# ---- design 1 ----
### Gate-type map, design 1

Scale bar: 50 microns.
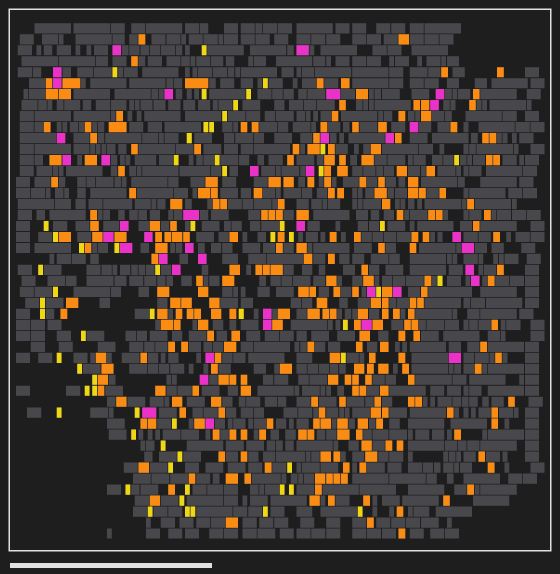

File: src/rtl/branch_resolve_unit.sv
// Execute-stage branch/jump resolution with link/target generation, mispredict flagging and statistics.
// Define BRANCH_PREDICT_EN to include the bimodal 2-bit history table; otherwise prediction is static not-taken.
module branch_resolve_unit #(
  parameter int XLEN         = 32,
  parameter int BHT_IDX_BITS = 6,
  parameter int STAT_W       = 16
) (
  input  logic              clk,
  input  logic              rst_n,
  input  logic [XLEN-1:0]   pred_pc,
  output logic              pred_taken,
  input  logic              res_valid,
  input  logic [2:0]        res_op,
  input  logic [XLEN-1:0]   res_pc,
  input  logic [XLEN-1:0]   res_a,
  input  logic [XLEN-1:0]   res_b,
  input  logic [XLEN-1:0]   res_imm,
  input  logic              res_pred_taken,
  output logic              out_valid,
  output logic              out_taken,
  output logic [XLEN-1:0]   out_target,
  output logic [XLEN-1:0]   out_link,
  output logic              out_mispredict,
  input  logic              stat_clr,
  output logic [STAT_W-1:0] stat_branches,
  output logic [STAT_W-1:0] stat_mispredicts
);

  typedef enum logic [2:0] {
    OP_BEQ  = 3'd0,
    OP_BNE  = 3'd1,
    OP_BLT  = 3'd2,
    OP_BGE  = 3'd3,
    OP_BLTU = 3'd4,
    OP_BGEU = 3'd5,
    OP_JAL  = 3'd6,
    OP_JALR = 3'd7
  } op_e;

  localparam logic [STAT_W-1:0] STAT_MAX = '1;

  op_e             op;
  logic            eq, lt, ltu;
  logic            taken, mispredict;
  logic [XLEN-1:0] target, jalr_sum;

  // NOTE: every signal written in an always_comb gets a default first, so no latch can be inferred.
  always_comb begin
    op         = op_e'(res_op);
    eq         = (res_a == res_b);
    lt         = ($signed(res_a) < $signed(res_b));
    ltu        = (res_a < res_b);
    jalr_sum   = res_a + res_imm;
    taken      = 1'b1;
    target     = res_pc + res_imm;
    mispredict = 1'b1;
    case (op)
      OP_BEQ:  taken = eq;
      OP_BNE:  taken = !eq;
      OP_BLT:  taken = lt;
      OP_BGE:  taken = !lt;
      OP_BLTU: taken = ltu;
      OP_BGEU: taken = !ltu;
      default: taken = 1'b1;
    endcase
    case (op)
      OP_JAL:  mispredict = !res_pred_taken;
      OP_JALR: begin
        mispredict = 1'b1;
        target     = {jalr_sum[XLEN-1:1], 1'b0};
      end
      default: mispredict = (taken != res_pred_taken);
    endcase
  end

  // Result registers hold their last value between strobes.
  logic            out_valid_q, out_valid_d;
  logic            out_taken_q, out_taken_d;
  logic            out_mispredict_q, out_mispredict_d;
  logic [XLEN-1:0] out_target_q, out_target_d;
  logic [XLEN-1:0] out_link_q, out_link_d;
  logic [STAT_W-1:0] stat_branches_q, stat_branches_d;
  logic [STAT_W-1:0] stat_mispredicts_q, stat_mispredicts_d;

  always_comb begin
    out_valid_d        = res_valid;
    out_taken_d        = out_taken_q;
    out_mispredict_d   = out_mispredict_q;
    out_target_d       = out_target_q;
    out_link_d         = out_link_q;
    stat_branches_d    = stat_branches_q;
    stat_mispredicts_d = stat_mispredicts_q;
    if (res_valid) begin
      out_taken_d      = taken;
      out_mispredict_d = mispredict;
      out_target_d     = target;
      out_link_d       = res_pc + XLEN'(4);
    end
    if (stat_clr) begin
      stat_branches_d    = '0;
      stat_mispredicts_d = '0;
    end else if (res_valid) begin
      if (stat_branches_q != STAT_MAX)
        stat_branches_d = stat_branches_q + STAT_W'(1);
      if (mispredict && stat_mispredicts_q != STAT_MAX)
        stat_mispredicts_d = stat_mispredicts_q + STAT_W'(1);
    end
  end

  // NOTE: sequential state is assigned with <= so every flop samples pre-edge values together.
  always_ff @(posedge clk or negedge rst_n) begin
    if (!rst_n) begin
      out_valid_q        <= 1'b0;
      out_taken_q        <= 1'b0;
      out_mispredict_q   <= 1'b0;
      out_target_q       <= '0;
      out_link_q         <= '0;
      stat_branches_q    <= '0;
      stat_mispredicts_q <= '0;
    end else begin
      out_valid_q        <= out_valid_d;
      out_taken_q        <= out_taken_d;
      out_mispredict_q   <= out_mispredict_d;
      out_target_q       <= out_target_d;
      out_link_q         <= out_link_d;
      stat_branches_q    <= stat_branches_d;
      stat_mispredicts_q <= stat_mispredicts_d;
    end
  end

  assign out_valid        = out_valid_q;
  assign out_taken        = out_taken_q;
  assign out_mispredict   = out_mispredict_q;
  assign out_target       = out_target_q;
  assign out_link         = out_link_q;
  assign stat_branches    = stat_branches_q;
  assign stat_mispredicts = stat_mispredicts_q;

`ifdef BRANCH_PREDICT_EN
  localparam int BHT_ENTRIES = 1 << BHT_IDX_BITS;

  logic [1:0]              bht_q [BHT_ENTRIES];
  logic [1:0]              bht_d [BHT_ENTRIES];
  logic [BHT_IDX_BITS-1:0] res_idx, pred_idx;
  logic                    is_branch;
  logic                    unused_pred_pc;

  assign res_idx        = res_pc[BHT_IDX_BITS+1:2];
  assign pred_idx       = pred_pc[BHT_IDX_BITS+1:2];
  assign is_branch      = (res_op < 3'd6);
  assign unused_pred_pc = ^{pred_pc[XLEN-1:BHT_IDX_BITS+2], pred_pc[1:0]};

  always_comb begin
    bht_d = bht_q;
    if (res_valid && is_branch) begin
      if (taken && bht_q[res_idx] != 2'd3)
        bht_d[res_idx] = bht_q[res_idx] + 2'd1;
      else if (!taken && bht_q[res_idx] != 2'd0)
        bht_d[res_idx] = bht_q[res_idx] - 2'd1;
    end
  end

  // NOTE: the table is built from resettable flops rather than RAM because every counter must wake up weakly not-taken.
  always_ff @(posedge clk or negedge rst_n) begin
    if (!rst_n) begin
      for (int i = 0; i < BHT_ENTRIES; i++) bht_q[i] <= 2'b01;
    end else begin
      bht_q <= bht_d;
    end
  end

  // Reads the pre-edge table, so a same-cycle update to this index shows next cycle.
  assign pred_taken = bht_q[pred_idx][1];
`else
  logic unused_pred_pc;
  assign unused_pred_pc = ^pred_pc;
  assign pred_taken     = 1'b0;
`endif

endmodule
File: config.mk
export PLATFORM = sky130hd
export DESIGN_NAME = branch_resolve_unit
export DESIGN_NICKNAME = d
export VERILOG_FILES = /design/src/rtl/branch_resolve_unit.sv
export SDC_FILE = /design/constraint.sdc
export NUM_CORES = 1
export LEC_CHECK = 0
export CAP_MARGIN = 5
export CORE_UTILIZATION = 53
export CTS_CLUSTER_SIZE = 25
export DETAILED_ROUTE_END_ITERATION = 8
export PLACE_DENSITY = 0.9
export RECOVER_POWER = 50
export SLEW_MARGIN = 20
export SYNTH_ARGS = -nofsm -noshare
export SYNTH_HDL_FRONTEND = slang
export SYNTH_SLANG_ARGS = --single-unit
export TNS_END_PERCENT = 5
File: constraint.sdc
create_clock -name clk -period 4.2 [get_ports clk]
set_clock_uncertainty 0.2 [all_clocks]
set_input_delay 0.84 -clock clk [delete_from_list [all_inputs] [get_ports clk]]
set_output_delay 0.84 -clock clk [all_outputs]
set_load 0.1 [all_outputs]
# ---- design 2 ----
## src/rtl/acc_mem_arbiter.sv

```systemverilog
`default_nettype none
// ============================================================================
// Module      : acc_mem_arbiter
// Description : Shares the accumulator processor's single-port memory between
//               instruction fetch (if), data load/store (dm) and I/O/debug
//               (io). Each access has a fixed WAIT_CYCLES+1 memory cycles and
//               is followed by a one-cycle done pulse with registered rdata.
//               Optional macro ACC_ARB_ROUND_ROBIN_EN selects round-robin
//               arbitration (if -> dm -> io); otherwise the priority is fixed
//               at dm > if > io.
// Revision    : 1.0 - initial release
// ============================================================================
module acc_mem_arbiter #(
    parameter int ADDR_W      = 16,
    parameter int DATA_W      = 16,
    parameter int WAIT_CYCLES = 2
) (
    input  logic              clk,
    input  logic              reset,
    input  logic              if_req,
    input  logic [ADDR_W-1:0] if_addr,
    output logic              if_done,
    input  logic              dm_req,
    input  logic              dm_we,
    input  logic [ADDR_W-1:0] dm_addr,
    input  logic [DATA_W-1:0] dm_wdata,
    output logic              dm_done,
    input  logic              io_req,
    input  logic              io_we,
    input  logic [ADDR_W-1:0] io_addr,
    input  logic [DATA_W-1:0] io_wdata,
    output logic              io_done,
    output logic [DATA_W-1:0] rdata,
    output logic              busy,
    output logic [1:0]        grant_id,
    output logic              mem_en,
    output logic              mem_we,
    output logic [ADDR_W-1:0] mem_addr,
    output logic [DATA_W-1:0] mem_wdata,
    input  logic [DATA_W-1:0] mem_rdata
);

    // Counter wide enough to hold WAIT_CYCLES, never narrower than one bit.
    localparam int               CNT_W    = (WAIT_CYCLES > 0) ? $clog2(WAIT_CYCLES + 1) : 1;
    localparam logic [CNT_W-1:0] CNT_LAST = CNT_W'(WAIT_CYCLES);
    localparam logic [CNT_W-1:0] CNT_ONE  = CNT_W'(1);

    localparam logic [1:0] S_IDLE   = 2'd0;
    localparam logic [1:0] S_ACCESS = 2'd1;
    localparam logic [1:0] S_RESP   = 2'd2;

    localparam logic [1:0] ID_NONE = 2'd0;
    localparam logic [1:0] ID_IF   = 2'd1;
    localparam logic [1:0] ID_DM   = 2'd2;
    localparam logic [1:0] ID_IO   = 2'd3;

    logic [1:0]        state_q, state_d;
    logic [CNT_W-1:0]  cnt_q;
    logic [1:0]        grant_q;
    logic              we_q;
    logic [ADDR_W-1:0] addr_q;
    logic [DATA_W-1:0] wdata_q;
    logic [DATA_W-1:0] rdata_q;

    logic              any_req;
    logic [1:0]        win;
    logic              sel_we;
    logic [ADDR_W-1:0] sel_addr;
    logic [DATA_W-1:0] sel_wdata;

    assign any_req = if_req | dm_req | io_req;

`ifdef ACC_ARB_ROUND_ROBIN_EN
    // Last winner; resets to io so that if is first in line after reset.
    logic [1:0] last_q;

    // Round-robin winner: search starts at the requester after the last winner.
    always_comb begin
        win = ID_NONE;
        case (last_q)
            ID_IF: begin
                if (dm_req)      win = ID_DM;
                else if (io_req) win = ID_IO;
                else if (if_req) win = ID_IF;
            end
            ID_DM: begin
                if (io_req)      win = ID_IO;
                else if (if_req) win = ID_IF;
                else if (dm_req) win = ID_DM;
            end
            default: begin
                if (if_req)      win = ID_IF;
                else if (dm_req) win = ID_DM;
                else if (io_req) win = ID_IO;
            end
        endcase
    end

    // Remember the winner each time an access is started.
    always_ff @(posedge clk) begin
        if (reset) begin
            last_q <= ID_IO;
        end else if (state_q == S_IDLE && any_req) begin
            last_q <= win;
        end
    end
`else
    // Fixed-priority winner: dm > if > io.
    always_comb begin
        win = ID_NONE;
        if (dm_req)      win = ID_DM;
        else if (if_req) win = ID_IF;
        else if (io_req) win = ID_IO;
    end
`endif

    // Select the winning requester's access attributes; fetches are always reads.
    always_comb begin
        sel_we    = 1'b0;
        sel_addr  = '0;
        sel_wdata = '0;
        case (win)
            ID_IF: begin
                sel_addr = if_addr;
            end
            ID_DM: begin
                sel_we    = dm_we;
                sel_addr  = dm_addr;
                sel_wdata = dm_wdata;
            end
            ID_IO: begin
                sel_we    = io_we;
                sel_addr  = io_addr;
                sel_wdata = io_wdata;
            end
            default: ;
        endcase
    end

    // State register.
    always_ff @(posedge clk) begin
        if (reset) state_q <= S_IDLE;
        else       state_q <= state_d;
    end

    // Next-state logic: IDLE -> ACCESS (WAIT_CYCLES+1 cycles) -> RESP -> IDLE.
    always_comb begin
        state_d = state_q;
        case (state_q)
            S_IDLE:   if (any_req) state_d = S_ACCESS;
            S_ACCESS: if (cnt_q == CNT_LAST) state_d = S_RESP;
            S_RESP:   state_d = S_IDLE;
            default:  state_d = S_IDLE;
        endcase
    end

    // Access datapath: latch the winner in IDLE, count wait states, capture read data.
    always_ff @(posedge clk) begin
        if (reset) begin
            cnt_q   <= '0;
            grant_q <= ID_NONE;
            we_q    <= 1'b0;
            addr_q  <= '0;
            wdata_q <= '0;
            rdata_q <= '0;
        end else begin
            case (state_q)
                S_IDLE: begin
                    if (any_req) begin
                        cnt_q   <= '0;
                        grant_q <= win;
                        we_q    <= sel_we;
                        addr_q  <= sel_addr;
                        wdata_q <= sel_wdata;
                    end
                end
                S_ACCESS: begin
                    if (cnt_q == CNT_LAST) begin
                        if (!we_q) rdata_q <= mem_rdata;
                    end else begin
                        cnt_q <= cnt_q + CNT_ONE;
                    end
                end
                S_RESP: begin
                    grant_q <= ID_NONE;
                end
                default: ;
            endcase
        end
    end

    // Outputs decoded from state and the latched access.
    always_comb begin
        mem_en    = (state_q == S_ACCESS);
        mem_we    = (state_q == S_ACCESS) && we_q;
        mem_addr  = addr_q;
        mem_wdata = wdata_q;
        busy      = (state_q != S_IDLE);
        grant_id  = grant_q;
        rdata     = rdata_q;
        if_done   = (state_q == S_RESP) && (grant_q == ID_IF);
        dm_done   = (state_q == S_RESP) && (grant_q == ID_DM);
        io_done   = (state_q == S_RESP) && (grant_q == ID_IO);
    end

endmodule
`default_nettype wire

```

## config.mk

```make
export PLATFORM = sky130hd
export DESIGN_NAME = acc_mem_arbiter
export DESIGN_NICKNAME = d
export VERILOG_FILES = /design/src/rtl/acc_mem_arbiter.sv
export SDC_FILE = /design/constraint.sdc
export NUM_CORES = 1
export LEC_CHECK = 0
export ABC_AREA = 1
export CAP_MARGIN = 30
export CORE_MARGIN = 2
export CORE_UTILIZATION = 42
export CTS_BUF_LIST = sky130_fd_sc_hd__clkbuf_4 sky130_fd_sc_hd__clkbuf_8 sky130_fd_sc_hd__clkbuf_16
export DETAILED_ROUTE_END_ITERATION = 10
export PLACE_DENSITY = 0.87
export REMOVE_ABC_BUFFERS = 1
export SLEW_MARGIN = 25
export SYNTH_ARGS = -nofsm -noshare
export SYNTH_HDL_FRONTEND = slang
export SYNTH_SLANG_ARGS = --single-unit
```

## constraint.sdc

```tcl
create_clock -name clk -period 1.8 [get_ports clk]
set_input_delay 0.18 -clock clk [delete_from_list [all_inputs] [get_ports clk]]
set_output_delay 0.18 -clock clk [all_outputs]
set_load 0.05 [all_outputs]
```

### Cell classes on the final placement, design 1

Scale bar: 50 microns.
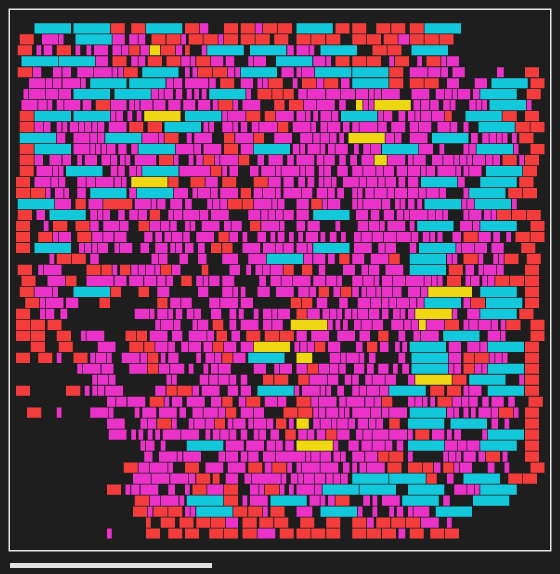
legend:
  other buffers and delay cells:
    color: red
    cells: 308
  clock drivers and dummy loads:
    color: yellow
    cells: 16
  all other logic:
    color: magenta
    cells: 1005
  flip-flops:
    color: cyan
    cells: 99
final core utilization: 0.746
std cell rows: 47

## Picture notes: 'Gate-type map' of design 1
legend:
  AND and OR gates:
    color: magenta
    cells: 40
  inverting AOI/OAI gates:
    color: orange
    cells: 280
  inverters:
    color: yellow
    cells: 60
post-route insts no fill: 1648
multi-input gate share of the layout cell area: 0.507
highest-count logic cell in the final layout: sky130_fd_sc_hd__clkdlybuf4s50_1

==> impl_metrics.env, design 1 <==
# flow metrics
export IMPL_run_status="complete, but fails checks"
export IMPL_violations="max-capacitance violations, max-slew violations"
export IMPL_drt_pass1_iterations=6
export IMPL_count_of_distinct_cell_types_in_the_synthesized_netlist=71
export IMPL_area_growth_syn_to_layout_pct=36.0
export IMPL_rr_startpoint="stat_branches[7]"
export IMPL_cap_violations=3
export IMPL_floorplan_io_pins=268
export IMPL_numCtsBuffers=9
export IMPL_openroad_warnings=58
export IMPL_final_period_utilization=0.961
export IMPL_finalMaxSlewViolations=180
export IMPL_detailroute_wirelength_met2_mm=13.7
export IMPL_lay_top_cells="212 x sky130_fd_sc_hd__clkdlybuf4s50_1, 141 x sky130_fd_sc_hd__nor2_1, 111 x sky130_fd_sc_hd__a21oi_1"
export IMPL_synth_net_count=1409
-- design 1: sequential cells by signal, indices dropped and copies added (netlist names) --
signal	flops
out_mispredict	1
out_link	32
out_taken	1
out_target	32
stat_branches	16
stat_mispredicts	16
out_valid	1
-- design 1: area by class of cell --
cell class | count | area [sq um] | share of cell area
multi-input combinational | 945 | 6340 | 0.507
timing repair buffer | 308 | 2890 | 0.231
sequential | 99 | 2480 | 0.198
tap | 220 | 275 | 0.0220
clock buffer | 9 | 225 | 0.0180
inverter | 60 | 225 | 0.0180
clock inverter | 7 | 76.3 | 0.00610
-- design 1: cell usage after synthesis, drive strengths merged (27+ instances only) --
| cell type | n | area share |
|---|---|---|
| a21oi | 112 | 0.061 |
| nor2b | 27 | 0.018 |
| inv | 60 | 0.024 |
| xnor2 | 40 | 0.038 |
| nand2 | 82 | 0.033 |
| o21ai | 69 | 0.038 |
| nor2 | 141 | 0.058 |
| xor2 | 46 | 0.044 |
| nor3 | 28 | 0.016 |
| clkbuf | 35 | 0.014 |
| nand3 | 41 | 0.022 |
| ha | 96 | 0.13 |
| dfrtp | 99 | 0.27 |
### Floorplan with the power grid, design 2

Pins as bars on the die edge. Tap cells in gray.
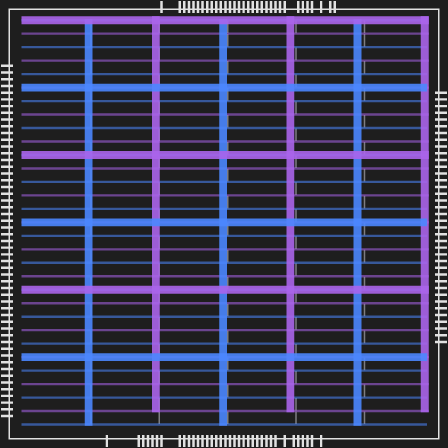
legend:
  VDD:
    color: purple
  VSS:
    color: blue
met5 straps: 6
rows: 30
met4 straps: 6
Core ar.: 6680 sq um
width of the die: 86.4 microns
peak ir drop on the vdd network: 0.365 mV

### Clock distribution, design 2

Scale bar: 20 microns.
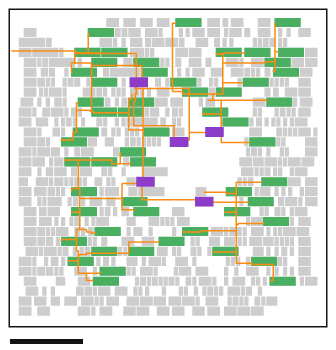
legend:
  cells driving clock nets:
    color: purple
    count: 5
  clock wires:
    color: orange
    length: 627 microns
  flip-flops:
    color: green
    count: 55
flops lie: widely spread
clock latency at the later pin of the worst-skew pair: 0.31 ns
Clk. pwr: 0.000711 W
Layout Skew: 0.0109 ns
Clk network pwr share: 0.225

==> impl_metrics.env, design 2 <==
# flow metrics
export IMPL_finalNonFillerCells=676
export IMPL_postSynthSeqShare=0.386
export IMPL_hold_viol=0
export IMPL_routed_via_count=3356
export IMPL_critPathMaxStageDelay_ns=0.83
export IMPL_clock_sinks=55
export IMPL_dpl_worst_slack_ns=0.104
export IMPL_synth_top_flop_cell="sky130_fd_sc_hd__dfxtp_1"
export IMPL_yosysMostFrequentCell="sky130_fd_sc_hd__nand2_1"
export IMPL_fin_total_pwr_w=0.00316
export IMPL_clock_tree_htree_level_count=2
export IMPL_n_multi_input_combinational_cell=315
export IMPL_drt_antenna_violating_nets=0
export IMPL_adder_share=0.00439
export IMPL_netSwitchingPower_w=0.00107
export IMPL_static_leakage_nw=1.99
export IMPL_synth_top_area_share=0.386
export IMPL_critPathKind="reg -> out"
export IMPL_yosys_area_sq_um=2850
export IMPL_yosys_area_share_simple=0.388
export IMPL_clock_tree_from_tritoncts="built"
export IMPL_maxUsedRoutingLayer="met4"
export IMPL_seq_area_frac=0.238
export IMPL_count_of_unresolved_drc_violations_after_routing=0
export IMPL_worst_path_max_fanout=4
export IMPL_path_buffers=1
export IMPL_timing_hold_ws_ns=0.424
export IMPL_rr_startpoint="cnt_q[0]"
export IMPL_regToRegSetupSlack_ns=0.29
export IMPL_power_frac_comb=0.349
export IMPL_total_global_routing_track_utilization=0.226
export IMPL_drt_pass1_iterations=4
export IMPL_run_status="complete, no violations"
export IMPL_io_buffers=158
export IMPL_grt_busiest_layer="met2"
export IMPL_area_growth_syn_to_layout_pct=62.5
export IMPL_n_antenna_cell=0
export IMPL_post_synth_ao_oa_area_fraction=0.106
export IMPL_power_share_switching=0.341
export IMPL_post_dp_cell_area_sq_um=4540
export IMPL_ys_cells=441
export IMPL_final_comb_area_sq_um=1420
-- design 2: state kept, by name, indices dropped and copies added, names as in the netlist --
name       count
mem_wdata     16
mem_addr      16
cnt_q          2
state_q        2
rdata         16
grant_id       2
we_q           1
-- design 2: power by group through the flow --
stage / registers (W) / clock network [W] / logic (W)
final: 0.00134 / 0.000711 / 0.00110
after global routing: 0.00135 / 0.000768 / 0.00119
after CTS: 0.00134 / 0.000719 / 0.00111
after detailed placement: 0.00137 / 0 / 0.00110
after global placement: 0.00137 / 0 / 0.00108
after floorplan: 0.00161 / 0 / 0.000332
-- design 2: path summary, 6_finish.rpt --
path                                endpoint  cells past startpoint
worst min-delay path            mem_addr[10]                      3
worst max register to register      rdata[5]                      6
worst max-delay path             grant_id[0]                      1
worst min register to register          we_q                      2
-- design 2: cell usage in the layout, fill, tap and decap left out, drive strengths merged, types with 7 or more instances in the layout --
cell type        n
buf             21
inv             46
nand2          144
o21ai           17
nand4           17
dfxtp           55
nor2            75
clkdlybuf4s50  151
a21oi           35
clkbuf           7
nand3           22

# ---- design 3 ----
**src/rtl/aes_pkg.sv**
```systemverilog
// Shared encodings for the UART-to-word message packer:
// key-length codes, frame byte counts and FSM state names.
package aes_pkg;

    typedef enum logic [1:0] {
        KEY_128 = 2'd0,
        KEY_192 = 2'd1,
        KEY_256 = 2'd2
    } key_len_e;

    localparam int PT_BYTES      = 16;
    localparam int KEY_BYTES_128 = 16;
    localparam int KEY_BYTES_192 = 24;
    localparam int KEY_BYTES_256 = 32;
    localparam int BUF_BYTES     = PT_BYTES + KEY_BYTES_256;
    localparam int BUF_BITS      = BUF_BYTES * 8;

    typedef enum logic [1:0] {
        ST_IDLE  = 2'd0,
        ST_RECV  = 2'd1,
        ST_SEND  = 2'd2,
        ST_FLUSH = 2'd3
    } mp_state_e;

    // Code 3 is reserved and falls back to a 128-bit key.
    function automatic logic [1:0] norm_key_len(input logic [1:0] kl);
        return (kl == 2'd3) ? 2'(KEY_128) : kl;
    endfunction

    function automatic logic [5:0] frame_bytes(input logic [1:0] kl);
        logic [5:0] n;
        case (kl)
            KEY_192: n = 6'(PT_BYTES + KEY_BYTES_192);
            KEY_256: n = 6'(PT_BYTES + KEY_BYTES_256);
            default: n = 6'(PT_BYTES + KEY_BYTES_128);
        endcase
        return n;
    endfunction

endpackage

```
**src/rtl/mp_pack_if.sv**
```systemverilog
// Packed-word output stream of the message packer.
// master = packer side, slave = consumer side.
interface mp_pack_if #(
    parameter int DATA_WIDTH = 32
);
    logic [DATA_WIDTH-1:0] MP_data_out;
    logic                  MP_valid_out;
    logic                  MP_ready_in;
    logic                  MP_key_out;
    logic                  MP_last_out;
    logic [1:0]            key_len_out;

    modport master (
        output MP_data_out,
        output MP_valid_out,
        output MP_key_out,
        output MP_last_out,
        output key_len_out,
        input  MP_ready_in
    );

    modport slave (
        input  MP_data_out,
        input  MP_valid_out,
        input  MP_key_out,
        input  MP_last_out,
        input  key_len_out,
        output MP_ready_in
    );
endinterface

```
**src/rtl/mp_gap_timer.sv**
```systemverilog
// Idle-cycle watchdog between bytes of one frame.
// expired is high during the TIMEOUT_CYC-th consecutive idle cycle.
module mp_gap_timer #(
    parameter int TIMEOUT_CYC = 100000
) (
    input  logic clk,
    input  logic rst_n,
    input  logic enable,
    input  logic clear,
    output logic expired
);
    localparam int            CW   = $clog2(TIMEOUT_CYC + 1);
    localparam logic [CW-1:0] LAST = CW'(TIMEOUT_CYC - 1);

    logic [CW-1:0] count_q;
    logic [CW-1:0] count_d;

    always_comb begin
        count_d = count_q;
        if (clear) begin
            count_d = '0;
        end else if (enable && (count_q != LAST)) begin
            count_d = count_q + CW'(1);
        end
    end

    always_ff @(posedge clk or negedge rst_n) begin
        if (!rst_n) begin
            count_q <= '0;
        end else begin
            count_q <= count_d;
        end
    end

    assign expired = enable && (count_q == LAST);

endmodule

```
**src/rtl/mp_pack.sv**
```systemverilog
// Collects a UART frame (16 plaintext + 16/24/32 key bytes) into
// a byte buffer and streams it out as big-endian DATA_WIDTH words.
module mp_pack
    import aes_pkg::*;
#(
    parameter int DATA_WIDTH  = 32,
    parameter int TIMEOUT_CYC = 100000
) (
    input  logic       clk,
    input  logic       rst_n,
    input  logic [7:0] uart_byte_in,
    input  logic       RX_DV_in,
    input  logic [1:0] key_len_in,
    output logic       timeout_err_out,
    output logic       overrun_err_out,
    output logic       busy_out,
    mp_pack_if.master  mp
);
    localparam int BPW      = DATA_WIDTH / 8;
    localparam int PT_WORDS = PT_BYTES / BPW;

    mp_state_e state_q;
    mp_state_e state_d;

    logic [BUF_BITS-1:0] buf_q;
    logic [BUF_BITS-1:0] buf_d;
    logic [5:0]          byte_cnt_q;
    logic [5:0]          byte_cnt_d;
    logic [3:0]          word_cnt_q;
    logic [3:0]          word_cnt_d;
    logic [1:0]          kl_q;
    logic [1:0]          kl_d;
    logic                timeout_q;
    logic                timeout_d;
    logic                overrun_q;
    logic                overrun_d;

    logic [5:0] total_bytes;
    logic [3:0] total_words;
    logic       last_byte;
    logic       last_word;
    logic [8:0] wr_msb;
    logic [8:0] rd_msb;
    logic       gap_expired;
    logic       in_recv;

    assign in_recv     = (state_q == ST_RECV);
    assign total_bytes = frame_bytes(kl_q);
    assign total_words = 4'((int'(total_bytes) + BPW - 1) / BPW);
    assign last_byte   = (byte_cnt_q == total_bytes - 6'd1);
    assign last_word   = (word_cnt_q == total_words - 4'd1);

    // Byte 0 sits at the buffer MSBs so words read out big-endian.
    assign wr_msb = 9'(BUF_BITS - 1) - {byte_cnt_q, 3'b000};
    assign rd_msb = 9'(BUF_BITS - 1) - 9'(int'(word_cnt_q) * DATA_WIDTH);

    mp_gap_timer #(
        .TIMEOUT_CYC(TIMEOUT_CYC)
    ) u_gap_timer (
        .clk    (clk),
        .rst_n  (rst_n),
        .enable (in_recv),
        .clear  (RX_DV_in || !in_recv),
        .expired(gap_expired)
    );

    always_ff @(posedge clk or negedge rst_n) begin
        if (!rst_n) begin
            state_q <= ST_IDLE;
        end else begin
            state_q <= state_d;
        end
    end

    always_comb begin
        state_d = state_q;
        case (state_q)
            ST_IDLE: begin
                if (RX_DV_in) begin
                    state_d = ST_RECV;
                end
            end
            ST_RECV: begin
                if (RX_DV_in) begin
                    if (last_byte) begin
                        state_d = ST_SEND;
                    end
                end else if (gap_expired) begin
                    state_d = ST_IDLE;
                end
            end
            ST_SEND: begin
                if (mp.MP_ready_in && last_word) begin
                    state_d = ST_FLUSH;
                end
            end
            default: state_d = ST_IDLE;
        endcase
    end

    always_comb begin
        mp.MP_valid_out = 1'b0;
        mp.MP_data_out  = '0;
        mp.MP_key_out   = 1'b0;
        mp.MP_last_out  = 1'b0;
        if (state_q == ST_SEND) begin
            mp.MP_valid_out = 1'b1;
            mp.MP_data_out  = buf_q[rd_msb -: DATA_WIDTH];
            mp.MP_key_out   = (word_cnt_q >= 4'(PT_WORDS));
            mp.MP_last_out  = last_word;
        end
    end

    assign busy_out        = (state_q != ST_IDLE);
    assign mp.key_len_out  = kl_q;
    assign timeout_err_out = timeout_q;
    assign overrun_err_out = overrun_q;

    // A new frame clears the buffer, which zero-fills a short last key word.
    always_comb begin
        buf_d      = buf_q;
        byte_cnt_d = byte_cnt_q;
        word_cnt_d = word_cnt_q;
        kl_d       = kl_q;
        timeout_d  = 1'b0;
        overrun_d  = 1'b0;
        case (state_q)
            ST_IDLE: begin
                if (RX_DV_in) begin
                    buf_d      = {uart_byte_in, {(BUF_BITS - 8){1'b0}}};
                    kl_d       = norm_key_len(key_len_in);
                    byte_cnt_d = 6'd1;
                    word_cnt_d = '0;
                end
            end
            ST_RECV: begin
                if (RX_DV_in) begin
                    buf_d[wr_msb -: 8] = uart_byte_in;
                    byte_cnt_d         = byte_cnt_q + 6'd1;
                end else if (gap_expired) begin
                    buf_d      = '0;
                    byte_cnt_d = '0;
                    timeout_d  = 1'b1;
                end
            end
            ST_SEND: begin
                overrun_d = RX_DV_in;
                if (mp.MP_ready_in && !last_word) begin
                    word_cnt_d = word_cnt_q + 4'd1;
                end
            end
            default: begin
                overrun_d  = RX_DV_in;
                byte_cnt_d = '0;
                word_cnt_d = '0;
            end
        endcase
    end

    always_ff @(posedge clk or negedge rst_n) begin
        if (!rst_n) begin
            buf_q      <= '0;
            byte_cnt_q <= '0;
            word_cnt_q <= '0;
            kl_q       <= '0;
            timeout_q  <= 1'b0;
            overrun_q  <= 1'b0;
        end else begin
            buf_q      <= buf_d;
            byte_cnt_q <= byte_cnt_d;
            word_cnt_q <= word_cnt_d;
            kl_q       <= kl_d;
            timeout_q  <= timeout_d;
            overrun_q  <= overrun_d;
        end
    end

endmodule

```
**src/flat_wrapper.sv**
```systemverilog
// flat-port wrapper written by rule: the top's interface ports become plain ports
module mp_pack_flat import aes_pkg::*;
#(
    parameter int DATA_WIDTH  = 32,
    parameter int TIMEOUT_CYC = 100000
)
  (clk, rst_n, uart_byte_in, RX_DV_in, key_len_in, timeout_err_out, overrun_err_out, busy_out, mp_MP_data_out, mp_MP_valid_out, mp_MP_key_out, mp_MP_last_out, mp_key_len_out, mp_MP_ready_in);
  mp_pack_if #(.DATA_WIDTH(DATA_WIDTH)) mp_i ();
  input  logic clk;
  input  logic rst_n;
  input  logic [7:0] uart_byte_in;
  input  logic RX_DV_in;
  input  logic [1:0] key_len_in;
  output logic timeout_err_out;
  output logic overrun_err_out;
  output logic busy_out;
  output wire logic [$bits(mp_i.MP_data_out)-1:0] mp_MP_data_out;
  output wire logic [$bits(mp_i.MP_valid_out)-1:0] mp_MP_valid_out;
  output wire logic [$bits(mp_i.MP_key_out)-1:0] mp_MP_key_out;
  output wire logic [$bits(mp_i.MP_last_out)-1:0] mp_MP_last_out;
  output wire logic [$bits(mp_i.key_len_out)-1:0] mp_key_len_out;
  input wire logic [$bits(mp_i.MP_ready_in)-1:0] mp_MP_ready_in;
  assign mp_MP_data_out = mp_i.MP_data_out;
  assign mp_MP_valid_out = mp_i.MP_valid_out;
  assign mp_MP_key_out = mp_i.MP_key_out;
  assign mp_MP_last_out = mp_i.MP_last_out;
  assign mp_key_len_out = mp_i.key_len_out;
  assign mp_i.MP_ready_in = mp_MP_ready_in;
  mp_pack #(.DATA_WIDTH(DATA_WIDTH), .TIMEOUT_CYC(TIMEOUT_CYC)) u_core (.clk(clk), .rst_n(rst_n), .uart_byte_in(uart_byte_in), .RX_DV_in(RX_DV_in), .key_len_in(key_len_in), .timeout_err_out(timeout_err_out), .overrun_err_out(overrun_err_out), .busy_out(busy_out), .mp(mp_i));
endmodule
```
**config.mk**
```make
export PLATFORM = sky130hd
export DESIGN_NAME = mp_pack_flat
export DESIGN_NICKNAME = d
export VERILOG_FILES = /design/src/rtl/aes_pkg.sv /design/src/rtl/mp_pack_if.sv /design/src/rtl/mp_gap_timer.sv /design/src/rtl/mp_pack.sv /design/src/flat_wrapper.sv
export SDC_FILE = /design/constraint.sdc
export NUM_CORES = 1
export LEC_CHECK = 0
export CAP_MARGIN = 20
export CORE_AREA = 10 10 254 256
export DETAILED_ROUTE_END_ITERATION = 8
export DIE_AREA = 0 0 264 266
export DONT_BUFFER_PORTS = 1
export PLACE_DENSITY = 0.6
export SLEW_MARGIN = 20
export SYNTH_ARGS = -nofsm -noshare
export SYNTH_HDL_FRONTEND = slang
export SYNTH_SLANG_ARGS = --single-unit
```
**constraint.sdc**
```tcl
create_clock -name clk -period 4.89 [get_ports clk]
set_input_delay 0.978 -clock clk [delete_from_list [all_inputs] [get_ports clk]]
set_output_delay 0.978 -clock clk [all_outputs]
set_load 0.05 [all_outputs]
```
# ---- design 4 ----
File: src/rtl/stream_cipher_unit_if.sv
// rtl/stream_cipher_unit_if.sv - key-load, input-beat and output-beat bundle for stream_cipher_unit
interface stream_cipher_unit_if #(
    parameter int DW = 8,
    parameter int KW = 2
);
    logic          key_load;
    logic [KW-1:0] key_idx;
    logic [DW-1:0] key_data;
    logic          mode;
    logic          in_valid;
    logic          in_ready;
    logic [DW-1:0] in_data;
    logic          out_valid;
    logic          out_ready;
    logic [DW-1:0] out_data;

    modport master (
        output key_load, key_idx, key_data, mode, in_valid, in_data, out_ready,
        input  in_ready, out_valid, out_data
    );

    modport slave (
        input  key_load, key_idx, key_data, mode, in_valid, in_data, out_ready,
        output in_ready, out_valid, out_data
    );
endinterface

File: src/rtl/stream_cipher_unit.sv
// rtl/stream_cipher_unit.sv - two-stage XOR/rotate stream cipher with rotating key ring
module stream_cipher_unit #(
    parameter int                  DW         = 8,
    parameter int                  NKEYS      = 3,
    parameter int                  ROT_PERIOD = 1,
    parameter int                  PERM_ROT   = 3,
    parameter logic [NKEYS*DW-1:0] KEY_INIT   = 24'hF03C5A
) (
    input logic                  clk,
    input logic                  rst,
    stream_cipher_unit_if.slave  bus
);
    localparam int KW = (NKEYS > 1) ? $clog2(NKEYS) : 1;
    localparam int CW = (ROT_PERIOD > 1) ? $clog2(ROT_PERIOD) : 1;

    logic [DW-1:0]   keys [NKEYS];
    logic [KW-1:0]   ptr;
    logic [CW-1:0]   cnt;

    logic            s1_valid;
    logic [DW-1:0]   s1_data;
    logic [DW-1:0]   s1_key;
    logic            s1_mode;

    logic            out_valid_r;
    logic [DW-1:0]   out_data_r;

    logic            s2_ready;
    logic            in_ready_w;
    logic            accept;
    logic [2*DW-1:0] enc_dbl;
    logic [2*DW-1:0] dec_dbl;
    logic [DW-1:0]   xf_data;

    assign s2_ready      = !out_valid_r || bus.out_ready;
    assign in_ready_w    = (!s1_valid || s2_ready) && !bus.key_load;
    assign accept        = bus.in_valid && in_ready_w;
    assign bus.in_ready  = in_ready_w;
    assign bus.out_valid = out_valid_r;
    assign bus.out_data  = out_data_r;

    // Rotations are taken as fixed slices of the value concatenated with itself.
    always_comb begin
        enc_dbl = {2{s1_data ^ s1_key}};
        dec_dbl = {2{s1_data}};
        xf_data = '0;
        if (s1_mode) begin
            xf_data = dec_dbl[DW-1+PERM_ROT -: DW] ^ s1_key;
        end else begin
            xf_data = enc_dbl[2*DW-1-PERM_ROT -: DW];
        end
    end

    // Out-of-range key_idx matches no slot, so the write drops but the resync still happens.
    always_ff @(posedge clk or negedge rst) begin
        if (!rst) begin
            for (int i = 0; i < NKEYS; i++) begin
                keys[i] <= KEY_INIT[i*DW +: DW];
            end
        end else if (bus.key_load) begin
            for (int i = 0; i < NKEYS; i++) begin
                if ((NKEYS == 1) || (bus.key_idx == KW'(i))) begin
                    keys[i] <= bus.key_data;
                end
            end
        end
    end

    always_ff @(posedge clk or negedge rst) begin
        if (!rst) begin
            ptr <= '0;
            cnt <= '0;
        end else if (bus.key_load) begin
            ptr <= '0;
            cnt <= '0;
        end else if (accept) begin
            if (cnt == CW'(ROT_PERIOD - 1)) begin
                cnt <= '0;
                ptr <= (ptr == KW'(NKEYS - 1)) ? '0 : ptr + 1'b1;
            end else begin
                cnt <= cnt + 1'b1;
            end
        end
    end

    // The key travels with the beat, so later ring changes cannot touch it.
    always_ff @(posedge clk or negedge rst) begin
        if (!rst) begin
            s1_valid <= 1'b0;
            s1_data  <= '0;
            s1_key   <= '0;
            s1_mode  <= 1'b0;
        end else if (accept) begin
            s1_valid <= 1'b1;
            s1_data  <= bus.in_data;
            s1_key   <= keys[ptr];
            s1_mode  <= bus.mode;
        end else if (s2_ready) begin
            s1_valid <= 1'b0;
        end
    end

    always_ff @(posedge clk or negedge rst) begin
        if (!rst) begin
            out_valid_r <= 1'b0;
            out_data_r  <= '0;
        end else if (s2_ready) begin
            out_valid_r <= s1_valid;
            if (s1_valid) begin
                out_data_r <= xf_data;
            end
        end
    end
endmodule

File: src/flat_wrapper.sv
// flat-port wrapper written by rule: the top's interface ports become plain ports
module stream_cipher_unit_flat 
#(
    parameter int                  DW         = 8,
    parameter int                  NKEYS      = 3,
    parameter int                  ROT_PERIOD = 1,
    parameter int                  PERM_ROT   = 3,
    parameter logic [NKEYS*DW-1:0] KEY_INIT   = 24'hF03C5A
)
  (clk, rst, bus_key_load, bus_key_idx, bus_key_data, bus_mode, bus_in_valid, bus_in_data, bus_out_ready, bus_in_ready, bus_out_valid, bus_out_data);
  stream_cipher_unit_if #(.DW(DW), .KW(2)) bus_i ();
  input logic clk;
  input logic rst;
  input wire logic [$bits(bus_i.key_load)-1:0] bus_key_load;
  input wire logic [$bits(bus_i.key_idx)-1:0] bus_key_idx;
  input wire logic [$bits(bus_i.key_data)-1:0] bus_key_data;
  input wire logic [$bits(bus_i.mode)-1:0] bus_mode;
  input wire logic [$bits(bus_i.in_valid)-1:0] bus_in_valid;
  input wire logic [$bits(bus_i.in_data)-1:0] bus_in_data;
  input wire logic [$bits(bus_i.out_ready)-1:0] bus_out_ready;
  output wire logic [$bits(bus_i.in_ready)-1:0] bus_in_ready;
  output wire logic [$bits(bus_i.out_valid)-1:0] bus_out_valid;
  output wire logic [$bits(bus_i.out_data)-1:0] bus_out_data;
  assign bus_i.key_load = bus_key_load;
  assign bus_i.key_idx = bus_key_idx;
  assign bus_i.key_data = bus_key_data;
  assign bus_i.mode = bus_mode;
  assign bus_i.in_valid = bus_in_valid;
  assign bus_i.in_data = bus_in_data;
  assign bus_i.out_ready = bus_out_ready;
  assign bus_in_ready = bus_i.in_ready;
  assign bus_out_valid = bus_i.out_valid;
  assign bus_out_data = bus_i.out_data;
  stream_cipher_unit #(.DW(DW), .NKEYS(NKEYS), .ROT_PERIOD(ROT_PERIOD), .PERM_ROT(PERM_ROT), .KEY_INIT(KEY_INIT)) u_core (.clk(clk), .rst(rst), .bus(bus_i));
endmodule
File: config.mk
export PLATFORM = sky130hd
export DESIGN_NAME = stream_cipher_unit_flat
export DESIGN_NICKNAME = d
export VERILOG_FILES = /design/src/rtl/stream_cipher_unit_if.sv /design/src/rtl/stream_cipher_unit.sv /design/src/flat_wrapper.sv
export SDC_FILE = /design/constraint.sdc
export NUM_CORES = 1
export LEC_CHECK = 0
export CAP_MARGIN = 10
export CORE_ASPECT_RATIO = 1.4
export CORE_MARGIN = 2
export CORE_UTILIZATION = 55
export CTS_CLUSTER_DIAMETER = 120
export DETAILED_ROUTE_END_ITERATION = 6
export PLACE_DENSITY = 0.8
export SYNTH_ARGS = -nofsm -noshare
export SYNTH_HDL_FRONTEND = slang
export SYNTH_SLANG_ARGS = --single-unit
File: constraint.sdc
create_clock -name clk -period 2.27 [get_ports clk]
set_clock_uncertainty 0.15 [all_clocks]
set_input_delay 0.454 -clock clk [delete_from_list [all_inputs] [get_ports clk]]
set_output_delay 0.454 -clock clk [all_outputs]
set_load 0.02 [all_outputs]
# ---- design 5 ----
$ cat src/rtl/uart_baud_gen_frac.sv
// Fractional UART baud generator: one m_clk domain, emits rx_tick at the oversample
// rate and tx_tick at the bit rate, with glitch-free runtime reconfiguration.
module uart_baud_gen_frac #(
  parameter int INT_W        = 16,
  parameter int FRAC_W       = 8,
  parameter int OSR_W        = 5,
  parameter int DEF_DIV_INT  = 651,
  parameter int DEF_DIV_FRAC = 11,
  parameter int DEF_OSR      = 16
) (
  input  logic              m_clk,
  input  logic              reset,
  input  logic              enable,
  input  logic [INT_W-1:0]  cfg_div_int,
  input  logic [FRAC_W-1:0] cfg_div_frac,
  input  logic [OSR_W-1:0]  cfg_osr,
  input  logic              cfg_load,
  output logic              cfg_busy,
  output logic              rx_tick,
  output logic              tx_tick
);

  localparam logic [INT_W-1:0]  ONE_I = INT_W'(1);
  localparam logic [OSR_W-1:0]  ONE_O = OSR_W'(1);
  localparam logic [INT_W-1:0]  DEF_I = INT_W'(DEF_DIV_INT);
  localparam logic [FRAC_W-1:0] DEF_F = FRAC_W'(DEF_DIV_FRAC);
  localparam logic [OSR_W-1:0]  DEF_O = OSR_W'(DEF_OSR);

  logic [INT_W-1:0]  div_int_q, div_int_p;
  logic [FRAC_W-1:0] div_frac_q, div_frac_p;
  logic [OSR_W-1:0]  osr_q, osr_p;
  logic              pend_q;
  logic [INT_W-1:0]  cnt_q;
  logic [FRAC_W-1:0] acc_q;
  logic              carry_q;
  logic [OSR_W-1:0]  osr_cnt_q;

  logic [INT_W-1:0]  div_eff;
  logic [INT_W-1:0]  period;
  logic              terminal;
  logic [OSR_W-1:0]  osr_eff;
  logic              osr_last;
  logic [FRAC_W:0]   sum;

  // The carry is dropped at the maximum divisor so the period never wraps to zero.
  assign div_eff  = (div_int_q == '0) ? ONE_I : div_int_q;
  assign period   = div_eff + INT_W'(carry_q && (div_eff != '1));
  assign terminal = (cnt_q == period - ONE_I);
  assign osr_eff  = (osr_q == '0) ? ONE_O : osr_q;
  assign osr_last = (osr_cnt_q == osr_eff - ONE_O);
  assign sum      = {1'b0, acc_q} + {1'b0, div_frac_q};

  // NOTE: all state updates use non-blocking assignments so every branch reads the
  // pre-edge values (e.g. tx_tick sees the old osr on the edge a new config lands).
  always_ff @(posedge m_clk or posedge reset) begin
    if (reset) begin
      div_int_q  <= DEF_I;
      div_frac_q <= DEF_F;
      osr_q      <= DEF_O;
      div_int_p  <= DEF_I;
      div_frac_p <= DEF_F;
      osr_p      <= DEF_O;
      pend_q     <= 1'b0;
      cnt_q      <= '0;
      acc_q      <= '0;
      carry_q    <= 1'b0;
      osr_cnt_q  <= '0;
      rx_tick    <= 1'b0;
      tx_tick    <= 1'b0;
      cfg_busy   <= 1'b0;
    end else begin
      // Busy stays up through the cycle following the edge that applies the config.
      cfg_busy <= cfg_load | pend_q;
      if (!enable) begin
        cnt_q     <= '0;
        acc_q     <= '0;
        carry_q   <= 1'b0;
        osr_cnt_q <= '0;
        rx_tick   <= 1'b0;
        tx_tick   <= 1'b0;
        pend_q    <= 1'b0;
        if (cfg_load) begin
          div_int_q  <= cfg_div_int;
          div_frac_q <= cfg_div_frac;
          osr_q      <= cfg_osr;
          div_int_p  <= cfg_div_int;
          div_frac_p <= cfg_div_frac;
          osr_p      <= cfg_osr;
        end else if (pend_q) begin
          div_int_q  <= div_int_p;
          div_frac_q <= div_frac_p;
          osr_q      <= osr_p;
        end
      end else begin
        rx_tick <= terminal;
        tx_tick <= terminal && osr_last;
        if (terminal) begin
          cnt_q <= '0;
          if (pend_q) begin
            div_int_q  <= div_int_p;
            div_frac_q <= div_frac_p;
            osr_q      <= osr_p;
            acc_q      <= '0;
            carry_q    <= 1'b0;
            osr_cnt_q  <= '0;
          end else begin
            acc_q     <= sum[FRAC_W-1:0];
            carry_q   <= sum[FRAC_W];
            osr_cnt_q <= osr_last ? '0 : osr_cnt_q + ONE_O;
          end
        end else begin
          cnt_q <= cnt_q + ONE_I;
        end
        // A load on a terminal edge is held for the following terminal count.
        if (cfg_load) begin
          div_int_p  <= cfg_div_int;
          div_frac_p <= cfg_div_frac;
          osr_p      <= cfg_osr;
          pend_q     <= 1'b1;
        end else if (terminal) begin
          pend_q <= 1'b0;
        end
      end
    end
  end

endmodule

$ cat config.mk
export PLATFORM = sky130hd
export DESIGN_NAME = uart_baud_gen_frac
export DESIGN_NICKNAME = d
export VERILOG_FILES = /design/src/rtl/uart_baud_gen_frac.sv
export SDC_FILE = /design/constraint.sdc
export NUM_CORES = 1
export LEC_CHECK = 0
export CAP_MARGIN = 20
export CORE_ASPECT_RATIO = 0.8
export CORE_MARGIN = 3
export CORE_UTILIZATION = 60
export CTS_BUF_LIST = sky130_fd_sc_hd__clkbuf_4
export DETAILED_ROUTE_END_ITERATION = 7
export PLACE_DENSITY = 0.81
export SLEW_MARGIN = 20
export SYNTH_ARGS = -nofsm -noshare
export SYNTH_HDL_FRONTEND = slang
export SYNTH_SLANG_ARGS = --single-unit
$ cat constraint.sdc
create_clock -name m_clk -period 4.5 [get_ports m_clk]
set_input_delay 0.45 -clock m_clk [delete_from_list [all_inputs] [get_ports m_clk]]
set_output_delay 0.45 -clock m_clk [all_outputs]
set_load 0.03 [all_outputs]
# ---- design 6 ----
### src/rtl/sdram_check_pkg.sv
// Shared types and helpers for the SDRAM write/read-back checker.
package sdram_check_pkg;

    localparam int ADDR_W = 24;
    localparam int DATA_W = 16;

    typedef enum logic [2:0] {
        stIdle,
        stFill,
        stWcall,
        stRstart,
        stRcall,
        stDrain,
        stPass,
        stFail
    } checkState_e;

    // Test pattern: low address bits scrambled by the seed.
    function automatic logic [DATA_W-1:0] pattern(input logic [ADDR_W-1:0] addr,
                                                  input logic [DATA_W-1:0] seed);
        return addr[DATA_W-1:0] ^ seed;
    endfunction

endpackage

### src/rtl/sdram_check_addrgen.sv
// Block and word counters for the checker.
// Produces the burst start address, the current word address and the pattern word
// expected at that address.
module sdram_check_addrgen
    import sdram_check_pkg::*;
#(
    parameter int                BURST     = 4,
    parameter int                BLOCKS    = 16,
    parameter logic [ADDR_W-1:0] BASE_ADDR = '0,
    parameter logic [DATA_W-1:0] SEED      = 16'hA5A5
) (
    input  logic              CLOCK,
    input  logic              RESET,
    input  logic              clear,
    input  logic              nextWord,
    input  logic              nextBlock,
    output logic [ADDR_W-1:0] blockAddr,
    output logic [ADDR_W-1:0] wordAddr,
    output logic [DATA_W-1:0] expWord,
    output logic              lastWord,
    output logic              wordEnd,
    output logic              lastBlock
);

    localparam int BLK_W  = $clog2(BLOCKS + 1);
    localparam int WORD_W = $clog2(BURST + 1);
    localparam logic [ADDR_W-1:0] BURST_A = ADDR_W'(BURST);

    logic [BLK_W-1:0]  blk;
    logic [WORD_W-1:0] word;

    // Word counter runs one past the burst so the drain phase has a tail cycle for
    // the final compare; stepping to the next block rewinds it and wraps blk after
    // the last block so the read phase restarts at block 0.
    always_ff @(posedge CLOCK or negedge RESET) begin
        if (!RESET) begin
            blk  <= '0;
            word <= '0;
        end else if (clear) begin
            blk  <= '0;
            word <= '0;
        end else if (nextBlock) begin
            word <= '0;
            blk  <= lastBlock ? '0 : blk + 1'b1;
        end else if (nextWord) begin
            word <= word + 1'b1;
        end
    end

    assign blockAddr = BASE_ADDR + ADDR_W'(blk) * BURST_A;
    assign wordAddr  = blockAddr + ADDR_W'(word);
    assign expWord   = pattern(wordAddr, SEED);
    assign lastWord  = (word == WORD_W'(BURST - 1));
    assign wordEnd   = (word == WORD_W'(BURST));
    assign lastBlock = (blk == BLK_W'(BLOCKS - 1));

endmodule

### src/rtl/sdram_checkmod.sv
// Traffic master for sdram_basemod: writes address-derived bursts, reads them back
// and compares every word, reporting pass or the first failing address.
module sdram_checkmod
    import sdram_check_pkg::*;
#(
    parameter int                BURST     = 4,
    parameter int                BLOCKS    = 16,
    parameter logic [ADDR_W-1:0] BASE_ADDR = 24'h0,
    parameter logic [DATA_W-1:0] SEED      = 16'hA5A5
) (
    input  logic              CLOCK,
    input  logic              RESET,
    input  logic              iStart,
    output logic              oBusy,
    output logic              oPass,
    output logic              oFail,
    output logic [ADDR_W-1:0] oErrAddr,
    output logic [1:0]        oEn,
    output logic [ADDR_W-1:0] oAddr,
    output logic [DATA_W-1:0] oData,
    input  logic [DATA_W-1:0] iData,
    output logic [1:0]        oCall,
    input  logic [1:0]        iDone
);

    checkState_e       state;
    checkState_e       nextState;
    logic              clear;
    logic              nextWord;
    logic              nextBlock;
    logic [ADDR_W-1:0] blockAddr;
    logic [ADDR_W-1:0] wordAddr;
    logic [DATA_W-1:0] expWord;
    logic              lastWord;
    logic              wordEnd;
    logic              lastBlock;
    logic              cmpValid;
    logic [DATA_W-1:0] cmpExp;
    logic [ADDR_W-1:0] cmpAddr;
    logic              mismatch;

    sdram_check_addrgen #(
        .BURST     (BURST),
        .BLOCKS    (BLOCKS),
        .BASE_ADDR (BASE_ADDR),
        .SEED      (SEED)
    ) addrGen (
        .CLOCK     (CLOCK),
        .RESET     (RESET),
        .clear     (clear),
        .nextWord  (nextWord),
        .nextBlock (nextBlock),
        .blockAddr (blockAddr),
        .wordAddr  (wordAddr),
        .expWord   (expWord),
        .lastWord  (lastWord),
        .wordEnd   (wordEnd),
        .lastBlock (lastBlock)
    );

    // Read data arrives one cycle after the pop, so only a registered compare is valid.
    assign mismatch = (state == stDrain) && cmpValid && (iData != cmpExp);

    // State register; reset drops every state-decoded output at once.
    always_ff @(posedge CLOCK or negedge RESET) begin
        if (!RESET) begin
            state <= stIdle;
        end else begin
            state <= nextState;
        end
    end

    // Next-state logic and FIFO/call outputs, all decoded from the current state.
    always_comb begin
        nextState = state;
        clear     = 1'b0;
        nextWord  = 1'b0;
        nextBlock = 1'b0;
        oEn       = 2'b00;
        oCall     = 2'b00;
        oData     = '0;
        oAddr     = '0;
        case (state)
            stIdle: begin
                if (iStart) begin
                    clear     = 1'b1;
                    nextState = stFill;
                end
            end
            stFill: begin
                oAddr    = blockAddr;
                oEn[1]   = 1'b1;
                oData    = expWord;
                nextWord = 1'b1;
                if (lastWord) begin
                    nextState = stWcall;
                end
            end
            stWcall: begin
                oAddr    = blockAddr;
                oCall[1] = 1'b1;
                if (iDone[1]) begin
                    nextBlock = 1'b1;
                    nextState = lastBlock ? stRstart : stFill;
                end
            end
            stRstart: begin
                oAddr     = blockAddr;
                nextState = stRcall;
            end
            stRcall: begin
                oAddr    = blockAddr;
                oCall[0] = 1'b1;
                if (iDone[0]) begin
                    nextState = stDrain;
                end
            end
            stDrain: begin
                oAddr = blockAddr;
                if (!wordEnd) begin
                    oEn[0]   = 1'b1;
                    nextWord = 1'b1;
                end
                if (mismatch) begin
                    nextState = stFail;
                end else if (wordEnd) begin
                    nextBlock = 1'b1;
                    nextState = lastBlock ? stPass : stRcall;
                end
            end
            stPass: begin
                nextState = stIdle;
            end
            stFail: begin
                nextState = stIdle;
            end
            default: begin
                nextState = stIdle;
            end
        endcase
    end

    // Compare pipeline: remember what each popped word should be and where it lives.
    always_ff @(posedge CLOCK or negedge RESET) begin
        if (!RESET) begin
            cmpValid <= 1'b0;
            cmpExp   <= '0;
            cmpAddr  <= '0;
        end else begin
            cmpValid <= oEn[0];
            cmpExp   <= expWord;
            cmpAddr  <= wordAddr;
        end
    end

    // Sticky run status: cleared on an accepted start, set by the first mismatch or
    // by the last word of the last block comparing equal.
    always_ff @(posedge CLOCK or negedge RESET) begin
        if (!RESET) begin
            oBusy    <= 1'b0;
            oPass    <= 1'b0;
            oFail    <= 1'b0;
            oErrAddr <= '0;
        end else if ((state == stIdle) && iStart) begin
            oBusy    <= 1'b1;
            oPass    <= 1'b0;
            oFail    <= 1'b0;
            oErrAddr <= '0;
        end else if (mismatch) begin
            oFail    <= 1'b1;
            oErrAddr <= cmpAddr;
            oBusy    <= 1'b0;
        end else if ((state == stDrain) && wordEnd && lastBlock) begin
            oPass <= 1'b1;
            oBusy <= 1'b0;
        end
    end

endmodule

### config.mk
export PLATFORM = sky130hd
export DESIGN_NAME = sdram_checkmod
export DESIGN_NICKNAME = d
export VERILOG_FILES = /design/src/rtl/sdram_check_pkg.sv /design/src/rtl/sdram_check_addrgen.sv /design/src/rtl/sdram_checkmod.sv
export SDC_FILE = /design/constraint.sdc
export NUM_CORES = 1
export LEC_CHECK = 0
export ABC_AREA = 1
export CORE_MARGIN = 2
export CORE_UTILIZATION = 30
export CTS_BUF_LIST = sky130_fd_sc_hd__clkbuf_8
export CTS_CLUSTER_DIAMETER = 30
export CTS_CLUSTER_SIZE = 40
export DETAILED_ROUTE_END_ITERATION = 6
export GPL_ROUTABILITY_DRIVEN = 0
export PLACE_DENSITY = 0.58
export SETUP_SLACK_MARGIN = 0.4
export SYNTH_ARGS = -nofsm -noshare
export SYNTH_HDL_FRONTEND = slang
export SYNTH_SLANG_ARGS = --single-unit
### constraint.sdc
create_clock -name CLOCK -period 1.8 [get_ports CLOCK]
set_input_delay 0.36 -clock CLOCK [delete_from_list [all_inputs] [get_ports CLOCK]]
set_output_delay 0.36 -clock CLOCK [all_outputs]
set_load 0.1 [all_outputs]
### Gate-type map, design 6

Scale bar: 20 microns.
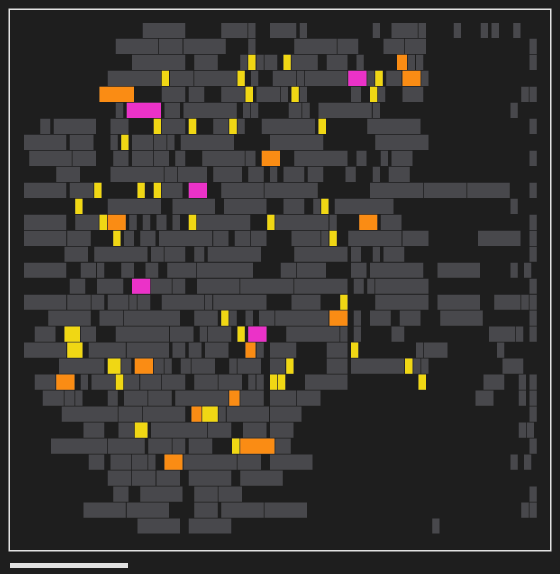
legend:
  inverters:
    color: yellow
    cells: 39
  XOR/XNOR gates:
    color: magenta
    cells: 5
  inverting AOI/OAI gates:
    color: orange
    cells: 14
highest-count logic cell in the final layout: sky130_fd_sc_hd__nand2_1
post-route insts no fill: 488

### Clock distribution, design 6

Scale bar: 20 microns.
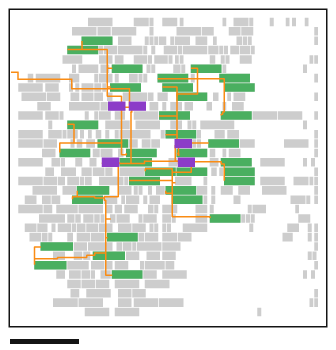
legend:
  clock wires:
    color: orange
    length: 426 microns
  flip-flops:
    color: green
    count: 36
  cells driving clock nets:
    color: purple
    count: 5
routed clock nets: 6
Clk network pwr share: 0.086
clock latency at the later pin of the worst-skew pair: 0.28 ns

==> impl_metrics.env, design 6 <==
# flow metrics
export IMPL_edf_count=0
export IMPL_clockNetworkPower_w=0.000585
export IMPL_drt_pass1_iterations=4
export IMPL_p_seq_frac=0.171
export IMPL_worst_endpoint_required_ns=1.44
export IMPL_worst_path_max_fanout=3
export IMPL_syn_instance_count=287
export IMPL_ys_cells=287
export IMPL_initial_utilization=0.305
export IMPL_critical_path_most_common_cell="sky130_fd_sc_hd__ha_4"
export IMPL_netSwitchingPower_w=0.00363
export IMPL_floorplan_io_pins=92
export IMPL_final_net_count=412
export IMPL_setup_viol_count_final=19
export IMPL_grt_busiest_layer="met2"
export IMPL_fillerInstances=661
export IMPL_violations="negative setup slack"
export IMPL_run_status="complete, but fails checks"
export IMPL_post_place_cells=449
export IMPL_final_clk_cell_share=0.0226
export IMPL_clkTransAtPathRegs_ns=0.07
export IMPL_critPathMaxStageDelay_ns=0.43
export IMPL_root_buffer="sky130_fd_sc_hd__clkbuf_8"
export IMPL_timing_final_ws_setup_ns=-0.194
export IMPL_path_buffers=2
export IMPL_grt_util_met3=0.0304
-- design 6: state kept, by name, summed over array words and instances (netlist names), 3 cells and up --
signal        cells
cmpAddr           8
oErrAddr          8
addrGen.blk       5
cmpExp            5
addrGen.word      3
state             3
-- design 6: per-stage QoR --
step / utilization / setup WS, ns / TNS, ns / area (sq um)
after CTS: 0.514 / -0.212 / -1.84 / 3910
after global routing: 0.539 / -0.255 / -3.72 / 4100
after detailed placement: 0.452 / -0.298 / -4.48 / 3440
after floorplan: - / -0.137 / -0.802 / 2730
final: 0.539 / -0.194 / -2.53 / 4100
after global placement: 0.452 / -0.220 / -3.46 / 3440
-- design 6: cells by family after synthesis --
family | synth area share
adders and majority gates | 0.0324
other | 0.00324
xor gates and xnor gates | 0.0189
AOI/OAI and AO/OA | 0.0383
DFF | 0.389
buffers and inverters | 0.228
and+or+nand+nor | 0.291
-- design 6: what timing repair did --
item | CTS | global route
buffers inserted | 21 | 9
gates resized | 46 | 32
gates cloned | 1 | 0
pin swaps | 20 | 28
setup endpoints to repair | 43 | 43
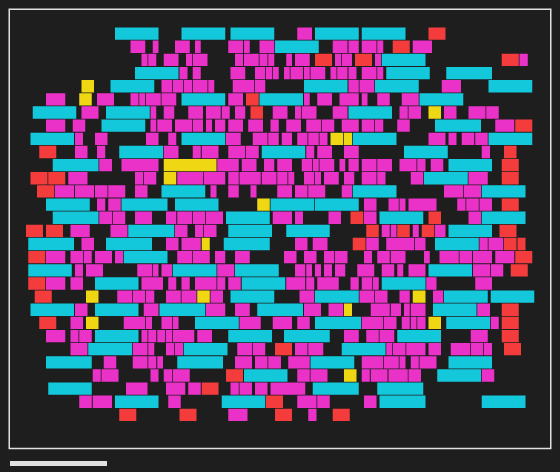
*Cell classes on the final placement, design 5*
Scale bar: 20 microns.
legend:
  other buffers and delay cells:
    color: red
    cells: 45
  flip-flops:
    color: cyan
    cells: 92
  clock drivers and dummy loads:
    color: yellow
    cells: 16
  all other logic:
    color: magenta
    cells: 374
std cell rows: 30
sequential share of cell area: 0.397

==> impl_metrics.env, design 5 <==
# flow metrics
export IMPL_openroad_warnings=26
export IMPL_grt_overflow_total=0
export IMPL_synth_top_area_share=0.345
export IMPL_run_status="complete, no violations"
export IMPL_final_period_utilization=0.900
export IMPL_fin_total_pwr_w=0.00192
export IMPL_met3WireLength_microns=750
export IMPL_routed_wirelength_mm=12.7
export IMPL_grt_first_pass_wirelength_mm=21.7
export IMPL_ys_cells=512
export IMPL_met1Wirelength_mm=5.73
export IMPL_worstReg2RegEnd="osr_q[2]"
export IMPL_io_buffers=35
export IMPL_worst_path_max_fanout=43
export IMPL_root_buffer="sky130_fd_sc_hd__clkbuf_4"
export IMPL_initial_utilization=0.624
export IMPL_finalWeightedCongestion=0.920
export IMPL_synth_top_cell_by_area="sky130_fd_sc_hd__dfrtp_1"
export IMPL_clock_skew_final_ns=0.0212
export IMPL_clock_tree_htree_level_count=3
export IMPL_startpoint_type="flop"
export IMPL_maximum_frequency_from_static_timing_analysis_mhz=247
export IMPL_setup_tns_ns=0
## design 5: logic make-up after synthesis
group,count (synthesis),share of synthesized area
muxes,31,0.0648
AOI/OAI and AO/OA,165,0.230
and+or+nand+nor,108,0.113
DFF,92,0.433
buffers and inverters,55,0.0474
adders and majority gates,14,0.0341
xor gates and xnor gates,47,0.0767
## design 5: critical path, cell delays in order, from the launching register on
cell	delay (ns)
sky130_fd_sc_hd__dfrtp_1	0.51
sky130_fd_sc_hd__nor4_1	0.61
sky130_fd_sc_hd__nand4_1	0.15
sky130_fd_sc_hd__nor2_1	0.14
sky130_fd_sc_hd__nor2_1	0.05
sky130_fd_sc_hd__ha_1	0.23
sky130_fd_sc_hd__ha_1	0.25
sky130_fd_sc_hd__o21ba_1	0.20
sky130_fd_sc_hd__a221oi_1	0.30
sky130_fd_sc_hd__a31oi_1	0.09
sky130_fd_sc_hd__nor4_1	0.32
sky130_fd_sc_hd__o2111ai_1	0.18
sky130_fd_sc_hd__and2_1	0.19
sky130_fd_sc_hd__buf_4	0.27
sky130_fd_sc_hd__a221o_1	0.41
## design 5: metal layers
metal,vias to the layer above,track usage
li1,1955,-
met1,2159,0.366
met2,145,0.419
met3,14,0.0650
met4,0,0.0760
met5,-,0
### Clock distribution, design 3

Scale bar: 100 microns.
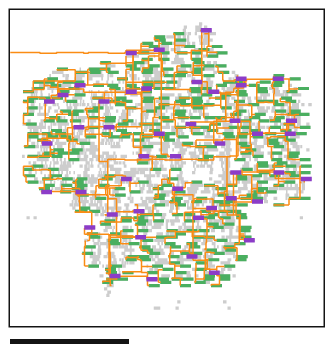
legend:
  cells driving clock nets:
    color: purple
    count: 46
  clock wires:
    color: orange
    length: 5590 microns
  flip-flops:
    color: green
    count: 417
routed clock nets: 47
Layout Skew: 0.0269 ns
Clk network pwr share: 0.413
clock latency at the later pin of the worst-skew pair: 0.60 ns

### Clock nets, design 3

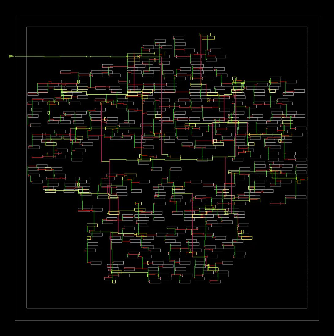
Clock Sinks: 417
sequential cell count of the final layout: 417

==> impl_metrics.env, design 3 <==
# flow metrics
export IMPL_sequential_cell_area_sq_um=10400
export IMPL_fillerInstances=5747
export IMPL_design_die_area_sq_um=70200
export IMPL_worst_path_max_fanout=15
export IMPL_routed_wirelength_mm=67.0
export IMPL_openroad_warnings=32
export IMPL_yosys_area_share_simple=0.104
export IMPL_adder_share=0.00607
export IMPL_setup_tns_ns=0
export IMPL_core_area_sq_um=59700
export IMPL_count_of_unresolved_drc_violations_after_routing=0
export IMPL_grt_util_met3=0.0404
export IMPL_crit_path_end="mp_MP_data_out[26]"
export IMPL_ys_cells=1802
export IMPL_die_width_microns=264
export IMPL_setup_viol_count_final=0
export IMPL_floorplan_io_pins=54
export IMPL_tightestPinTransition_ns=1.17
export IMPL_synthesis_yosys_warnings=0
export IMPL_yosys_area_sq_um=20600
export IMPL_max_slew_headroom=0.215
export IMPL_p_seq_w=0.00368
export IMPL_run_status="complete, no violations"
export IMPL_numCtsBuffers=46
export IMPL_route_detailed_wl_per_inst_microns=25.7
export IMPL_grt_start_max_net_pins=418
export IMPL_first_global_vias=16142
export IMPL_synth_area_per_cell_sq_um=11.4
export IMPL_period_needed_ns=4.12
==> design 3: synth_stat cells (13+ instances only) <==
| master | instances | area (sq um) |
|---|---|---|
| sky130_fd_sc_hd__a21oi_1 | 47 | 235 |
| sky130_fd_sc_hd__a22o_1 | 211 | 1850 |
| sky130_fd_sc_hd__a22oi_1 | 34 | 255 |
| sky130_fd_sc_hd__a32o_1 | 70 | 701 |
| sky130_fd_sc_hd__buf_2 | 43 | 215 |
| sky130_fd_sc_hd__clkbuf_1 | 60 | 225 |
| sky130_fd_sc_hd__dfrtp_1 | 417 | 10400 |
| sky130_fd_sc_hd__inv_1 | 116 | 435 |
| sky130_fd_sc_hd__mux4_2 | 96 | 2160 |
| sky130_fd_sc_hd__nand2_1 | 171 | 642 |
| sky130_fd_sc_hd__nand2b_1 | 13 | 81.3 |
| sky130_fd_sc_hd__nor2_1 | 110 | 413 |
| sky130_fd_sc_hd__nor2b_1 | 14 | 87.6 |
| sky130_fd_sc_hd__nor3_1 | 33 | 165 |
| sky130_fd_sc_hd__nor3_2 | 20 | 200 |
| sky130_fd_sc_hd__o211ai_2 | 24 | 300 |
| sky130_fd_sc_hd__o21ai_0 | 150 | 751 |
### Clock distribution, design 4

Scale bar: 20 microns.
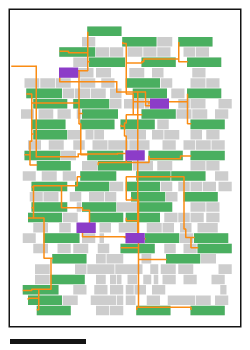
legend:
  clock wires:
    color: orange
    length: 539 microns
  cells driving clock nets:
    color: purple
    count: 5
  flip-flops:
    color: green
    count: 53
flops lie: widely spread
Clk network pwr share: 0.176
clock latency at the later pin of the worst-skew pair: 0.30 ns

==> impl_metrics.env, design 4 <==
# flow metrics
export IMPL_postSynthSeqShare=0.545
export IMPL_startpoint_type="primary input"
export IMPL_worst_path_max_fanout=2
export IMPL_total_global_routing_track_utilization=0.195
export IMPL_final_net_count=229
export IMPL_grt_overflow_total=0
export IMPL_layout_cells_largest_class="flip-flops and latches"
export IMPL_cap_violations=0
export IMPL_setup_repair_after_global_routing_missed_its_margin="false"
export IMPL_comb_share=0.357
export IMPL_synth_top_cell_by_area="sky130_fd_sc_hd__dfrtp_1"
export IMPL_count_of_unresolved_drc_violations_after_routing=0
export IMPL_synthesis_yosys_warnings=0
export IMPL_grt_util_met2=0.331
export IMPL_run_status="complete, no violations"
export IMPL_synthArstFlopShare=1.00
export IMPL_setup_viol_count_final=0
export IMPL_hold_viol=0
export IMPL_hold_path_startpoint="u_core.s1_valid"
export IMPL_finalWeightedCongestion=0.723
export IMPL_clock_tree_from_tritoncts="built"
export IMPL_grt_first_pass_wirelength_mm=7.36
export IMPL_grt_busiest_layer="met2"
export IMPL_layout_top_cell_excl_fill_tap="sky130_fd_sc_hd__dfrtp_1"
export IMPL_routed_wirelength_mm=4.25
export IMPL_fin_total_pwr_w=0.00278
export IMPL_worst_endpoint_required_ns=1.67
export IMPL_post_dp_cell_area_sq_um=2890
export IMPL_chipHeight_microns=83.1
export IMPL_met1Wirelength_mm=1.68
export IMPL_root_buffer="sky130_fd_sc_hd__clkbuf_8"
export IMPL_static_leakage_nw=1.21
export IMPL_final_period_utilization=0.931
export IMPL_n_multi_input_combinational_cell=104
export IMPL_total_power_density_per_cell_area_nw_per_um2=932
export IMPL_numCtsBuffers=5
export IMPL_clock_buffer_count=8
export IMPL_worstReg2RegEnd="u_core.s1_data[7]"
export IMPL_sequential_cell_area_sq_um=1340
design 4: state kept, by name, indices dropped and copies added, names as in the netlist:
register,cells
u_core.keys,24
u_core.bus.out_valid,1
u_core.ptr,2
u_core.bus.out_data,8
u_core.s1_data,8
u_core.s1_key,8
u_core.s1_mode,1
u_core.s1_valid,1
design 4: power groups by stage:
stage,Clock [W],Sequential (W),Combinational (W)
after floorplan,0,0.00145,0.000520
after global placement,0,0.00141,0.000867
after global routing,0.000550,0.00144,0.000969
after detailed placement,0,0.00142,0.000899
after CTS,0.000514,0.00140,0.000904
final,0.000491,0.00140,0.000890
design 4: kinds of logic (layout without fill, tap and decap cells):
kind of cell           after synthesis  count (layout)  synth area share
XOR/XNOR                            16              16            0.0570
AND/OR/NAND/NOR                     11              11            0.0351
flip-flops                          53              53             0.545
buffers and inverters                8              49            0.0214
multiplexers                        65              65             0.302
AND-OR/OR-AND                       12              12            0.0397
design 4: worst max-delay path: stages:
cell,delay [ns]
sky130_fd_sc_hd__clkdlybuf4s50_1,0.47
sky130_fd_sc_hd__nand3b_1,0.13
sky130_fd_sc_hd__nor2b_1,0.12
sky130_fd_sc_hd__dlygate4sd2_1,0.33

# ---- design 7 ----
===== config.mk =====
export PLATFORM = sky130hd
export DESIGN_NAME = shift_seq
export DESIGN_NICKNAME = d
export VERILOG_FILES = /design/src/rtl/shift_seq_pkg.sv /design/src/rtl/shift_seq_step.sv /design/src/rtl/shift_seq.sv
export SDC_FILE = /design/constraint.sdc
export NUM_CORES = 1
export LEC_CHECK = 0
export ABC_AREA = 1
export CAP_MARGIN = 10
export CORE_UTILIZATION = 25
export CTS_BUF_LIST = sky130_fd_sc_hd__clkbuf_16
export CTS_CLUSTER_SIZE = 20
export DETAILED_ROUTE_END_ITERATION = 8
export PLACE_DENSITY_LB_ADDON = 0.05
export SLEW_MARGIN = 20
export SYNTH_ARGS = -nofsm -noshare
export SYNTH_HDL_FRONTEND = slang
export SYNTH_SLANG_ARGS = --single-unit

===== constraint.sdc =====
create_clock -name clk -period 3.1 [get_ports clk]
set_input_delay 0.93 -clock clk [delete_from_list [all_inputs] [get_ports clk]]
set_output_delay 0.93 -clock clk [all_outputs]
set_load 0.01 [all_outputs]

===== src/rtl/shift_seq_pkg.sv =====
`default_nettype none
// ============================================================================
// Module      : shift_seq_pkg
// Description : Shared definitions for the shift sequencer. Holds the mode
//               codes, direction codes and FSM state encoding.
// Revision    : 1.0 - initial release
// ============================================================================
package shift_seq_pkg;

    // Fill-mode codes
    localparam logic [1:0] MODE_LOG = 2'b00;  // serial-in fill
    localparam logic [1:0] MODE_ARI = 2'b01;  // arithmetic (sign-extend right, zero left)
    localparam logic [1:0] MODE_ROT = 2'b10;  // rotate
    localparam logic [1:0] MODE_ONE = 2'b11;  // ones fill

    // Shift direction codes
    localparam logic DIR_L = 1'b0;
    localparam logic DIR_R = 1'b1;

    // Sequencer state encoding
    typedef enum logic [0:0] {
        ST_IDLE  = 1'b0,
        ST_SHIFT = 1'b1
    } state_t;

endpackage
`default_nettype wire


===== src/rtl/shift_seq_step.sv =====
`default_nettype none
// ============================================================================
// Module      : shift_seq_step
// Description : Combinational single-bit shift datapath.
//   p        in  WIDTH  current register value
//   dir      in  1      0 = left, 1 = right
//   mode     in  2      fill mode (see shift_seq_pkg)
//   s_in     in  1      serial fill bit (logical mode only)
//   next_p   out WIDTH  register value after one shift
//   out_bit  out 1      bit leaving the register
// Revision    : 1.0 - initial release
// ============================================================================
module shift_seq_step
    import shift_seq_pkg::*;
#(
    parameter int WIDTH = 16
) (
    input  logic [WIDTH-1:0] p,
    input  logic             dir,
    input  logic [1:0]       mode,
    input  logic             s_in,
    output logic [WIDTH-1:0] next_p,
    output logic             out_bit
);

    logic w_fill;

    always_comb begin
        w_fill  = 1'b0;
        next_p  = p;
        out_bit = 1'b0;
        case (dir)
            DIR_L: begin
                case (mode)
                    MODE_LOG: w_fill = s_in;
                    MODE_ARI: w_fill = 1'b0;
                    MODE_ROT: w_fill = p[WIDTH-1];
                    MODE_ONE: w_fill = 1'b1;
                    default:  w_fill = 1'b0;
                endcase
                next_p  = {p[WIDTH-2:0], w_fill};
                out_bit = p[WIDTH-1];
            end
            DIR_R: begin
                case (mode)
                    MODE_LOG: w_fill = s_in;
                    MODE_ARI: w_fill = p[WIDTH-1];
                    MODE_ROT: w_fill = p[0];
                    MODE_ONE: w_fill = 1'b1;
                    default:  w_fill = 1'b0;
                endcase
                next_p  = {w_fill, p[WIDTH-1:1]};
                out_bit = p[0];
            end
            default: begin
                next_p  = p;
                out_bit = 1'b0;
            end
        endcase
    end

endmodule
`default_nettype wire


===== src/rtl/shift_seq.sv =====
`default_nettype none
// ============================================================================
// Module      : shift_seq
// Description : Multi-mode shift sequencer. Parallel load in IDLE, then a
//               commanded number of single-bit shifts, one per clock, with a
//               busy level and a one-cycle done pulse.
//   clk    in  1      rising-edge clock
//   reset  in  1      synchronous active-high reset
//   ld     in  1      parallel load (IDLE only, wins over start)
//   p_in   in  WIDTH  parallel load data
//   start  in  1      begin shift sequence (IDLE only)
//   amt    in  CNT_W  number of shifts, sampled with start
//   dir    in  1      0 = left, 1 = right, sampled with start
//   mode   in  2      fill mode, sampled with start
//   s_in   in  1      serial fill bit, sampled live each shift
//   p_out  out WIDTH  register contents
//   s_out  out 1      bit shifted out by the most recent shift
//   busy   out 1      high while shifting
//   done   out 1      one-cycle completion pulse
// Revision    : 1.0 - initial release
// ============================================================================
module shift_seq
    import shift_seq_pkg::*;
#(
    parameter int WIDTH = 16,
    parameter int CNT_W = $clog2(WIDTH + 1)
) (
    input  logic             clk,
    input  logic             reset,
    input  logic             ld,
    input  logic [WIDTH-1:0] p_in,
    input  logic             start,
    input  logic [CNT_W-1:0] amt,
    input  logic             dir,
    input  logic [1:0]       mode,
    input  logic             s_in,
    output logic [WIDTH-1:0] p_out,
    output logic             s_out,
    output logic             busy,
    output logic             done
);

    state_t           state_q, state_d;
    logic [WIDTH-1:0] p_q, p_d;
    logic [CNT_W-1:0] cnt_q, cnt_d;
    logic             dir_q, dir_d;
    logic [1:0]       mode_q, mode_d;
    logic             s_out_q, s_out_d;
    logic             busy_q, busy_d;
    logic             done_q, done_d;

    logic [WIDTH-1:0] w_next_p;
    logic             w_out_bit;

    localparam logic [CNT_W-1:0] C_ONE = {{(CNT_W-1){1'b0}}, 1'b1};
    localparam logic [CNT_W-1:0] C_ZERO = '0;

    shift_seq_step #(
        .WIDTH (WIDTH)
    ) u_step (
        .p       (p_q),
        .dir     (dir_q),
        .mode    (mode_q),
        .s_in    (s_in),
        .next_p  (w_next_p),
        .out_bit (w_out_bit)
    );

    always_comb begin
        state_d = state_q;
        p_d     = p_q;
        cnt_d   = cnt_q;
        dir_d   = dir_q;
        mode_d  = mode_q;
        s_out_d = s_out_q;
        busy_d  = busy_q;
        done_d  = 1'b0;
        case (state_q)
            ST_IDLE: begin
                if (ld) begin
                    p_d = p_in;
                end else if (start) begin
                    if (amt == C_ZERO) begin
                        // Zero-length request completes immediately.
                        done_d = 1'b1;
                    end else begin
                        cnt_d   = amt;
                        dir_d   = dir;
                        mode_d  = mode;
                        state_d = ST_SHIFT;
                        busy_d  = 1'b1;
                    end
                end
            end
            ST_SHIFT: begin
                p_d     = w_next_p;
                s_out_d = w_out_bit;
                cnt_d   = cnt_q - C_ONE;
                // Last shift: done rises together with the final data.
                if (cnt_q == C_ONE) begin
                    state_d = ST_IDLE;
                    busy_d  = 1'b0;
                    done_d  = 1'b1;
                end
            end
            default: begin
                state_d = ST_IDLE;
                busy_d  = 1'b0;
            end
        endcase
    end

    always_ff @(posedge clk) begin
        if (reset) begin
            state_q <= ST_IDLE;
            p_q     <= '0;
            cnt_q   <= '0;
            dir_q   <= DIR_L;
            mode_q  <= MODE_LOG;
            s_out_q <= 1'b0;
            busy_q  <= 1'b0;
            done_q  <= 1'b0;
        end else begin
            state_q <= state_d;
            p_q     <= p_d;
            cnt_q   <= cnt_d;
            dir_q   <= dir_d;
            mode_q  <= mode_d;
            s_out_q <= s_out_d;
            busy_q  <= busy_d;
            done_q  <= done_d;
        end
    end

    assign p_out = p_q;
    assign s_out = s_out_q;
    assign busy  = busy_q;
    assign done  = done_q;

endmodule
`default_nettype wire


# ---- design 8 ----
File: config.mk
export PLATFORM = sky130hd
export DESIGN_NAME = pcie_tx_arbiter_flat
export DESIGN_NICKNAME = d
export VERILOG_FILES = /design/src/rtl/pcie_tx_arbiter_if.sv /design/src/rtl/pcie_tx_arbiter.sv /design/src/flat_wrapper.sv
export SDC_FILE = /design/constraint.sdc
export NUM_CORES = 1
export LEC_CHECK = 0
export ABC_AREA = 1
export CAP_MARGIN = 30
export CORE_AREA = 2 2 102 104
export DETAILED_ROUTE_END_ITERATION = 7
export DIE_AREA = 0 0 104 106
export PLACE_DENSITY_LB_ADDON = 0.08
export SETUP_SLACK_MARGIN = 0.3
export SYNTH_ARGS = -nofsm -noshare
export SYNTH_HDL_FRONTEND = slang
export SYNTH_SLANG_ARGS = --single-unit
export TNS_END_PERCENT = 50
File: constraint.sdc
create_clock -name user_clk -period 1.55 [get_ports user_clk]
set_input_delay 0.31 -clock user_clk [delete_from_list [all_inputs] [get_ports user_clk]]
set_output_delay 0.31 -clock user_clk [all_outputs]
set_load 0.01 [all_outputs]
File: src/rtl/pcie_tx_arbiter_if.sv
// Handshake bundle for the PCIe TX arbiter: two requester AXI-stream
// inputs and the single AXI-stream output toward the PCIe core.
interface pcie_tx_arbiter_if;
    logic [63:0] r0_tdata;
    logic [7:0]  r0_tkeep;
    logic [3:0]  r0_tuser;
    logic        r0_tlast;
    logic        r0_tvalid;
    logic        r0_tready;

    logic [63:0] r1_tdata;
    logic [7:0]  r1_tkeep;
    logic [3:0]  r1_tuser;
    logic        r1_tlast;
    logic        r1_tvalid;
    logic        r1_tready;

    logic [63:0] s_axis_tx_tdata;
    logic [7:0]  s_axis_tx_tkeep;
    logic [3:0]  s_axis_tx_tuser;
    logic        s_axis_tx_tlast;
    logic        s_axis_tx_tvalid;
    logic        s_axis_tx_tready;

    // Arbiter view: consumes requester beats, drives the core stream
    modport master (
        input  r0_tdata, r0_tkeep, r0_tuser, r0_tlast, r0_tvalid,
        output r0_tready,
        input  r1_tdata, r1_tkeep, r1_tuser, r1_tlast, r1_tvalid,
        output r1_tready,
        output s_axis_tx_tdata, s_axis_tx_tkeep, s_axis_tx_tuser,
        output s_axis_tx_tlast, s_axis_tx_tvalid,
        input  s_axis_tx_tready
    );

    // Environment view: requesters and the core stream sink
    modport slave (
        output r0_tdata, r0_tkeep, r0_tuser, r0_tlast, r0_tvalid,
        input  r0_tready,
        output r1_tdata, r1_tkeep, r1_tuser, r1_tlast, r1_tvalid,
        input  r1_tready,
        input  s_axis_tx_tdata, s_axis_tx_tkeep, s_axis_tx_tuser,
        input  s_axis_tx_tlast, s_axis_tx_tvalid,
        output s_axis_tx_tready
    );
endinterface

File: src/rtl/pcie_tx_arbiter.sv
// PCIe TX arbiter: shares the core transmit stream between two requesters
// (round robin on ties) and the core's own config-completion traffic, which
// takes priority but never interrupts a packet already in flight.
module pcie_tx_arbiter #(
    parameter int unsigned BUF_MIN = 1,
    parameter int unsigned DROP_W  = 16
) (
    input  logic              user_clk,
    input  logic              user_rst_n,
    input  logic              user_lnk_up,
    input  logic [5:0]        tx_buf_av,
    input  logic              tx_cfg_req,
    output logic              tx_cfg_gnt,
    input  logic              tx_err_drop,
    pcie_tx_arbiter_if.master bus,
    output logic [DROP_W-1:0] drop_cnt,
    output logic              busy
);

    localparam logic [1:0] IDLE = 2'd0;
    localparam logic [1:0] CFG  = 2'd1;
    localparam logic [1:0] PKT0 = 2'd2;
    localparam logic [1:0] PKT1 = 2'd3;

    localparam logic [DROP_W-1:0] DROP_MAX = {DROP_W{1'b1}};
    localparam logic [DROP_W-1:0] DROP_ONE = {{(DROP_W-1){1'b0}}, 1'b1};

    logic [1:0]        state_q, state_d;
    logic              lastSrv_q, lastSrv_d;
    logic              cfgGnt_q;
    logic [DROP_W-1:0] dropCnt_q, dropCnt_d;
    logic              bufOk;

    // A zero threshold means the buffer level never blocks a new packet
    if (BUF_MIN == 0) begin : gNoBufCheck
        assign bufOk = 1'b1;
    end else begin : gBufCheck
        assign bufOk = ({26'd0, tx_buf_av} >= BUF_MIN);
    end

    // Next-state decision: config wins in IDLE, packets run to their tlast
    always_comb begin
        state_d   = state_q;
        lastSrv_d = lastSrv_q;
        case (state_q)
            IDLE: begin
                if (tx_cfg_req) begin
                    state_d = CFG;
                end else if (user_lnk_up && bufOk) begin
                    if (bus.r0_tvalid && (!bus.r1_tvalid || lastSrv_q)) begin
                        state_d   = PKT0;
                        lastSrv_d = 1'b0;
                    end else if (bus.r1_tvalid) begin
                        state_d   = PKT1;
                        lastSrv_d = 1'b1;
                    end
                end
            end
            CFG: begin
                if (!tx_cfg_req) begin
                    state_d = IDLE;
                end
            end
            PKT0: begin
                if (bus.r0_tvalid && bus.s_axis_tx_tready && bus.r0_tlast) begin
                    state_d = IDLE;
                end
            end
            PKT1: begin
                if (bus.r1_tvalid && bus.s_axis_tx_tready && bus.r1_tlast) begin
                    state_d = IDLE;
                end
            end
            default: state_d = IDLE;
        endcase
    end

    // Drop counter saturates at all-ones instead of wrapping
    always_comb begin
        dropCnt_d = dropCnt_q;
        if (tx_err_drop && (dropCnt_q != DROP_MAX)) begin
            dropCnt_d = dropCnt_q + DROP_ONE;
        end
    end

    // State, round-robin pointer, registered grant and drop counter
    always_ff @(posedge user_clk or negedge user_rst_n) begin
        if (!user_rst_n) begin
            state_q   <= IDLE;
            lastSrv_q <= 1'b1;
            cfgGnt_q  <= 1'b0;
            dropCnt_q <= '0;
        end else begin
            state_q   <= state_d;
            lastSrv_q <= lastSrv_d;
            cfgGnt_q  <= (state_d == CFG);
            dropCnt_q <= dropCnt_d;
        end
    end

    // Zero-latency pass-through of the granted requester; everything idle otherwise
    always_comb begin
        bus.s_axis_tx_tdata  = '0;
        bus.s_axis_tx_tkeep  = '0;
        bus.s_axis_tx_tuser  = '0;
        bus.s_axis_tx_tlast  = 1'b0;
        bus.s_axis_tx_tvalid = 1'b0;
        bus.r0_tready        = 1'b0;
        bus.r1_tready        = 1'b0;
        case (state_q)
            PKT0: begin
                bus.s_axis_tx_tdata  = bus.r0_tdata;
                bus.s_axis_tx_tkeep  = bus.r0_tkeep;
                bus.s_axis_tx_tuser  = bus.r0_tuser;
                bus.s_axis_tx_tlast  = bus.r0_tlast;
                bus.s_axis_tx_tvalid = bus.r0_tvalid;
                bus.r0_tready        = bus.s_axis_tx_tready;
            end
            PKT1: begin
                bus.s_axis_tx_tdata  = bus.r1_tdata;
                bus.s_axis_tx_tkeep  = bus.r1_tkeep;
                bus.s_axis_tx_tuser  = bus.r1_tuser;
                bus.s_axis_tx_tlast  = bus.r1_tlast;
                bus.s_axis_tx_tvalid = bus.r1_tvalid;
                bus.r1_tready        = bus.s_axis_tx_tready;
            end
            default: ;
        endcase
    end

    assign tx_cfg_gnt = cfgGnt_q;
    assign drop_cnt   = dropCnt_q;
    assign busy       = (state_q != IDLE);

endmodule

File: src/flat_wrapper.sv
// flat-port wrapper written by rule: the top's interface ports become plain ports
module pcie_tx_arbiter_flat 
#(
    parameter int unsigned BUF_MIN = 1,
    parameter int unsigned DROP_W  = 16
)
  (user_clk, user_rst_n, user_lnk_up, tx_buf_av, tx_cfg_req, tx_cfg_gnt, tx_err_drop, drop_cnt, busy, bus_r0_tdata, bus_r0_tkeep, bus_r0_tuser, bus_r0_tlast, bus_r0_tvalid, bus_r0_tready, bus_r1_tdata, bus_r1_tkeep, bus_r1_tuser, bus_r1_tlast, bus_r1_tvalid, bus_r1_tready, bus_s_axis_tx_tdata, bus_s_axis_tx_tkeep, bus_s_axis_tx_tuser, bus_s_axis_tx_tlast, bus_s_axis_tx_tvalid, bus_s_axis_tx_tready);
  pcie_tx_arbiter_if bus_i ();
  input  logic user_clk;
  input  logic user_rst_n;
  input  logic user_lnk_up;
  input  logic [5:0] tx_buf_av;
  input  logic tx_cfg_req;
  output logic tx_cfg_gnt;
  input  logic tx_err_drop;
  output logic [DROP_W-1:0] drop_cnt;
  output logic busy;
  input wire logic [$bits(bus_i.r0_tdata)-1:0] bus_r0_tdata;
  input wire logic [$bits(bus_i.r0_tkeep)-1:0] bus_r0_tkeep;
  input wire logic [$bits(bus_i.r0_tuser)-1:0] bus_r0_tuser;
  input wire logic [$bits(bus_i.r0_tlast)-1:0] bus_r0_tlast;
  input wire logic [$bits(bus_i.r0_tvalid)-1:0] bus_r0_tvalid;
  output wire logic [$bits(bus_i.r0_tready)-1:0] bus_r0_tready;
  input wire logic [$bits(bus_i.r1_tdata)-1:0] bus_r1_tdata;
  input wire logic [$bits(bus_i.r1_tkeep)-1:0] bus_r1_tkeep;
  input wire logic [$bits(bus_i.r1_tuser)-1:0] bus_r1_tuser;
  input wire logic [$bits(bus_i.r1_tlast)-1:0] bus_r1_tlast;
  input wire logic [$bits(bus_i.r1_tvalid)-1:0] bus_r1_tvalid;
  output wire logic [$bits(bus_i.r1_tready)-1:0] bus_r1_tready;
  output wire logic [$bits(bus_i.s_axis_tx_tdata)-1:0] bus_s_axis_tx_tdata;
  output wire logic [$bits(bus_i.s_axis_tx_tkeep)-1:0] bus_s_axis_tx_tkeep;
  output wire logic [$bits(bus_i.s_axis_tx_tuser)-1:0] bus_s_axis_tx_tuser;
  output wire logic [$bits(bus_i.s_axis_tx_tlast)-1:0] bus_s_axis_tx_tlast;
  output wire logic [$bits(bus_i.s_axis_tx_tvalid)-1:0] bus_s_axis_tx_tvalid;
  input wire logic [$bits(bus_i.s_axis_tx_tready)-1:0] bus_s_axis_tx_tready;
  assign bus_i.r0_tdata = bus_r0_tdata;
  assign bus_i.r0_tkeep = bus_r0_tkeep;
  assign bus_i.r0_tuser = bus_r0_tuser;
  assign bus_i.r0_tlast = bus_r0_tlast;
  assign bus_i.r0_tvalid = bus_r0_tvalid;
  assign bus_r0_tready = bus_i.r0_tready;
  assign bus_i.r1_tdata = bus_r1_tdata;
  assign bus_i.r1_tkeep = bus_r1_tkeep;
  assign bus_i.r1_tuser = bus_r1_tuser;
  assign bus_i.r1_tlast = bus_r1_tlast;
  assign bus_i.r1_tvalid = bus_r1_tvalid;
  assign bus_r1_tready = bus_i.r1_tready;
  assign bus_s_axis_tx_tdata = bus_i.s_axis_tx_tdata;
  assign bus_s_axis_tx_tkeep = bus_i.s_axis_tx_tkeep;
  assign bus_s_axis_tx_tuser = bus_i.s_axis_tx_tuser;
  assign bus_s_axis_tx_tlast = bus_i.s_axis_tx_tlast;
  assign bus_s_axis_tx_tvalid = bus_i.s_axis_tx_tvalid;
  assign bus_i.s_axis_tx_tready = bus_s_axis_tx_tready;
  pcie_tx_arbiter #(.BUF_MIN(BUF_MIN), .DROP_W(DROP_W)) u_core (.user_clk(user_clk), .user_rst_n(user_rst_n), .user_lnk_up(user_lnk_up), .tx_buf_av(tx_buf_av), .tx_cfg_req(tx_cfg_req), .tx_cfg_gnt(tx_cfg_gnt), .tx_err_drop(tx_err_drop), .bus(bus_i), .drop_cnt(drop_cnt), .busy(busy));
endmodule
# ---- design 9 ----
File: src/rtl/tx_gearbox_sequencer.sv
//==============================================================================
// tx_gearbox_sequencer : 64b/66b TX scheduler with gearbox sequence counter,
//                        half-block handshake and idle block insertion.
// Optional statistics counters: define TX_GBSEQ_STATS_EN.
// Revision: 1.0
//==============================================================================
`default_nettype none

module tx_gearbox_sequencer #(
  parameter int         PIPE_LAT  = 2,
  parameter logic [7:0] IDLE_TYPE = 8'h1E
) (
  input  logic        clk_i,
  input  logic        rst_i,
  input  logic        enable_i,
  input  logic [31:0] blk_data_i,
  input  logic [1:0]  blk_head_i,
  input  logic        blk_valid_i,
  output logic        blk_ready_o,
  output logic [31:0] data_o,
  output logic [1:0]  head_o,
  output logic [6:0]  seq_o,
  output logic [6:0]  gb_seq_o,
  output logic        running_o,
  output logic        idle_ins_o,
  output logic        underrun_o,
  output logic [31:0] idle_cnt_o,
  output logic [31:0] underrun_cnt_o
);

  typedef enum logic [1:0] {
    ST_IDLE  = 2'd0,
    ST_START = 2'd1,
    ST_RUN   = 2'd2,
    ST_STOP  = 2'd3
  } state_t;

  localparam logic [6:0] SEQ_PAUSE = 7'd32;

  state_t      state_q, state_d;
  logic [6:0]  cnt_q, cnt_d;
  logic        isdata_q, isdata_d;
  logic [1:0]  hdr_q, hdr_d;
  logic [31:0] data_q, data_d;
  logic [1:0]  head_q, head_d;
  logic [6:0]  seq_q, seq_d;
  logic        idle_q, idle_d;
  logic        und_q, und_d;

  logic        active_w;
  logic        even_w;
  logic        pause_w;
  logic        boundary_w;
  logic [6:0]  cnt_inc_w;

  assign active_w   = (state_q == ST_RUN) || (state_q == ST_STOP);
  assign even_w     = ~cnt_q[0];
  assign pause_w    = (cnt_q == SEQ_PAUSE);
  // A stop request takes effect only where a new block would begin.
  assign boundary_w = (state_q == ST_STOP) && even_w && !pause_w;
  assign cnt_inc_w  = pause_w ? 7'd0 : cnt_q + 7'd1;

  assign blk_ready_o = active_w && !boundary_w && !pause_w && (even_w || isdata_q);

  always_comb begin
    state_d  = state_q;
    cnt_d    = cnt_q;
    isdata_d = isdata_q;
    hdr_d    = hdr_q;
    data_d   = data_q;
    head_d   = head_q;
    seq_d    = seq_q;
    idle_d   = 1'b0;
    und_d    = 1'b0;

    case (state_q)
      ST_IDLE: begin
        cnt_d  = 7'd0;
        data_d = '0;
        head_d = '0;
        seq_d  = '0;
        if (enable_i) state_d = ST_START;
      end
      ST_START: begin
        cnt_d   = 7'd0;
        data_d  = '0;
        head_d  = '0;
        seq_d   = '0;
        state_d = ST_RUN;
      end
      default: begin
        if (boundary_w) begin
          state_d = ST_IDLE;
          cnt_d   = 7'd0;
          data_d  = '0;
          head_d  = '0;
          seq_d   = '0;
        end else begin
          state_d = enable_i ? ST_RUN : ST_STOP;
          cnt_d   = cnt_inc_w;
          seq_d   = cnt_q;
          if (pause_w) begin
            // Gearbox pause slot: outputs hold, nothing is consumed.
          end else if (even_w) begin
            if (blk_valid_i) begin
              data_d   = blk_data_i;
              head_d   = blk_head_i;
              hdr_d    = blk_head_i;
              isdata_d = 1'b1;
            end else begin
              data_d   = {24'h0, IDLE_TYPE};
              head_d   = 2'b10;
              hdr_d    = 2'b10;
              isdata_d = 1'b0;
              idle_d   = 1'b1;
            end
          end else begin
            head_d = hdr_q;
            if (isdata_q && blk_valid_i) begin
              data_d = blk_data_i;
            end else begin
              data_d = '0;
              und_d  = isdata_q;
            end
          end
        end
      end
    endcase
  end

  always_ff @(posedge clk_i) begin
    if (rst_i) begin
      state_q  <= ST_IDLE;
      cnt_q    <= '0;
      isdata_q <= 1'b0;
      hdr_q    <= '0;
      data_q   <= '0;
      head_q   <= '0;
      seq_q    <= '0;
      idle_q   <= 1'b0;
      und_q    <= 1'b0;
    end else begin
      state_q  <= state_d;
      cnt_q    <= cnt_d;
      isdata_q <= isdata_d;
      hdr_q    <= hdr_d;
      data_q   <= data_d;
      head_q   <= head_d;
      seq_q    <= seq_d;
      idle_q   <= idle_d;
      und_q    <= und_d;
    end
  end

  assign data_o     = data_q;
  assign head_o     = head_q;
  assign seq_o      = seq_q;
  assign idle_ins_o = idle_q;
  assign underrun_o = und_q;
  assign running_o  = (state_q == ST_RUN);

  // Sequence delay matching the scrambler pipeline in front of the gearbox.
  generate
    if (PIPE_LAT == 0) begin : g_nodly
      assign gb_seq_o = seq_q;
    end else begin : g_dly
      logic [6:0] dly_q [PIPE_LAT];
      always_ff @(posedge clk_i) begin
        if (rst_i) begin
          for (int i = 0; i < PIPE_LAT; i++) dly_q[i] <= '0;
        end else begin
          dly_q[0] <= seq_q;
          for (int i = 1; i < PIPE_LAT; i++) dly_q[i] <= dly_q[i-1];
        end
      end
      assign gb_seq_o = dly_q[PIPE_LAT-1];
    end
  endgenerate

`ifdef TX_GBSEQ_STATS_EN
  logic [31:0] idle_cnt_q;
  logic [31:0] und_cnt_q;

  always_ff @(posedge clk_i) begin
    if (rst_i) begin
      idle_cnt_q <= '0;
      und_cnt_q  <= '0;
    end else begin
      if (idle_q && (idle_cnt_q != 32'hFFFF_FFFF)) idle_cnt_q <= idle_cnt_q + 32'd1;
      if (und_q && (und_cnt_q != 32'hFFFF_FFFF))   und_cnt_q  <= und_cnt_q + 32'd1;
    end
  end

  assign idle_cnt_o     = idle_cnt_q;
  assign underrun_cnt_o = und_cnt_q;
`else
  assign idle_cnt_o     = '0;
  assign underrun_cnt_o = '0;
`endif

endmodule

`default_nettype wire

File: config.mk
export PLATFORM = sky130hd
export DESIGN_NAME = tx_gearbox_sequencer
export DESIGN_NICKNAME = d
export VERILOG_FILES = /design/src/rtl/tx_gearbox_sequencer.sv
export SDC_FILE = /design/constraint.sdc
export NUM_CORES = 1
export LEC_CHECK = 0
export CAP_MARGIN = 20
export CORE_MARGIN = 2
export CORE_UTILIZATION = 40
export CTS_CLUSTER_DIAMETER = 80
export CTS_CLUSTER_SIZE = 24
export DETAILED_ROUTE_END_ITERATION = 10
export GPL_ROUTABILITY_DRIVEN = 1
export PLACE_DENSITY = 0.8
export SLEW_MARGIN = 25
export SYNTH_ARGS = -nofsm -noshare
export SYNTH_HDL_FRONTEND = slang
export SYNTH_SLANG_ARGS = --single-unit
export TNS_END_PERCENT = 5
File: constraint.sdc
create_clock -name clk_i -period 2.1 [get_ports clk_i]
set_clock_uncertainty 0.2 [all_clocks]
set_input_delay 0.315 -clock clk_i [delete_from_list [all_inputs] [get_ports clk_i]]
set_output_delay 0.315 -clock clk_i [all_outputs]
set_load 0.005 [all_outputs]

==> screenshots <==
Floorplan with the power grid.
Pins as bars on the die edge. Tap cells in gray.
shot_01.png
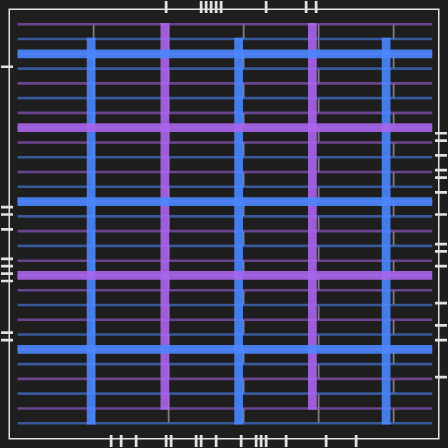
shot_02.png
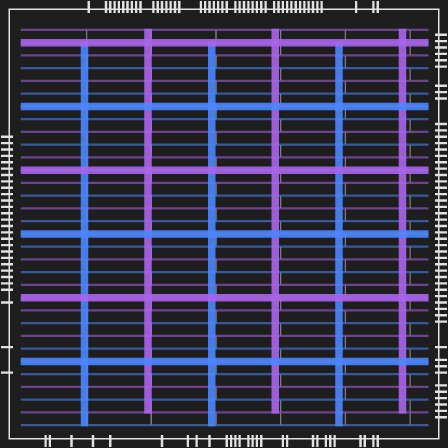
shot_03.png
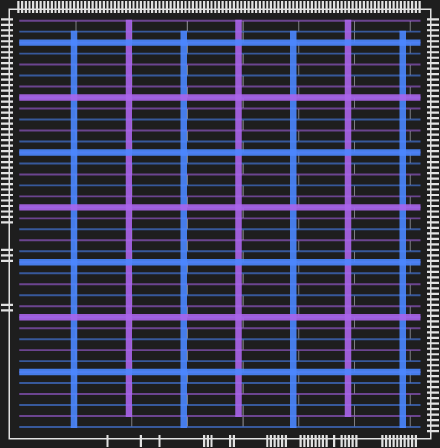
| picture | from |
|---|---|
| shot_03.png | design 8 |
| shot_01.png | design 7 |
| shot_02.png | design 9 |

### Clock nets, design 9

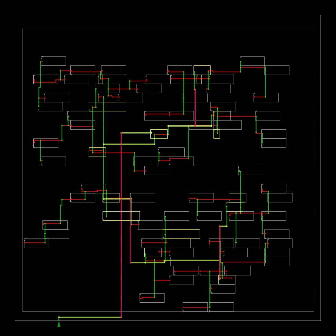
clock tree buffer count of the final layout: 12
clock latency at the later pin of the worst-skew pair: 0.33 ns
number of buffers created by CTS: 9

==> impl_metrics.env, design 9 <==
# flow metrics
export IMPL_design_die_area_sq_um=8330
export IMPL_fin_total_pwr_w=0.00294
export IMPL_route_detailed_wl_per_inst_microns=11.9
export IMPL_antenna_found_initial=0
export IMPL_routed_via_density=4.52
export IMPL_timing_final_ws_setup_ns=0.0310
export IMPL_maximum_frequency_from_static_timing_analysis_mhz=483
export IMPL_drtIter0Drc=91
export IMPL_nature_of_the_critical_path_endpoint="output pin"
export IMPL_total_global_routing_track_utilization=0.162
export IMPL_setup_tns_ns=0
export IMPL_critPathMaxStageDelay_ns=0.56
export IMPL_synth_top_cell_by_area="sky130_fd_sc_hd__dfxtp_1"
export IMPL_post_synth_mux_share=0.0103
export IMPL_hold_end="g_dly.dly_q[0][9]"
export IMPL_place_detailed_hpwl_mm=4.60
export IMPL_layout_top_cell_excl_fill_tap="sky130_fd_sc_hd__clkdlybuf4s50_1"
export IMPL_area_leaders="sky130_fd_sc_hd__dfxtp_1 45%, sky130_fd_sc_hd__buf_4 18%, sky130_fd_sc_hd__nand3_1 5.9%"
export IMPL_postSynthSeqShare=0.453
export IMPL_synth_area_per_cell_sq_um=8.83
export IMPL_static_leakage_nw=1.61
export IMPL_worst_endpoint_required_ns=1.58
export IMPL_run_status="complete, no violations"
export IMPL_drt_antenna_violating_nets=0
export IMPL_layout_drive_gt1_share=0.0909
export IMPL_ys_cells=345
export IMPL_clock_tree_from_tritoncts="built"
export IMPL_design_area_sq_um=4070
export IMPL_slowest_stage="sky130_fd_sc_hd__or4b_4"
export IMPL_grt_overflow_total=0
export IMPL_period_needed_ns=2.07
export IMPL_final_period_utilization=0.985
export IMPL_detailroute_wirelength_met2_mm=3.33
## design 9: registers in the layout, indices dropped and copies added (netlist names)
register     count
idle_ins_o       1
g_dly.dly_q     14
isdata_q         1
state_q          2
hdr_q            2
head_o           2
underrun_o       1
seq_o            7
data_o          32
cnt_q            7
## design 9: worst max-delay path, delay by kind of cell (launching register included)
kind / cells / cell delay, ns
AND/OR/NAND/NOR: 3 / 0.76
flip-flops: 1 / 0.32
buffers and inverters: 1 / 0.14
## design 9: layout make-up
cell class                 count  area [sq um]
clock inverter                 4          95.1
inverter                       5          18.8
sequential                    69          1380
multi-input combinational    245          1250
fill                         649          3260
timing repair buffer         105          1050
tap                           99           124
clock buffer                  12           145
## design 9: power breakdown
group          switching, W  internal [W]
logic              0.000160      0.000160
clock network      0.000459      0.000821
registers         0.0000123       0.00133
## design 9: cell families after synthesis
| group | Yosys count |
|---|---|
| muxes | 3 |
| other | 1 |
| AOI/OAI and AO/OA | 47 |
| and+or+nand+nor | 124 |
| adders and majority gates | 2 |
| xor gates and xnor gates | 5 |
| DFF | 69 |
| buffers and inverters | 94 |
### Clock distribution, design 7

Scale bar: 20 microns.
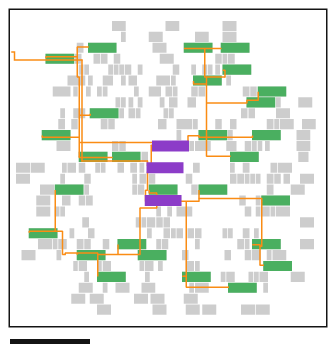
legend:
  flip-flops:
    color: green
    count: 28
  clock wires:
    color: orange
    length: 411 microns
  cells driving clock nets:
    color: purple
    count: 3
routed clock nets: 4
flops lie: widely spread
Clk network pwr share: 0.324
clock latency at the later pin of the worst-skew pair: 0.26 ns
Layout Skew: 0.00473 ns
Clk. pwr: 0.000302 W

### Clock nets, design 7

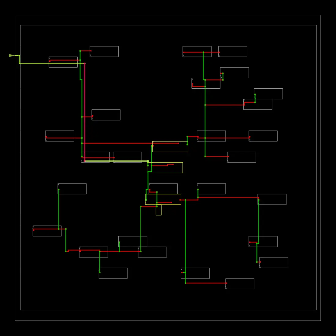
sequential cell count of the final layout: 28
number of buffers created by CTS: 3
clock tree buffer count of the final layout: 3
Clock Sinks: 28

==> impl_metrics.env, design 7 <==
# flow metrics
export IMPL_run_status="complete, no violations"
export IMPL_drt_pass1_iterations=4
export IMPL_finalWeightedCongestion=0.786
export IMPL_max_vdd_ir_drop_mv=0.228
export IMPL_setup_repair_after_global_routing_missed_its_margin="false"
export IMPL_route_detailed_wl_per_inst_microns=13.0
export IMPL_root_buffer="sky130_fd_sc_hd__clkbuf_16"
export IMPL_setup_tns_ns=0
export IMPL_startpoint_type="primary input"
export IMPL_post_place_cells=326
export IMPL_netSwitchingPower_w=0.000266
export IMPL_ys_cells=216
export IMPL_yosys_area_sq_um=1470
export IMPL_crit_arrival_ns=2.36
export IMPL_total_power_density_per_cell_area_nw_per_um2=454
export IMPL_postCtsHoldBufs=0
export IMPL_grt_overflow_total=0
export IMPL_worstReg2RegEnd="cnt_q[3]"
export IMPL_finalNonFillerCells=330
export IMPL_path_buffers=2
export IMPL_adder_share=0.0170
export IMPL_floorplan_io_pins=48
export IMPL_post_synth_mux_share=0
export IMPL_design_die_area_sq_um=6210
export IMPL_drtIter0Drc=61
export IMPL_post_synth_ao_oa_area_fraction=0.259
export IMPL_total_global_routing_track_utilization=0.141
export IMPL_syn_cell_area_sq_um=1470
export IMPL_synth_flops=28
export IMPL_clock_tree_htree_level_count=1
export IMPL_synthArstFlopShare=0
export IMPL_area_leaders="sky130_fd_sc_hd__dfxtp_1 38%, sky130_fd_sc_hd__nand2_1 9.7%, sky130_fd_sc_hd__a21oi_1 9.5%"
export IMPL_die_width_microns=78.8
export IMPL_routed_via_density=4.67
export IMPL_initial_utilization=0.263
export IMPL_fillerInstances=639
export IMPL_worstPathCellList="clkdlybuf4s50_1, nor2_4, inv_2, nor2_4, nand2_2, o21ai_1, a21oi_1"
export IMPL_n_antenna_cell=0
export IMPL_routed_wirelength_mm=4.29
export IMPL_grt_start_max_net_pins=31
==> design 7: cell type report <==
cell class                      instances  area (sq um)  area share
Clock inverter                          1          3.75     0.00182
Clock buffer                            3          75.1      0.0365
Sequential cell                        28           561       0.273
Multi-Input combinational cell        153           752       0.366
Tap cell                               72          90.1      0.0438
Timing Repair Buffer                   49           485       0.236
Inverter                               24          90.1      0.0438
==> design 7: routing by layer <==
metal	GRT usage	vias to the layer above	part of all wire
li1	-	806	-
met1	0.208	706	0.51
met2	0.213	26	0.45
met3	0.0230	2	0.040
met4	0.0333	0	0.0058
met5	0	-	0
==> design 7: worst max path at each step <==
stage / to / slack [ns] / depth (start not counted)
6_report: dir_q / 0.89 / 7
5_1_grt: dir_q / 0.72 / 7
4_1_cts: dir_q / 0.85 / 7
3_5_place_dp: dir_q / 0.59 / 7
3_3_place_gp: dir_q / 0.64 / 7
2_1_floorplan: cnt_q[0] / 1.49 / 6
==> design 7: worst min-delay path: cells and delay by family, from the launching register on <==
family | cells | cell delay (ns)
AND-OR/OR-AND | 1 | 0.04
AND/OR/NAND/NOR | 1 | 0.07
flip-flops | 1 | 0.34
### Clock nets, design 8

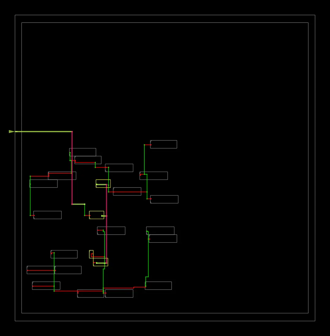
number of buffers created by CTS: 3
Clock Sinks: 20
sequential cell count of the final layout: 20

==> impl_metrics.env, design 8 <==
# flow metrics
export IMPL_run_status="complete, but fails checks"
export IMPL_violations="negative setup slack"
export IMPL_place_detailed_hpwl_mm=11.0
export IMPL_max_vdd_ir_drop_mv=0.547
export IMPL_critPathMaxStageDelay_ns=0.41
export IMPL_timing_final_ws_setup_ns=-0.349
export IMPL_setup_viol_count_final=81
export IMPL_clkTransAtPathRegs_ns=0.08
export IMPL_path_depth=7
export IMPL_path_buffers=5
export IMPL_syn_instance_count=286
export IMPL_grt_busiest_layer="met2"
export IMPL_layout_drive_gt1_share=0.355
export IMPL_crit_family="buffers and inverters"
export IMPL_post_dp_cell_area_sq_um=5070
export IMPL_finalWeightedCongestion=0.889
export IMPL_yosys_area_sq_um=2070
export IMPL_syn_cell_area_sq_um=2070
export IMPL_root_buffer="sky130_fd_sc_hd__clkbuf_8"
export IMPL_clockBufferDepth=2
export IMPL_met1Wirelength_mm=6.57
export IMPL_chipHeight_microns=106
export IMPL_detailroute_wirelength_met2_mm=6.82
export IMPL_layout_top_cell_excl_fill_tap="sky130_fd_sc_hd__clkdlybuf4s50_1"
export IMPL_startpoint_type="flop"
export IMPL_cap_violations=0
export IMPL_synthesis_yosys_warnings=0
export IMPL_num_nonclk_inverters=24
export IMPL_fin_total_pwr_w=0.00624
export IMPL_synth_top_flop_cell="sky130_fd_sc_hd__dfrtp_1"
export IMPL_finalMaxSlewViolations=0
export IMPL_synth_net_count=455
design 8: path summary, 6_finish.rpt:
path                                    start                      end  slack, ns
setup / recovery            u_core.state_q[1]  bus_s_axis_tx_tdata[27]      -0.35
hold / removal                     user_rst_n       u_core.drop_cnt[6]       0.39
setup reg to reg           u_core.drop_cnt[1]       u_core.drop_cnt[9]       0.08
hold reg to reg              u_core.lastSrv_q         u_core.lastSrv_q       0.48
max in group asynchronous          user_rst_n         u_core.lastSrv_q       0.88
min in group user_clk        u_core.lastSrv_q         u_core.lastSrv_q       0.48
design 8: timing repair:
action,in CTS,in global routing
pin swaps,46,47
setup buffers,12,2
cloned,7,3
gates resized,455,31
setup endpoints to repair,114,106
hold endpoints to repair,0,0
design 8: report_power, final:
group / internal, W / switching, W / leakage (nW)
logic: 0.00277 / 0.00226 / 2.23
registers: 0.000667 / 0.000181 / 0.243
clock network: 0.000183 / 0.000182 / 0.0228
total: 0.00362 / 0.00262 / 2.49
design 8: sequential cells by signal (all words and copies together), names as in the netlist:
signal and cells:
u_core.drop_cnt 16, u_core.lastSrv_q 1, u_core.state_q 2, u_core.tx_cfg_gnt 1

# ---- design 10 ----
### Gate-type map, design 10

Scale bar: 20 microns.
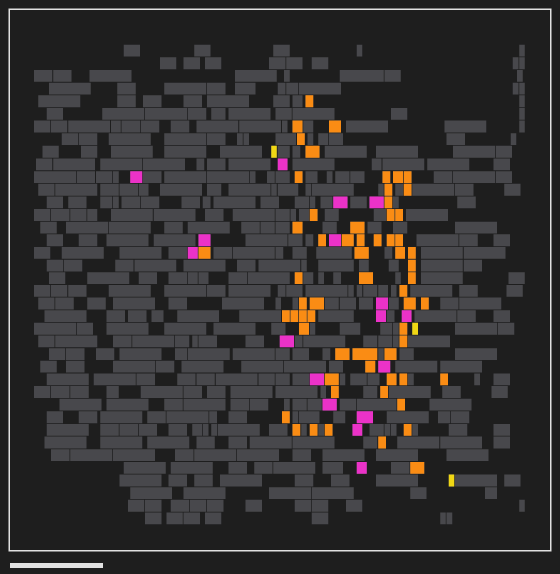

==> src/rtl/mem_loader.sv <==
// mem_loader: boot-time loader that writes a length-prefixed little-endian word image into
// memory, then releases the core. Define LOADER_CHECKSUM_EN for a trailing 32-bit checksum word.
//
// state   | meaning
// --------+----------------------------------------------------------
// S_LEN   | collecting the 4-byte word count N
// S_DATA  | collecting the 4 bytes of the next image word
// S_WRITE | one-cycle memwrite strobe for the assembled word
// S_CSUM  | collecting the 4-byte checksum (LOADER_CHECKSUM_EN only)
// S_DONE  | image loaded, core released; terminal until reset
// S_ERR   | bad header or checksum, core held in reset; terminal until reset

module mem_loader #(
    parameter logic [31:0] BASE_ADDR = 32'h0000_0000,
    parameter int unsigned MAX_WORDS = 131072,
    parameter int unsigned IDX_W     = $clog2(MAX_WORDS + 1)
) (
    input  logic        clk,
    input  logic        reset,
    input  logic        rx_valid,
    input  logic [7:0]  rx_data,
    output logic        rx_ready,
    output logic        memwrite,
    output logic [31:0] dataadr,
    output logic [31:0] writedata,
    output logic        core_reset,
    output logic        busy,
    output logic        done,
    output logic        err
);

    localparam logic [2:0] S_LEN   = 3'd0;
    localparam logic [2:0] S_DATA  = 3'd1;
    localparam logic [2:0] S_WRITE = 3'd2;
    localparam logic [2:0] S_DONE  = 3'd3;
    localparam logic [2:0] S_ERR   = 3'd4;
`ifdef LOADER_CHECKSUM_EN
    localparam logic [2:0] S_CSUM  = 3'd5;
`endif

    logic [2:0]       state;
    logic [2:0]       state_nxt;
    logic [1:0]       bcnt;
    logic [23:0]      shreg;
    logic [IDX_W-1:0] n_words;
    logic [IDX_W-1:0] idx;
    logic [IDX_W-1:0] idx_inc;
    logic [31:0]      word_in;
    logic [31:0]      idx_byte;
    logic             accept;
    logic             word_last;
    logic             hdr_bad;
`ifdef LOADER_CHECKSUM_EN
    logic [31:0]      csum;
`endif

    assign accept    = rx_valid && rx_ready;
    assign word_last = accept && (bcnt == 2'd3);
    // The three earlier bytes sit in shreg with the oldest in the low byte.
    assign word_in   = {rx_data, shreg};
    assign idx_inc   = idx + IDX_W'(1);
    assign idx_byte  = {{(30 - IDX_W){1'b0}}, idx, 2'b00};
    assign hdr_bad   = (word_in == 32'd0) || (word_in > MAX_WORDS);

    always_comb begin
        state_nxt = state;
        case (state)
            S_LEN: begin
                if (word_last) begin
                    state_nxt = hdr_bad ? S_ERR : S_DATA;
                end
            end
            S_DATA: begin
                if (word_last) begin
                    state_nxt = S_WRITE;
                end
            end
            S_WRITE: begin
                if (idx_inc == n_words) begin
`ifdef LOADER_CHECKSUM_EN
                    state_nxt = S_CSUM;
`else
                    state_nxt = S_DONE;
`endif
                end else begin
                    state_nxt = S_DATA;
                end
            end
`ifdef LOADER_CHECKSUM_EN
            S_CSUM: begin
                if (word_last) begin
                    state_nxt = (word_in == csum) ? S_DONE : S_ERR;
                end
            end
`endif
            S_DONE:  state_nxt = S_DONE;
            S_ERR:   state_nxt = S_ERR;
            default: state_nxt = S_ERR;
        endcase
    end

    always_ff @(posedge clk or negedge reset) begin
        if (!reset) begin
            state      <= S_LEN;
            bcnt       <= 2'd0;
            shreg      <= 24'd0;
            n_words    <= '0;
            idx        <= '0;
            rx_ready   <= 1'b0;
            memwrite   <= 1'b0;
            dataadr    <= BASE_ADDR;
            writedata  <= 32'd0;
            core_reset <= 1'b1;
            busy       <= 1'b0;
            done       <= 1'b0;
            err        <= 1'b0;
        end else begin
            state <= state_nxt;
`ifdef LOADER_CHECKSUM_EN
            rx_ready <= (state_nxt == S_LEN) || (state_nxt == S_DATA) || (state_nxt == S_CSUM);
`else
            rx_ready <= (state_nxt == S_LEN) || (state_nxt == S_DATA);
`endif
            memwrite   <= (state_nxt == S_WRITE);
            done       <= (state_nxt == S_DONE);
            err        <= (state_nxt == S_ERR);
            core_reset <= (state_nxt != S_DONE);

            if (accept) begin
                bcnt  <= bcnt + 2'd1;
                shreg <= {rx_data, shreg[23:8]};
            end

            if ((state_nxt == S_DONE) || (state_nxt == S_ERR)) begin
                busy <= 1'b0;
            end else if ((state == S_LEN) && accept) begin
                busy <= 1'b1;
            end

            if ((state == S_LEN) && word_last) begin
                n_words <= word_in[IDX_W-1:0];
                idx     <= '0;
            end

            if ((state == S_DATA) && word_last) begin
                writedata <= word_in;
                dataadr   <= BASE_ADDR + idx_byte;
            end

            if (state == S_WRITE) begin
                idx <= idx_inc;
            end
        end
    end

`ifdef LOADER_CHECKSUM_EN
    always_ff @(posedge clk or negedge reset) begin
        if (!reset) begin
            csum <= 32'd0;
        end else if (state == S_WRITE) begin
            csum <= csum + writedata;
        end
    end
`endif

endmodule

==> config.mk <==
export PLATFORM = sky130hd
export DESIGN_NAME = mem_loader
export DESIGN_NICKNAME = d
export VERILOG_FILES = /design/src/rtl/mem_loader.sv
export SDC_FILE = /design/constraint.sdc
export NUM_CORES = 1
export LEC_CHECK = 0
export CAP_MARGIN = 40
export CORE_MARGIN = 5
export CORE_UTILIZATION = 50
export DETAILED_ROUTE_END_ITERATION = 6
export GPL_ROUTABILITY_DRIVEN = 0
export PLACE_DENSITY = 0.74
export SYNTH_ARGS = -nofsm -noshare
export SYNTH_HDL_FRONTEND = slang
export SYNTH_SLANG_ARGS = --single-unit
==> constraint.sdc <==
create_clock -name clk -period 4.13 [get_ports clk]
set_clock_uncertainty 0.1 [all_clocks]
set_input_delay 0.6195 -clock clk [delete_from_list [all_inputs] [get_ports clk]]
set_output_delay 0.6195 -clock clk [all_outputs]
set_load 0.01 [all_outputs]
# ---- design 11 ----
### config.mk
export PLATFORM = sky130hd
export DESIGN_NAME = fetch_queue
export DESIGN_NICKNAME = d
export VERILOG_FILES = /design/src/rtl/fetch_queue.sv
export SDC_FILE = /design/constraint.sdc
export NUM_CORES = 1
export LEC_CHECK = 0
export CAP_MARGIN = 20
export CELL_PAD_IN_SITES_DETAIL_PLACEMENT = 1
export CELL_PAD_IN_SITES_GLOBAL_PLACEMENT = 2
export CORE_ASPECT_RATIO = 1.5
export CORE_MARGIN = 4
export CORE_UTILIZATION = 41
export CTS_CLUSTER_DIAMETER = 60
export DETAILED_ROUTE_END_ITERATION = 7
export PLACE_DENSITY = 0.83
export SETUP_SLACK_MARGIN = 0.15
export SLEW_MARGIN = 20
export SYNTH_ARGS = -nofsm -noshare
export SYNTH_HDL_FRONTEND = slang
export SYNTH_SLANG_ARGS = --single-unit
### constraint.sdc
create_clock -name clk -period 2.9 [get_ports clk]
set_input_delay 0.58 -clock clk [delete_from_list [all_inputs] [get_ports clk]]
set_output_delay 0.58 -clock clk [all_outputs]
set_load 0.005 [all_outputs]
### src/rtl/fetch_queue.sv
// Instruction queue between fetch and decode: circular buffer of {pc, instr} pairs with a
// valid/ready handshake on both sides and a single-cycle flush for redirects.
module fetch_queue #(
  parameter int unsigned DEPTH     = 4,
  parameter int unsigned PTR_W     = 2,
  parameter logic [15:0] NOP_INSTR = 16'h0800
) (
  input  logic             clk,
  input  logic             rst,
  input  logic             flush,
  input  logic             in_valid,
  output logic             in_ready,
  input  logic [15:0]      in_instr,
  input  logic [15:0]      in_pc,
  output logic             out_valid,
  input  logic             out_ready,
  output logic [15:0]      out_instr,
  output logic [15:0]      out_pc,
  output logic [PTR_W:0]   count,
  output logic             err
);

  localparam logic [PTR_W:0] Full = (PTR_W + 1)'(DEPTH);

  logic [31:0]      r_mem [DEPTH];
  logic [PTR_W-1:0] r_wr_ptr;
  logic [PTR_W-1:0] r_rd_ptr;
  logic [PTR_W:0]   r_count;
  logic             r_err;

  logic             w_push;
  logic             w_pop;
  logic [PTR_W:0]   w_count_d;

  // in_ready depends only on registered occupancy, so a pop never frees a slot same-cycle
  assign in_ready  = (r_count != Full);
  assign out_valid = (r_count != '0);
  assign w_push    = in_valid && in_ready;
  assign w_pop     = out_valid && out_ready;

  assign out_instr = out_valid ? r_mem[r_rd_ptr][15:0]  : NOP_INSTR;
  assign out_pc    = out_valid ? r_mem[r_rd_ptr][31:16] : 16'h0000;
  assign count     = r_count;
  assign err       = r_err;

  always_comb begin
    w_count_d = r_count;
    unique case ({w_push, w_pop})
      2'b10:   w_count_d = r_count + (PTR_W + 1)'(1);
      2'b01:   w_count_d = r_count - (PTR_W + 1)'(1);
      default: w_count_d = r_count;
    endcase
  end

  always_ff @(posedge clk) begin
    if (w_push && !flush) begin
      r_mem[r_wr_ptr] <= {in_pc, in_instr};
    end
  end

  always_ff @(posedge clk or negedge rst) begin
    if (!rst) begin
      r_wr_ptr <= '0;
      r_rd_ptr <= '0;
      r_count  <= '0;
      r_err    <= 1'b0;
    end else begin
      // Occupancy above DEPTH can only come from corrupted state; latch it as an error
      if ((w_push && !flush && in_pc[0]) || (r_count > Full)) begin
        r_err <= 1'b1;
      end
      if (flush) begin
        r_wr_ptr <= '0;
        r_rd_ptr <= '0;
        r_count  <= '0;
      end else begin
        if (w_push) r_wr_ptr <= r_wr_ptr + PTR_W'(1);
        if (w_pop)  r_rd_ptr <= r_rd_ptr + PTR_W'(1);
        r_count <= w_count_d;
      end
    end
  end

endmodule

### Cell classes on the final placement, design 10

Scale bar: 20 microns.
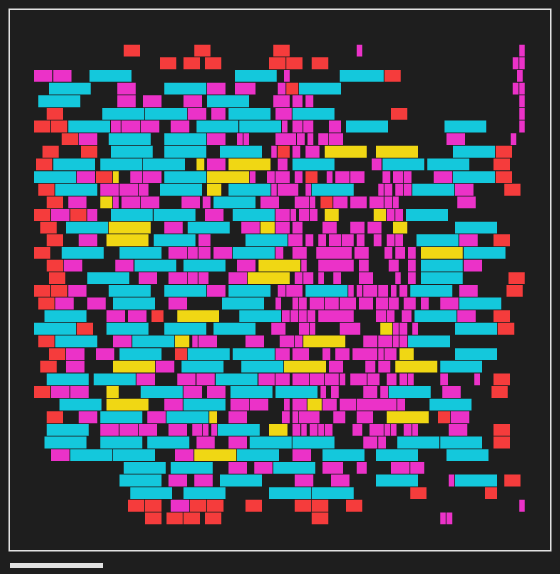
legend:
  all other logic:
    color: magenta
    cells: 303
  flip-flops:
    color: cyan
    cells: 121
  other buffers and delay cells:
    color: red
    cells: 73
  clock drivers and dummy loads:
    color: yellow
    cells: 32
final core utilization: 0.628
std cell rows: 38
final design instance area without fill: 6860 sq um
Core ar.: 10900 sq um
sequential share of cell area: 0.441

### Clock distribution, design 10

Scale bar: 20 microns.
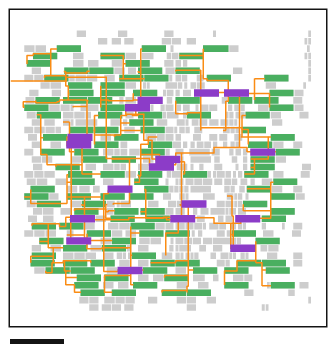
legend:
  cells driving clock nets:
    color: purple
    count: 17
  clock wires:
    color: orange
    length: 1480 microns
  flip-flops:
    color: green
    count: 121
flops lie: widely spread
Clk network pwr share: 0.520
Clk. pwr: 0.00135 W
clock latency at the later pin of the worst-skew pair: 0.42 ns

About 'Gate-type map' of design 10:
legend:
  inverting AOI/OAI gates:
    color: orange
    cells: 61
  inverters:
    color: yellow
    cells: 3
  AND and OR gates:
    color: magenta
    cells: 17
multi-input gate share of the layout cell area: 0.349
highest-count logic cell in the final layout: sky130_fd_sc_hd__dfrtp_1
post-route insts no fill: 669

==> impl_metrics.env, design 10 <==
# flow metrics
export IMPL_syn_cell_area_sq_um=5640
export IMPL_p_seq_frac=0.462
export IMPL_p_seq_w=0.00120
export IMPL_crit_arrival_ns=2.99
export IMPL_static_leakage_nw=3.18
export IMPL_first_global_vias=3863
export IMPL_post_place_cells=637
export IMPL_setup_repair_after_global_routing_missed_its_margin="false"
export IMPL_max_ffs_per_register=32
export IMPL_yosys_area_share_simple=0.104
export IMPL_final_comb_area_sq_um=2400
export IMPL_combinational_family_with_the_most_area_after_synthesis="multiplexers"
export IMPL_setup_tns_ns=0
export IMPL_grt_overflow_total=0
export IMPL_place_detailed_hpwl_mm=8.00
export IMPL_largestPowerGroup="clock"
export IMPL_rr_startpoint="idx[0]"
export IMPL_clock_tree_from_tritoncts="built"
export IMPL_count_of_unresolved_drc_violations_after_routing=0
export IMPL_die_width_microns=116
export IMPL_run_status="complete, no violations"
export IMPL_startpoint_type="flop"
## design 10: synthesized netlist by cell type (all sizes together), types with 5 or more instances
master	number	area [sq um]
and3	6	41.3
nor2	14	52.6
nand2	27	101
xnor2	15	131
o21ai	29	145
mux2	92	1040
nand3	8	50.1
nor4	12	118
a31oi	7	43.8
a21oi	11	55.1
xor2	7	61.3
nand4	5	52.6
buf	24	160
clkbuf	15	87.6
nor3	7	35.0
dfrtp	120	3000
## design 10: how the worst max path moves through the flow
| stage | endpoint | depth (start not counted) | startpoint |
|---|---|---|---|
| 2_1_floorplan | rx_ready | 7 | idx[0] |
| 6_report | rx_ready | 7 | idx[0] |
| 3_5_place_dp | writedata[26] | 6 | rx_valid |
| 4_1_cts | rx_ready | 7 | idx[0] |
| 3_3_place_gp | writedata[30] | 6 | rx_valid |
| 5_1_grt | rx_ready | 7 | idx[0] |
### Clock distribution, design 11

Scale bar: 20 microns.
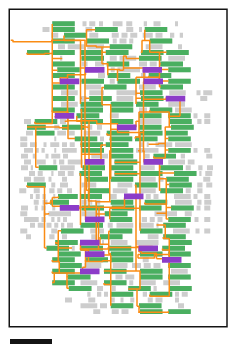
legend:
  flip-flops:
    color: green
    count: 136
  cells driving clock nets:
    color: purple
    count: 17
  clock wires:
    color: orange
    length: 1630 microns
routed clock nets: 18
Clk. pwr: 0.00239 W
Layout Skew: 0.00556 ns
Clk network pwr share: 0.415

==> impl_metrics.env, design 11 <==
# flow metrics
export IMPL_yosysMostFrequentCell="sky130_fd_sc_hd__edfxtp_1"
export IMPL_cts_setup_buffers=18
export IMPL_routed_via_density=5.23
export IMPL_clkTransAtPathRegs_ns=0.06
export IMPL_initial_utilization=0.419
export IMPL_final_net_count=430
export IMPL_regToRegSetupSlack_ns=0.39
export IMPL_area_growth_syn_to_layout_pct=35.8
export IMPL_maxUsedRoutingLayer="met4"
export IMPL_count_of_distinct_cell_types_in_the_synthesized_netlist=34
export IMPL_cts_repair_resized=31
export IMPL_run_status="complete, no violations"
export IMPL_grt_busiest_layer="met2"
export IMPL_sequential_cell_area_sq_um=4050
export IMPL_grt_util_met3=0.0398
export IMPL_met1Wirelength_mm=4.54
export IMPL_final_util=0.569
==> design 11: cell families after synthesis <==
family	count (synthesis)	synth area share
buffers and inverters	22	0.0211
AOI/OAI and AO/OA	19	0.0239
xor gates and xnor gates	3	0.00482
DFF	136	0.741
and+or+nand+nor	56	0.0640
muxes	32	0.132
adders and majority gates	5	0.0128
==> design 11: through the flow <==
step	std cells	power (W)	setup WS, ns	hold WS (ns)
2_1_floorplan	273	0.00279	0.530	0.284
3_3_place_gp	505	0.00327	0.317	0.498
3_5_place_dp	505	0.00330	0.196	0.488
4_1_cts	556	0.00578	0.119	0.458
5_1_grt	560	0.00599	0.0544	0.484
6_report	560	0.00576	0.126	0.457
==> design 11: final cells by class <==
cell class	instances	share of cell area
inverter	6	0.00304
sequential	136	0.547
tap	159	0.0269
clock inverter	13	0.0306
clock buffer	19	0.0584
timing repair buffer	112	0.155
multi-input combinational	115	0.179
==> design 11: where the power goes <==
part	switching, W	internal, W
registers	0.0000442	0.00223
clock network	0.000785	0.00161
logic	0.000452	0.000645
==> design 11: registers in the layout, indices dropped and copies added, names as in the netlist <==
register and count:
r_mem 128, count 3, r_rd_ptr 2, r_wr_ptr 2
err 1

==> gallery <==
Floorplan with the power grid.
Pins as bars on the die edge. Tap cells in gray.
(a)
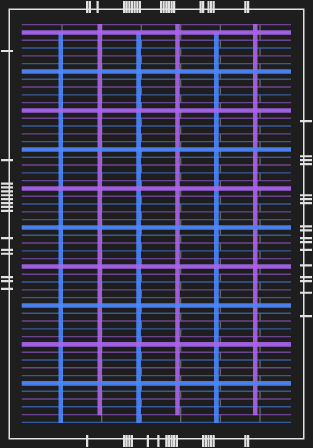
(b)
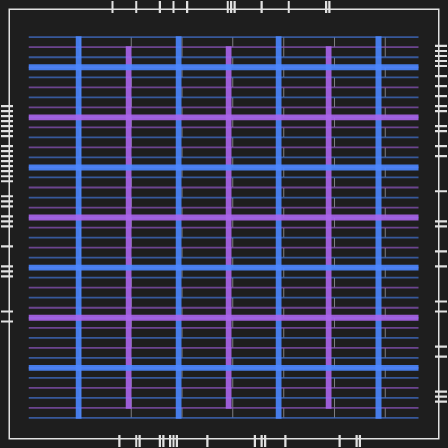
(a) comes from design 11.
(b) comes from design 10.



==> layout pictures side by side <==
Floorplan with the power grid.
Pins as bars on the die edge. Tap cells in gray.
panel A
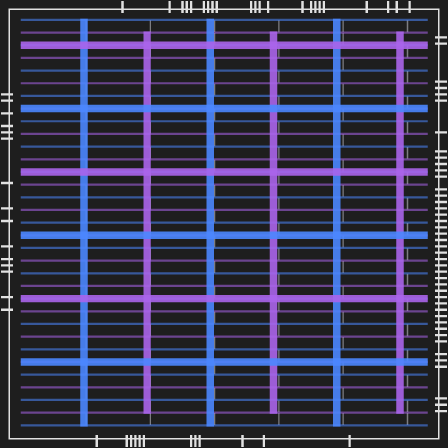
panel B
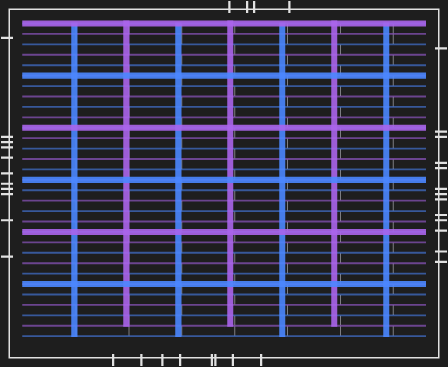
panel C
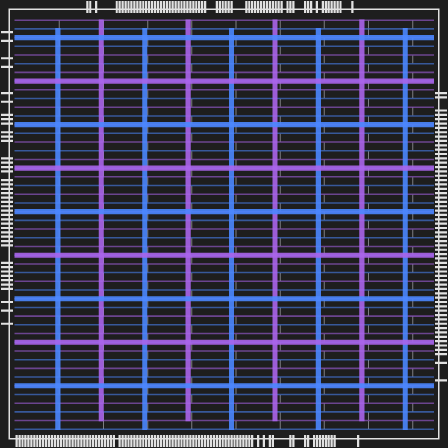
panel D
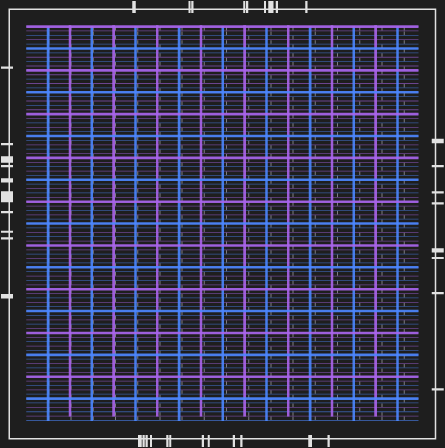
panel E
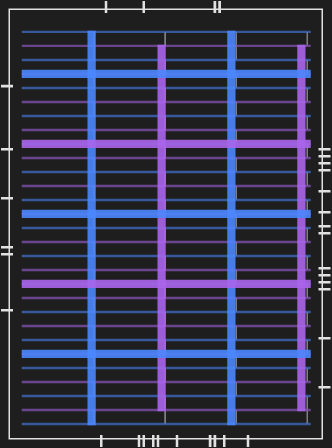
design 6: panel A
design 1: panel C
design 4: panel E
design 3: panel D
design 5: panel B
The one with the most pins is panel C.
The one with the smallest die is panel E.


==> layout pictures side by side <==
Clock distribution.
picture 1
Scale bar: 20 microns.
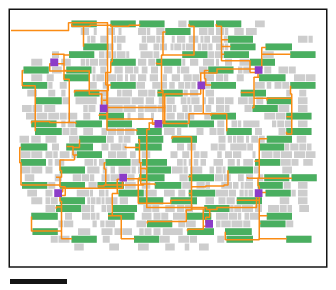
picture 2
Scale bar: 20 microns.
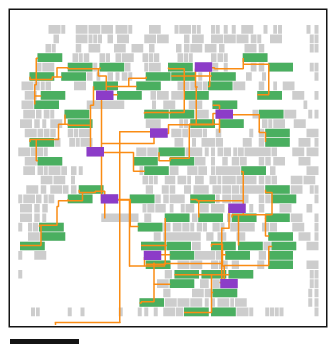
picture 3
Scale bar: 20 microns.
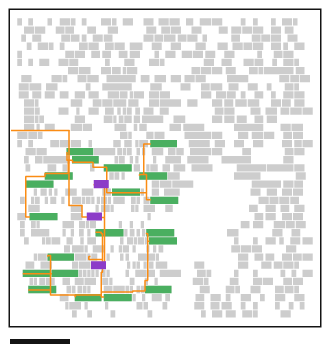
picture 4
Scale bar: 50 microns.
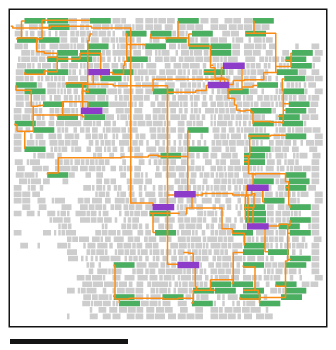
picture 1 -> design 5
picture 2 -> design 9
picture 4 -> design 1
picture 3 -> design 8

No activity file was given, so power comes from the tool's default toggle rates.
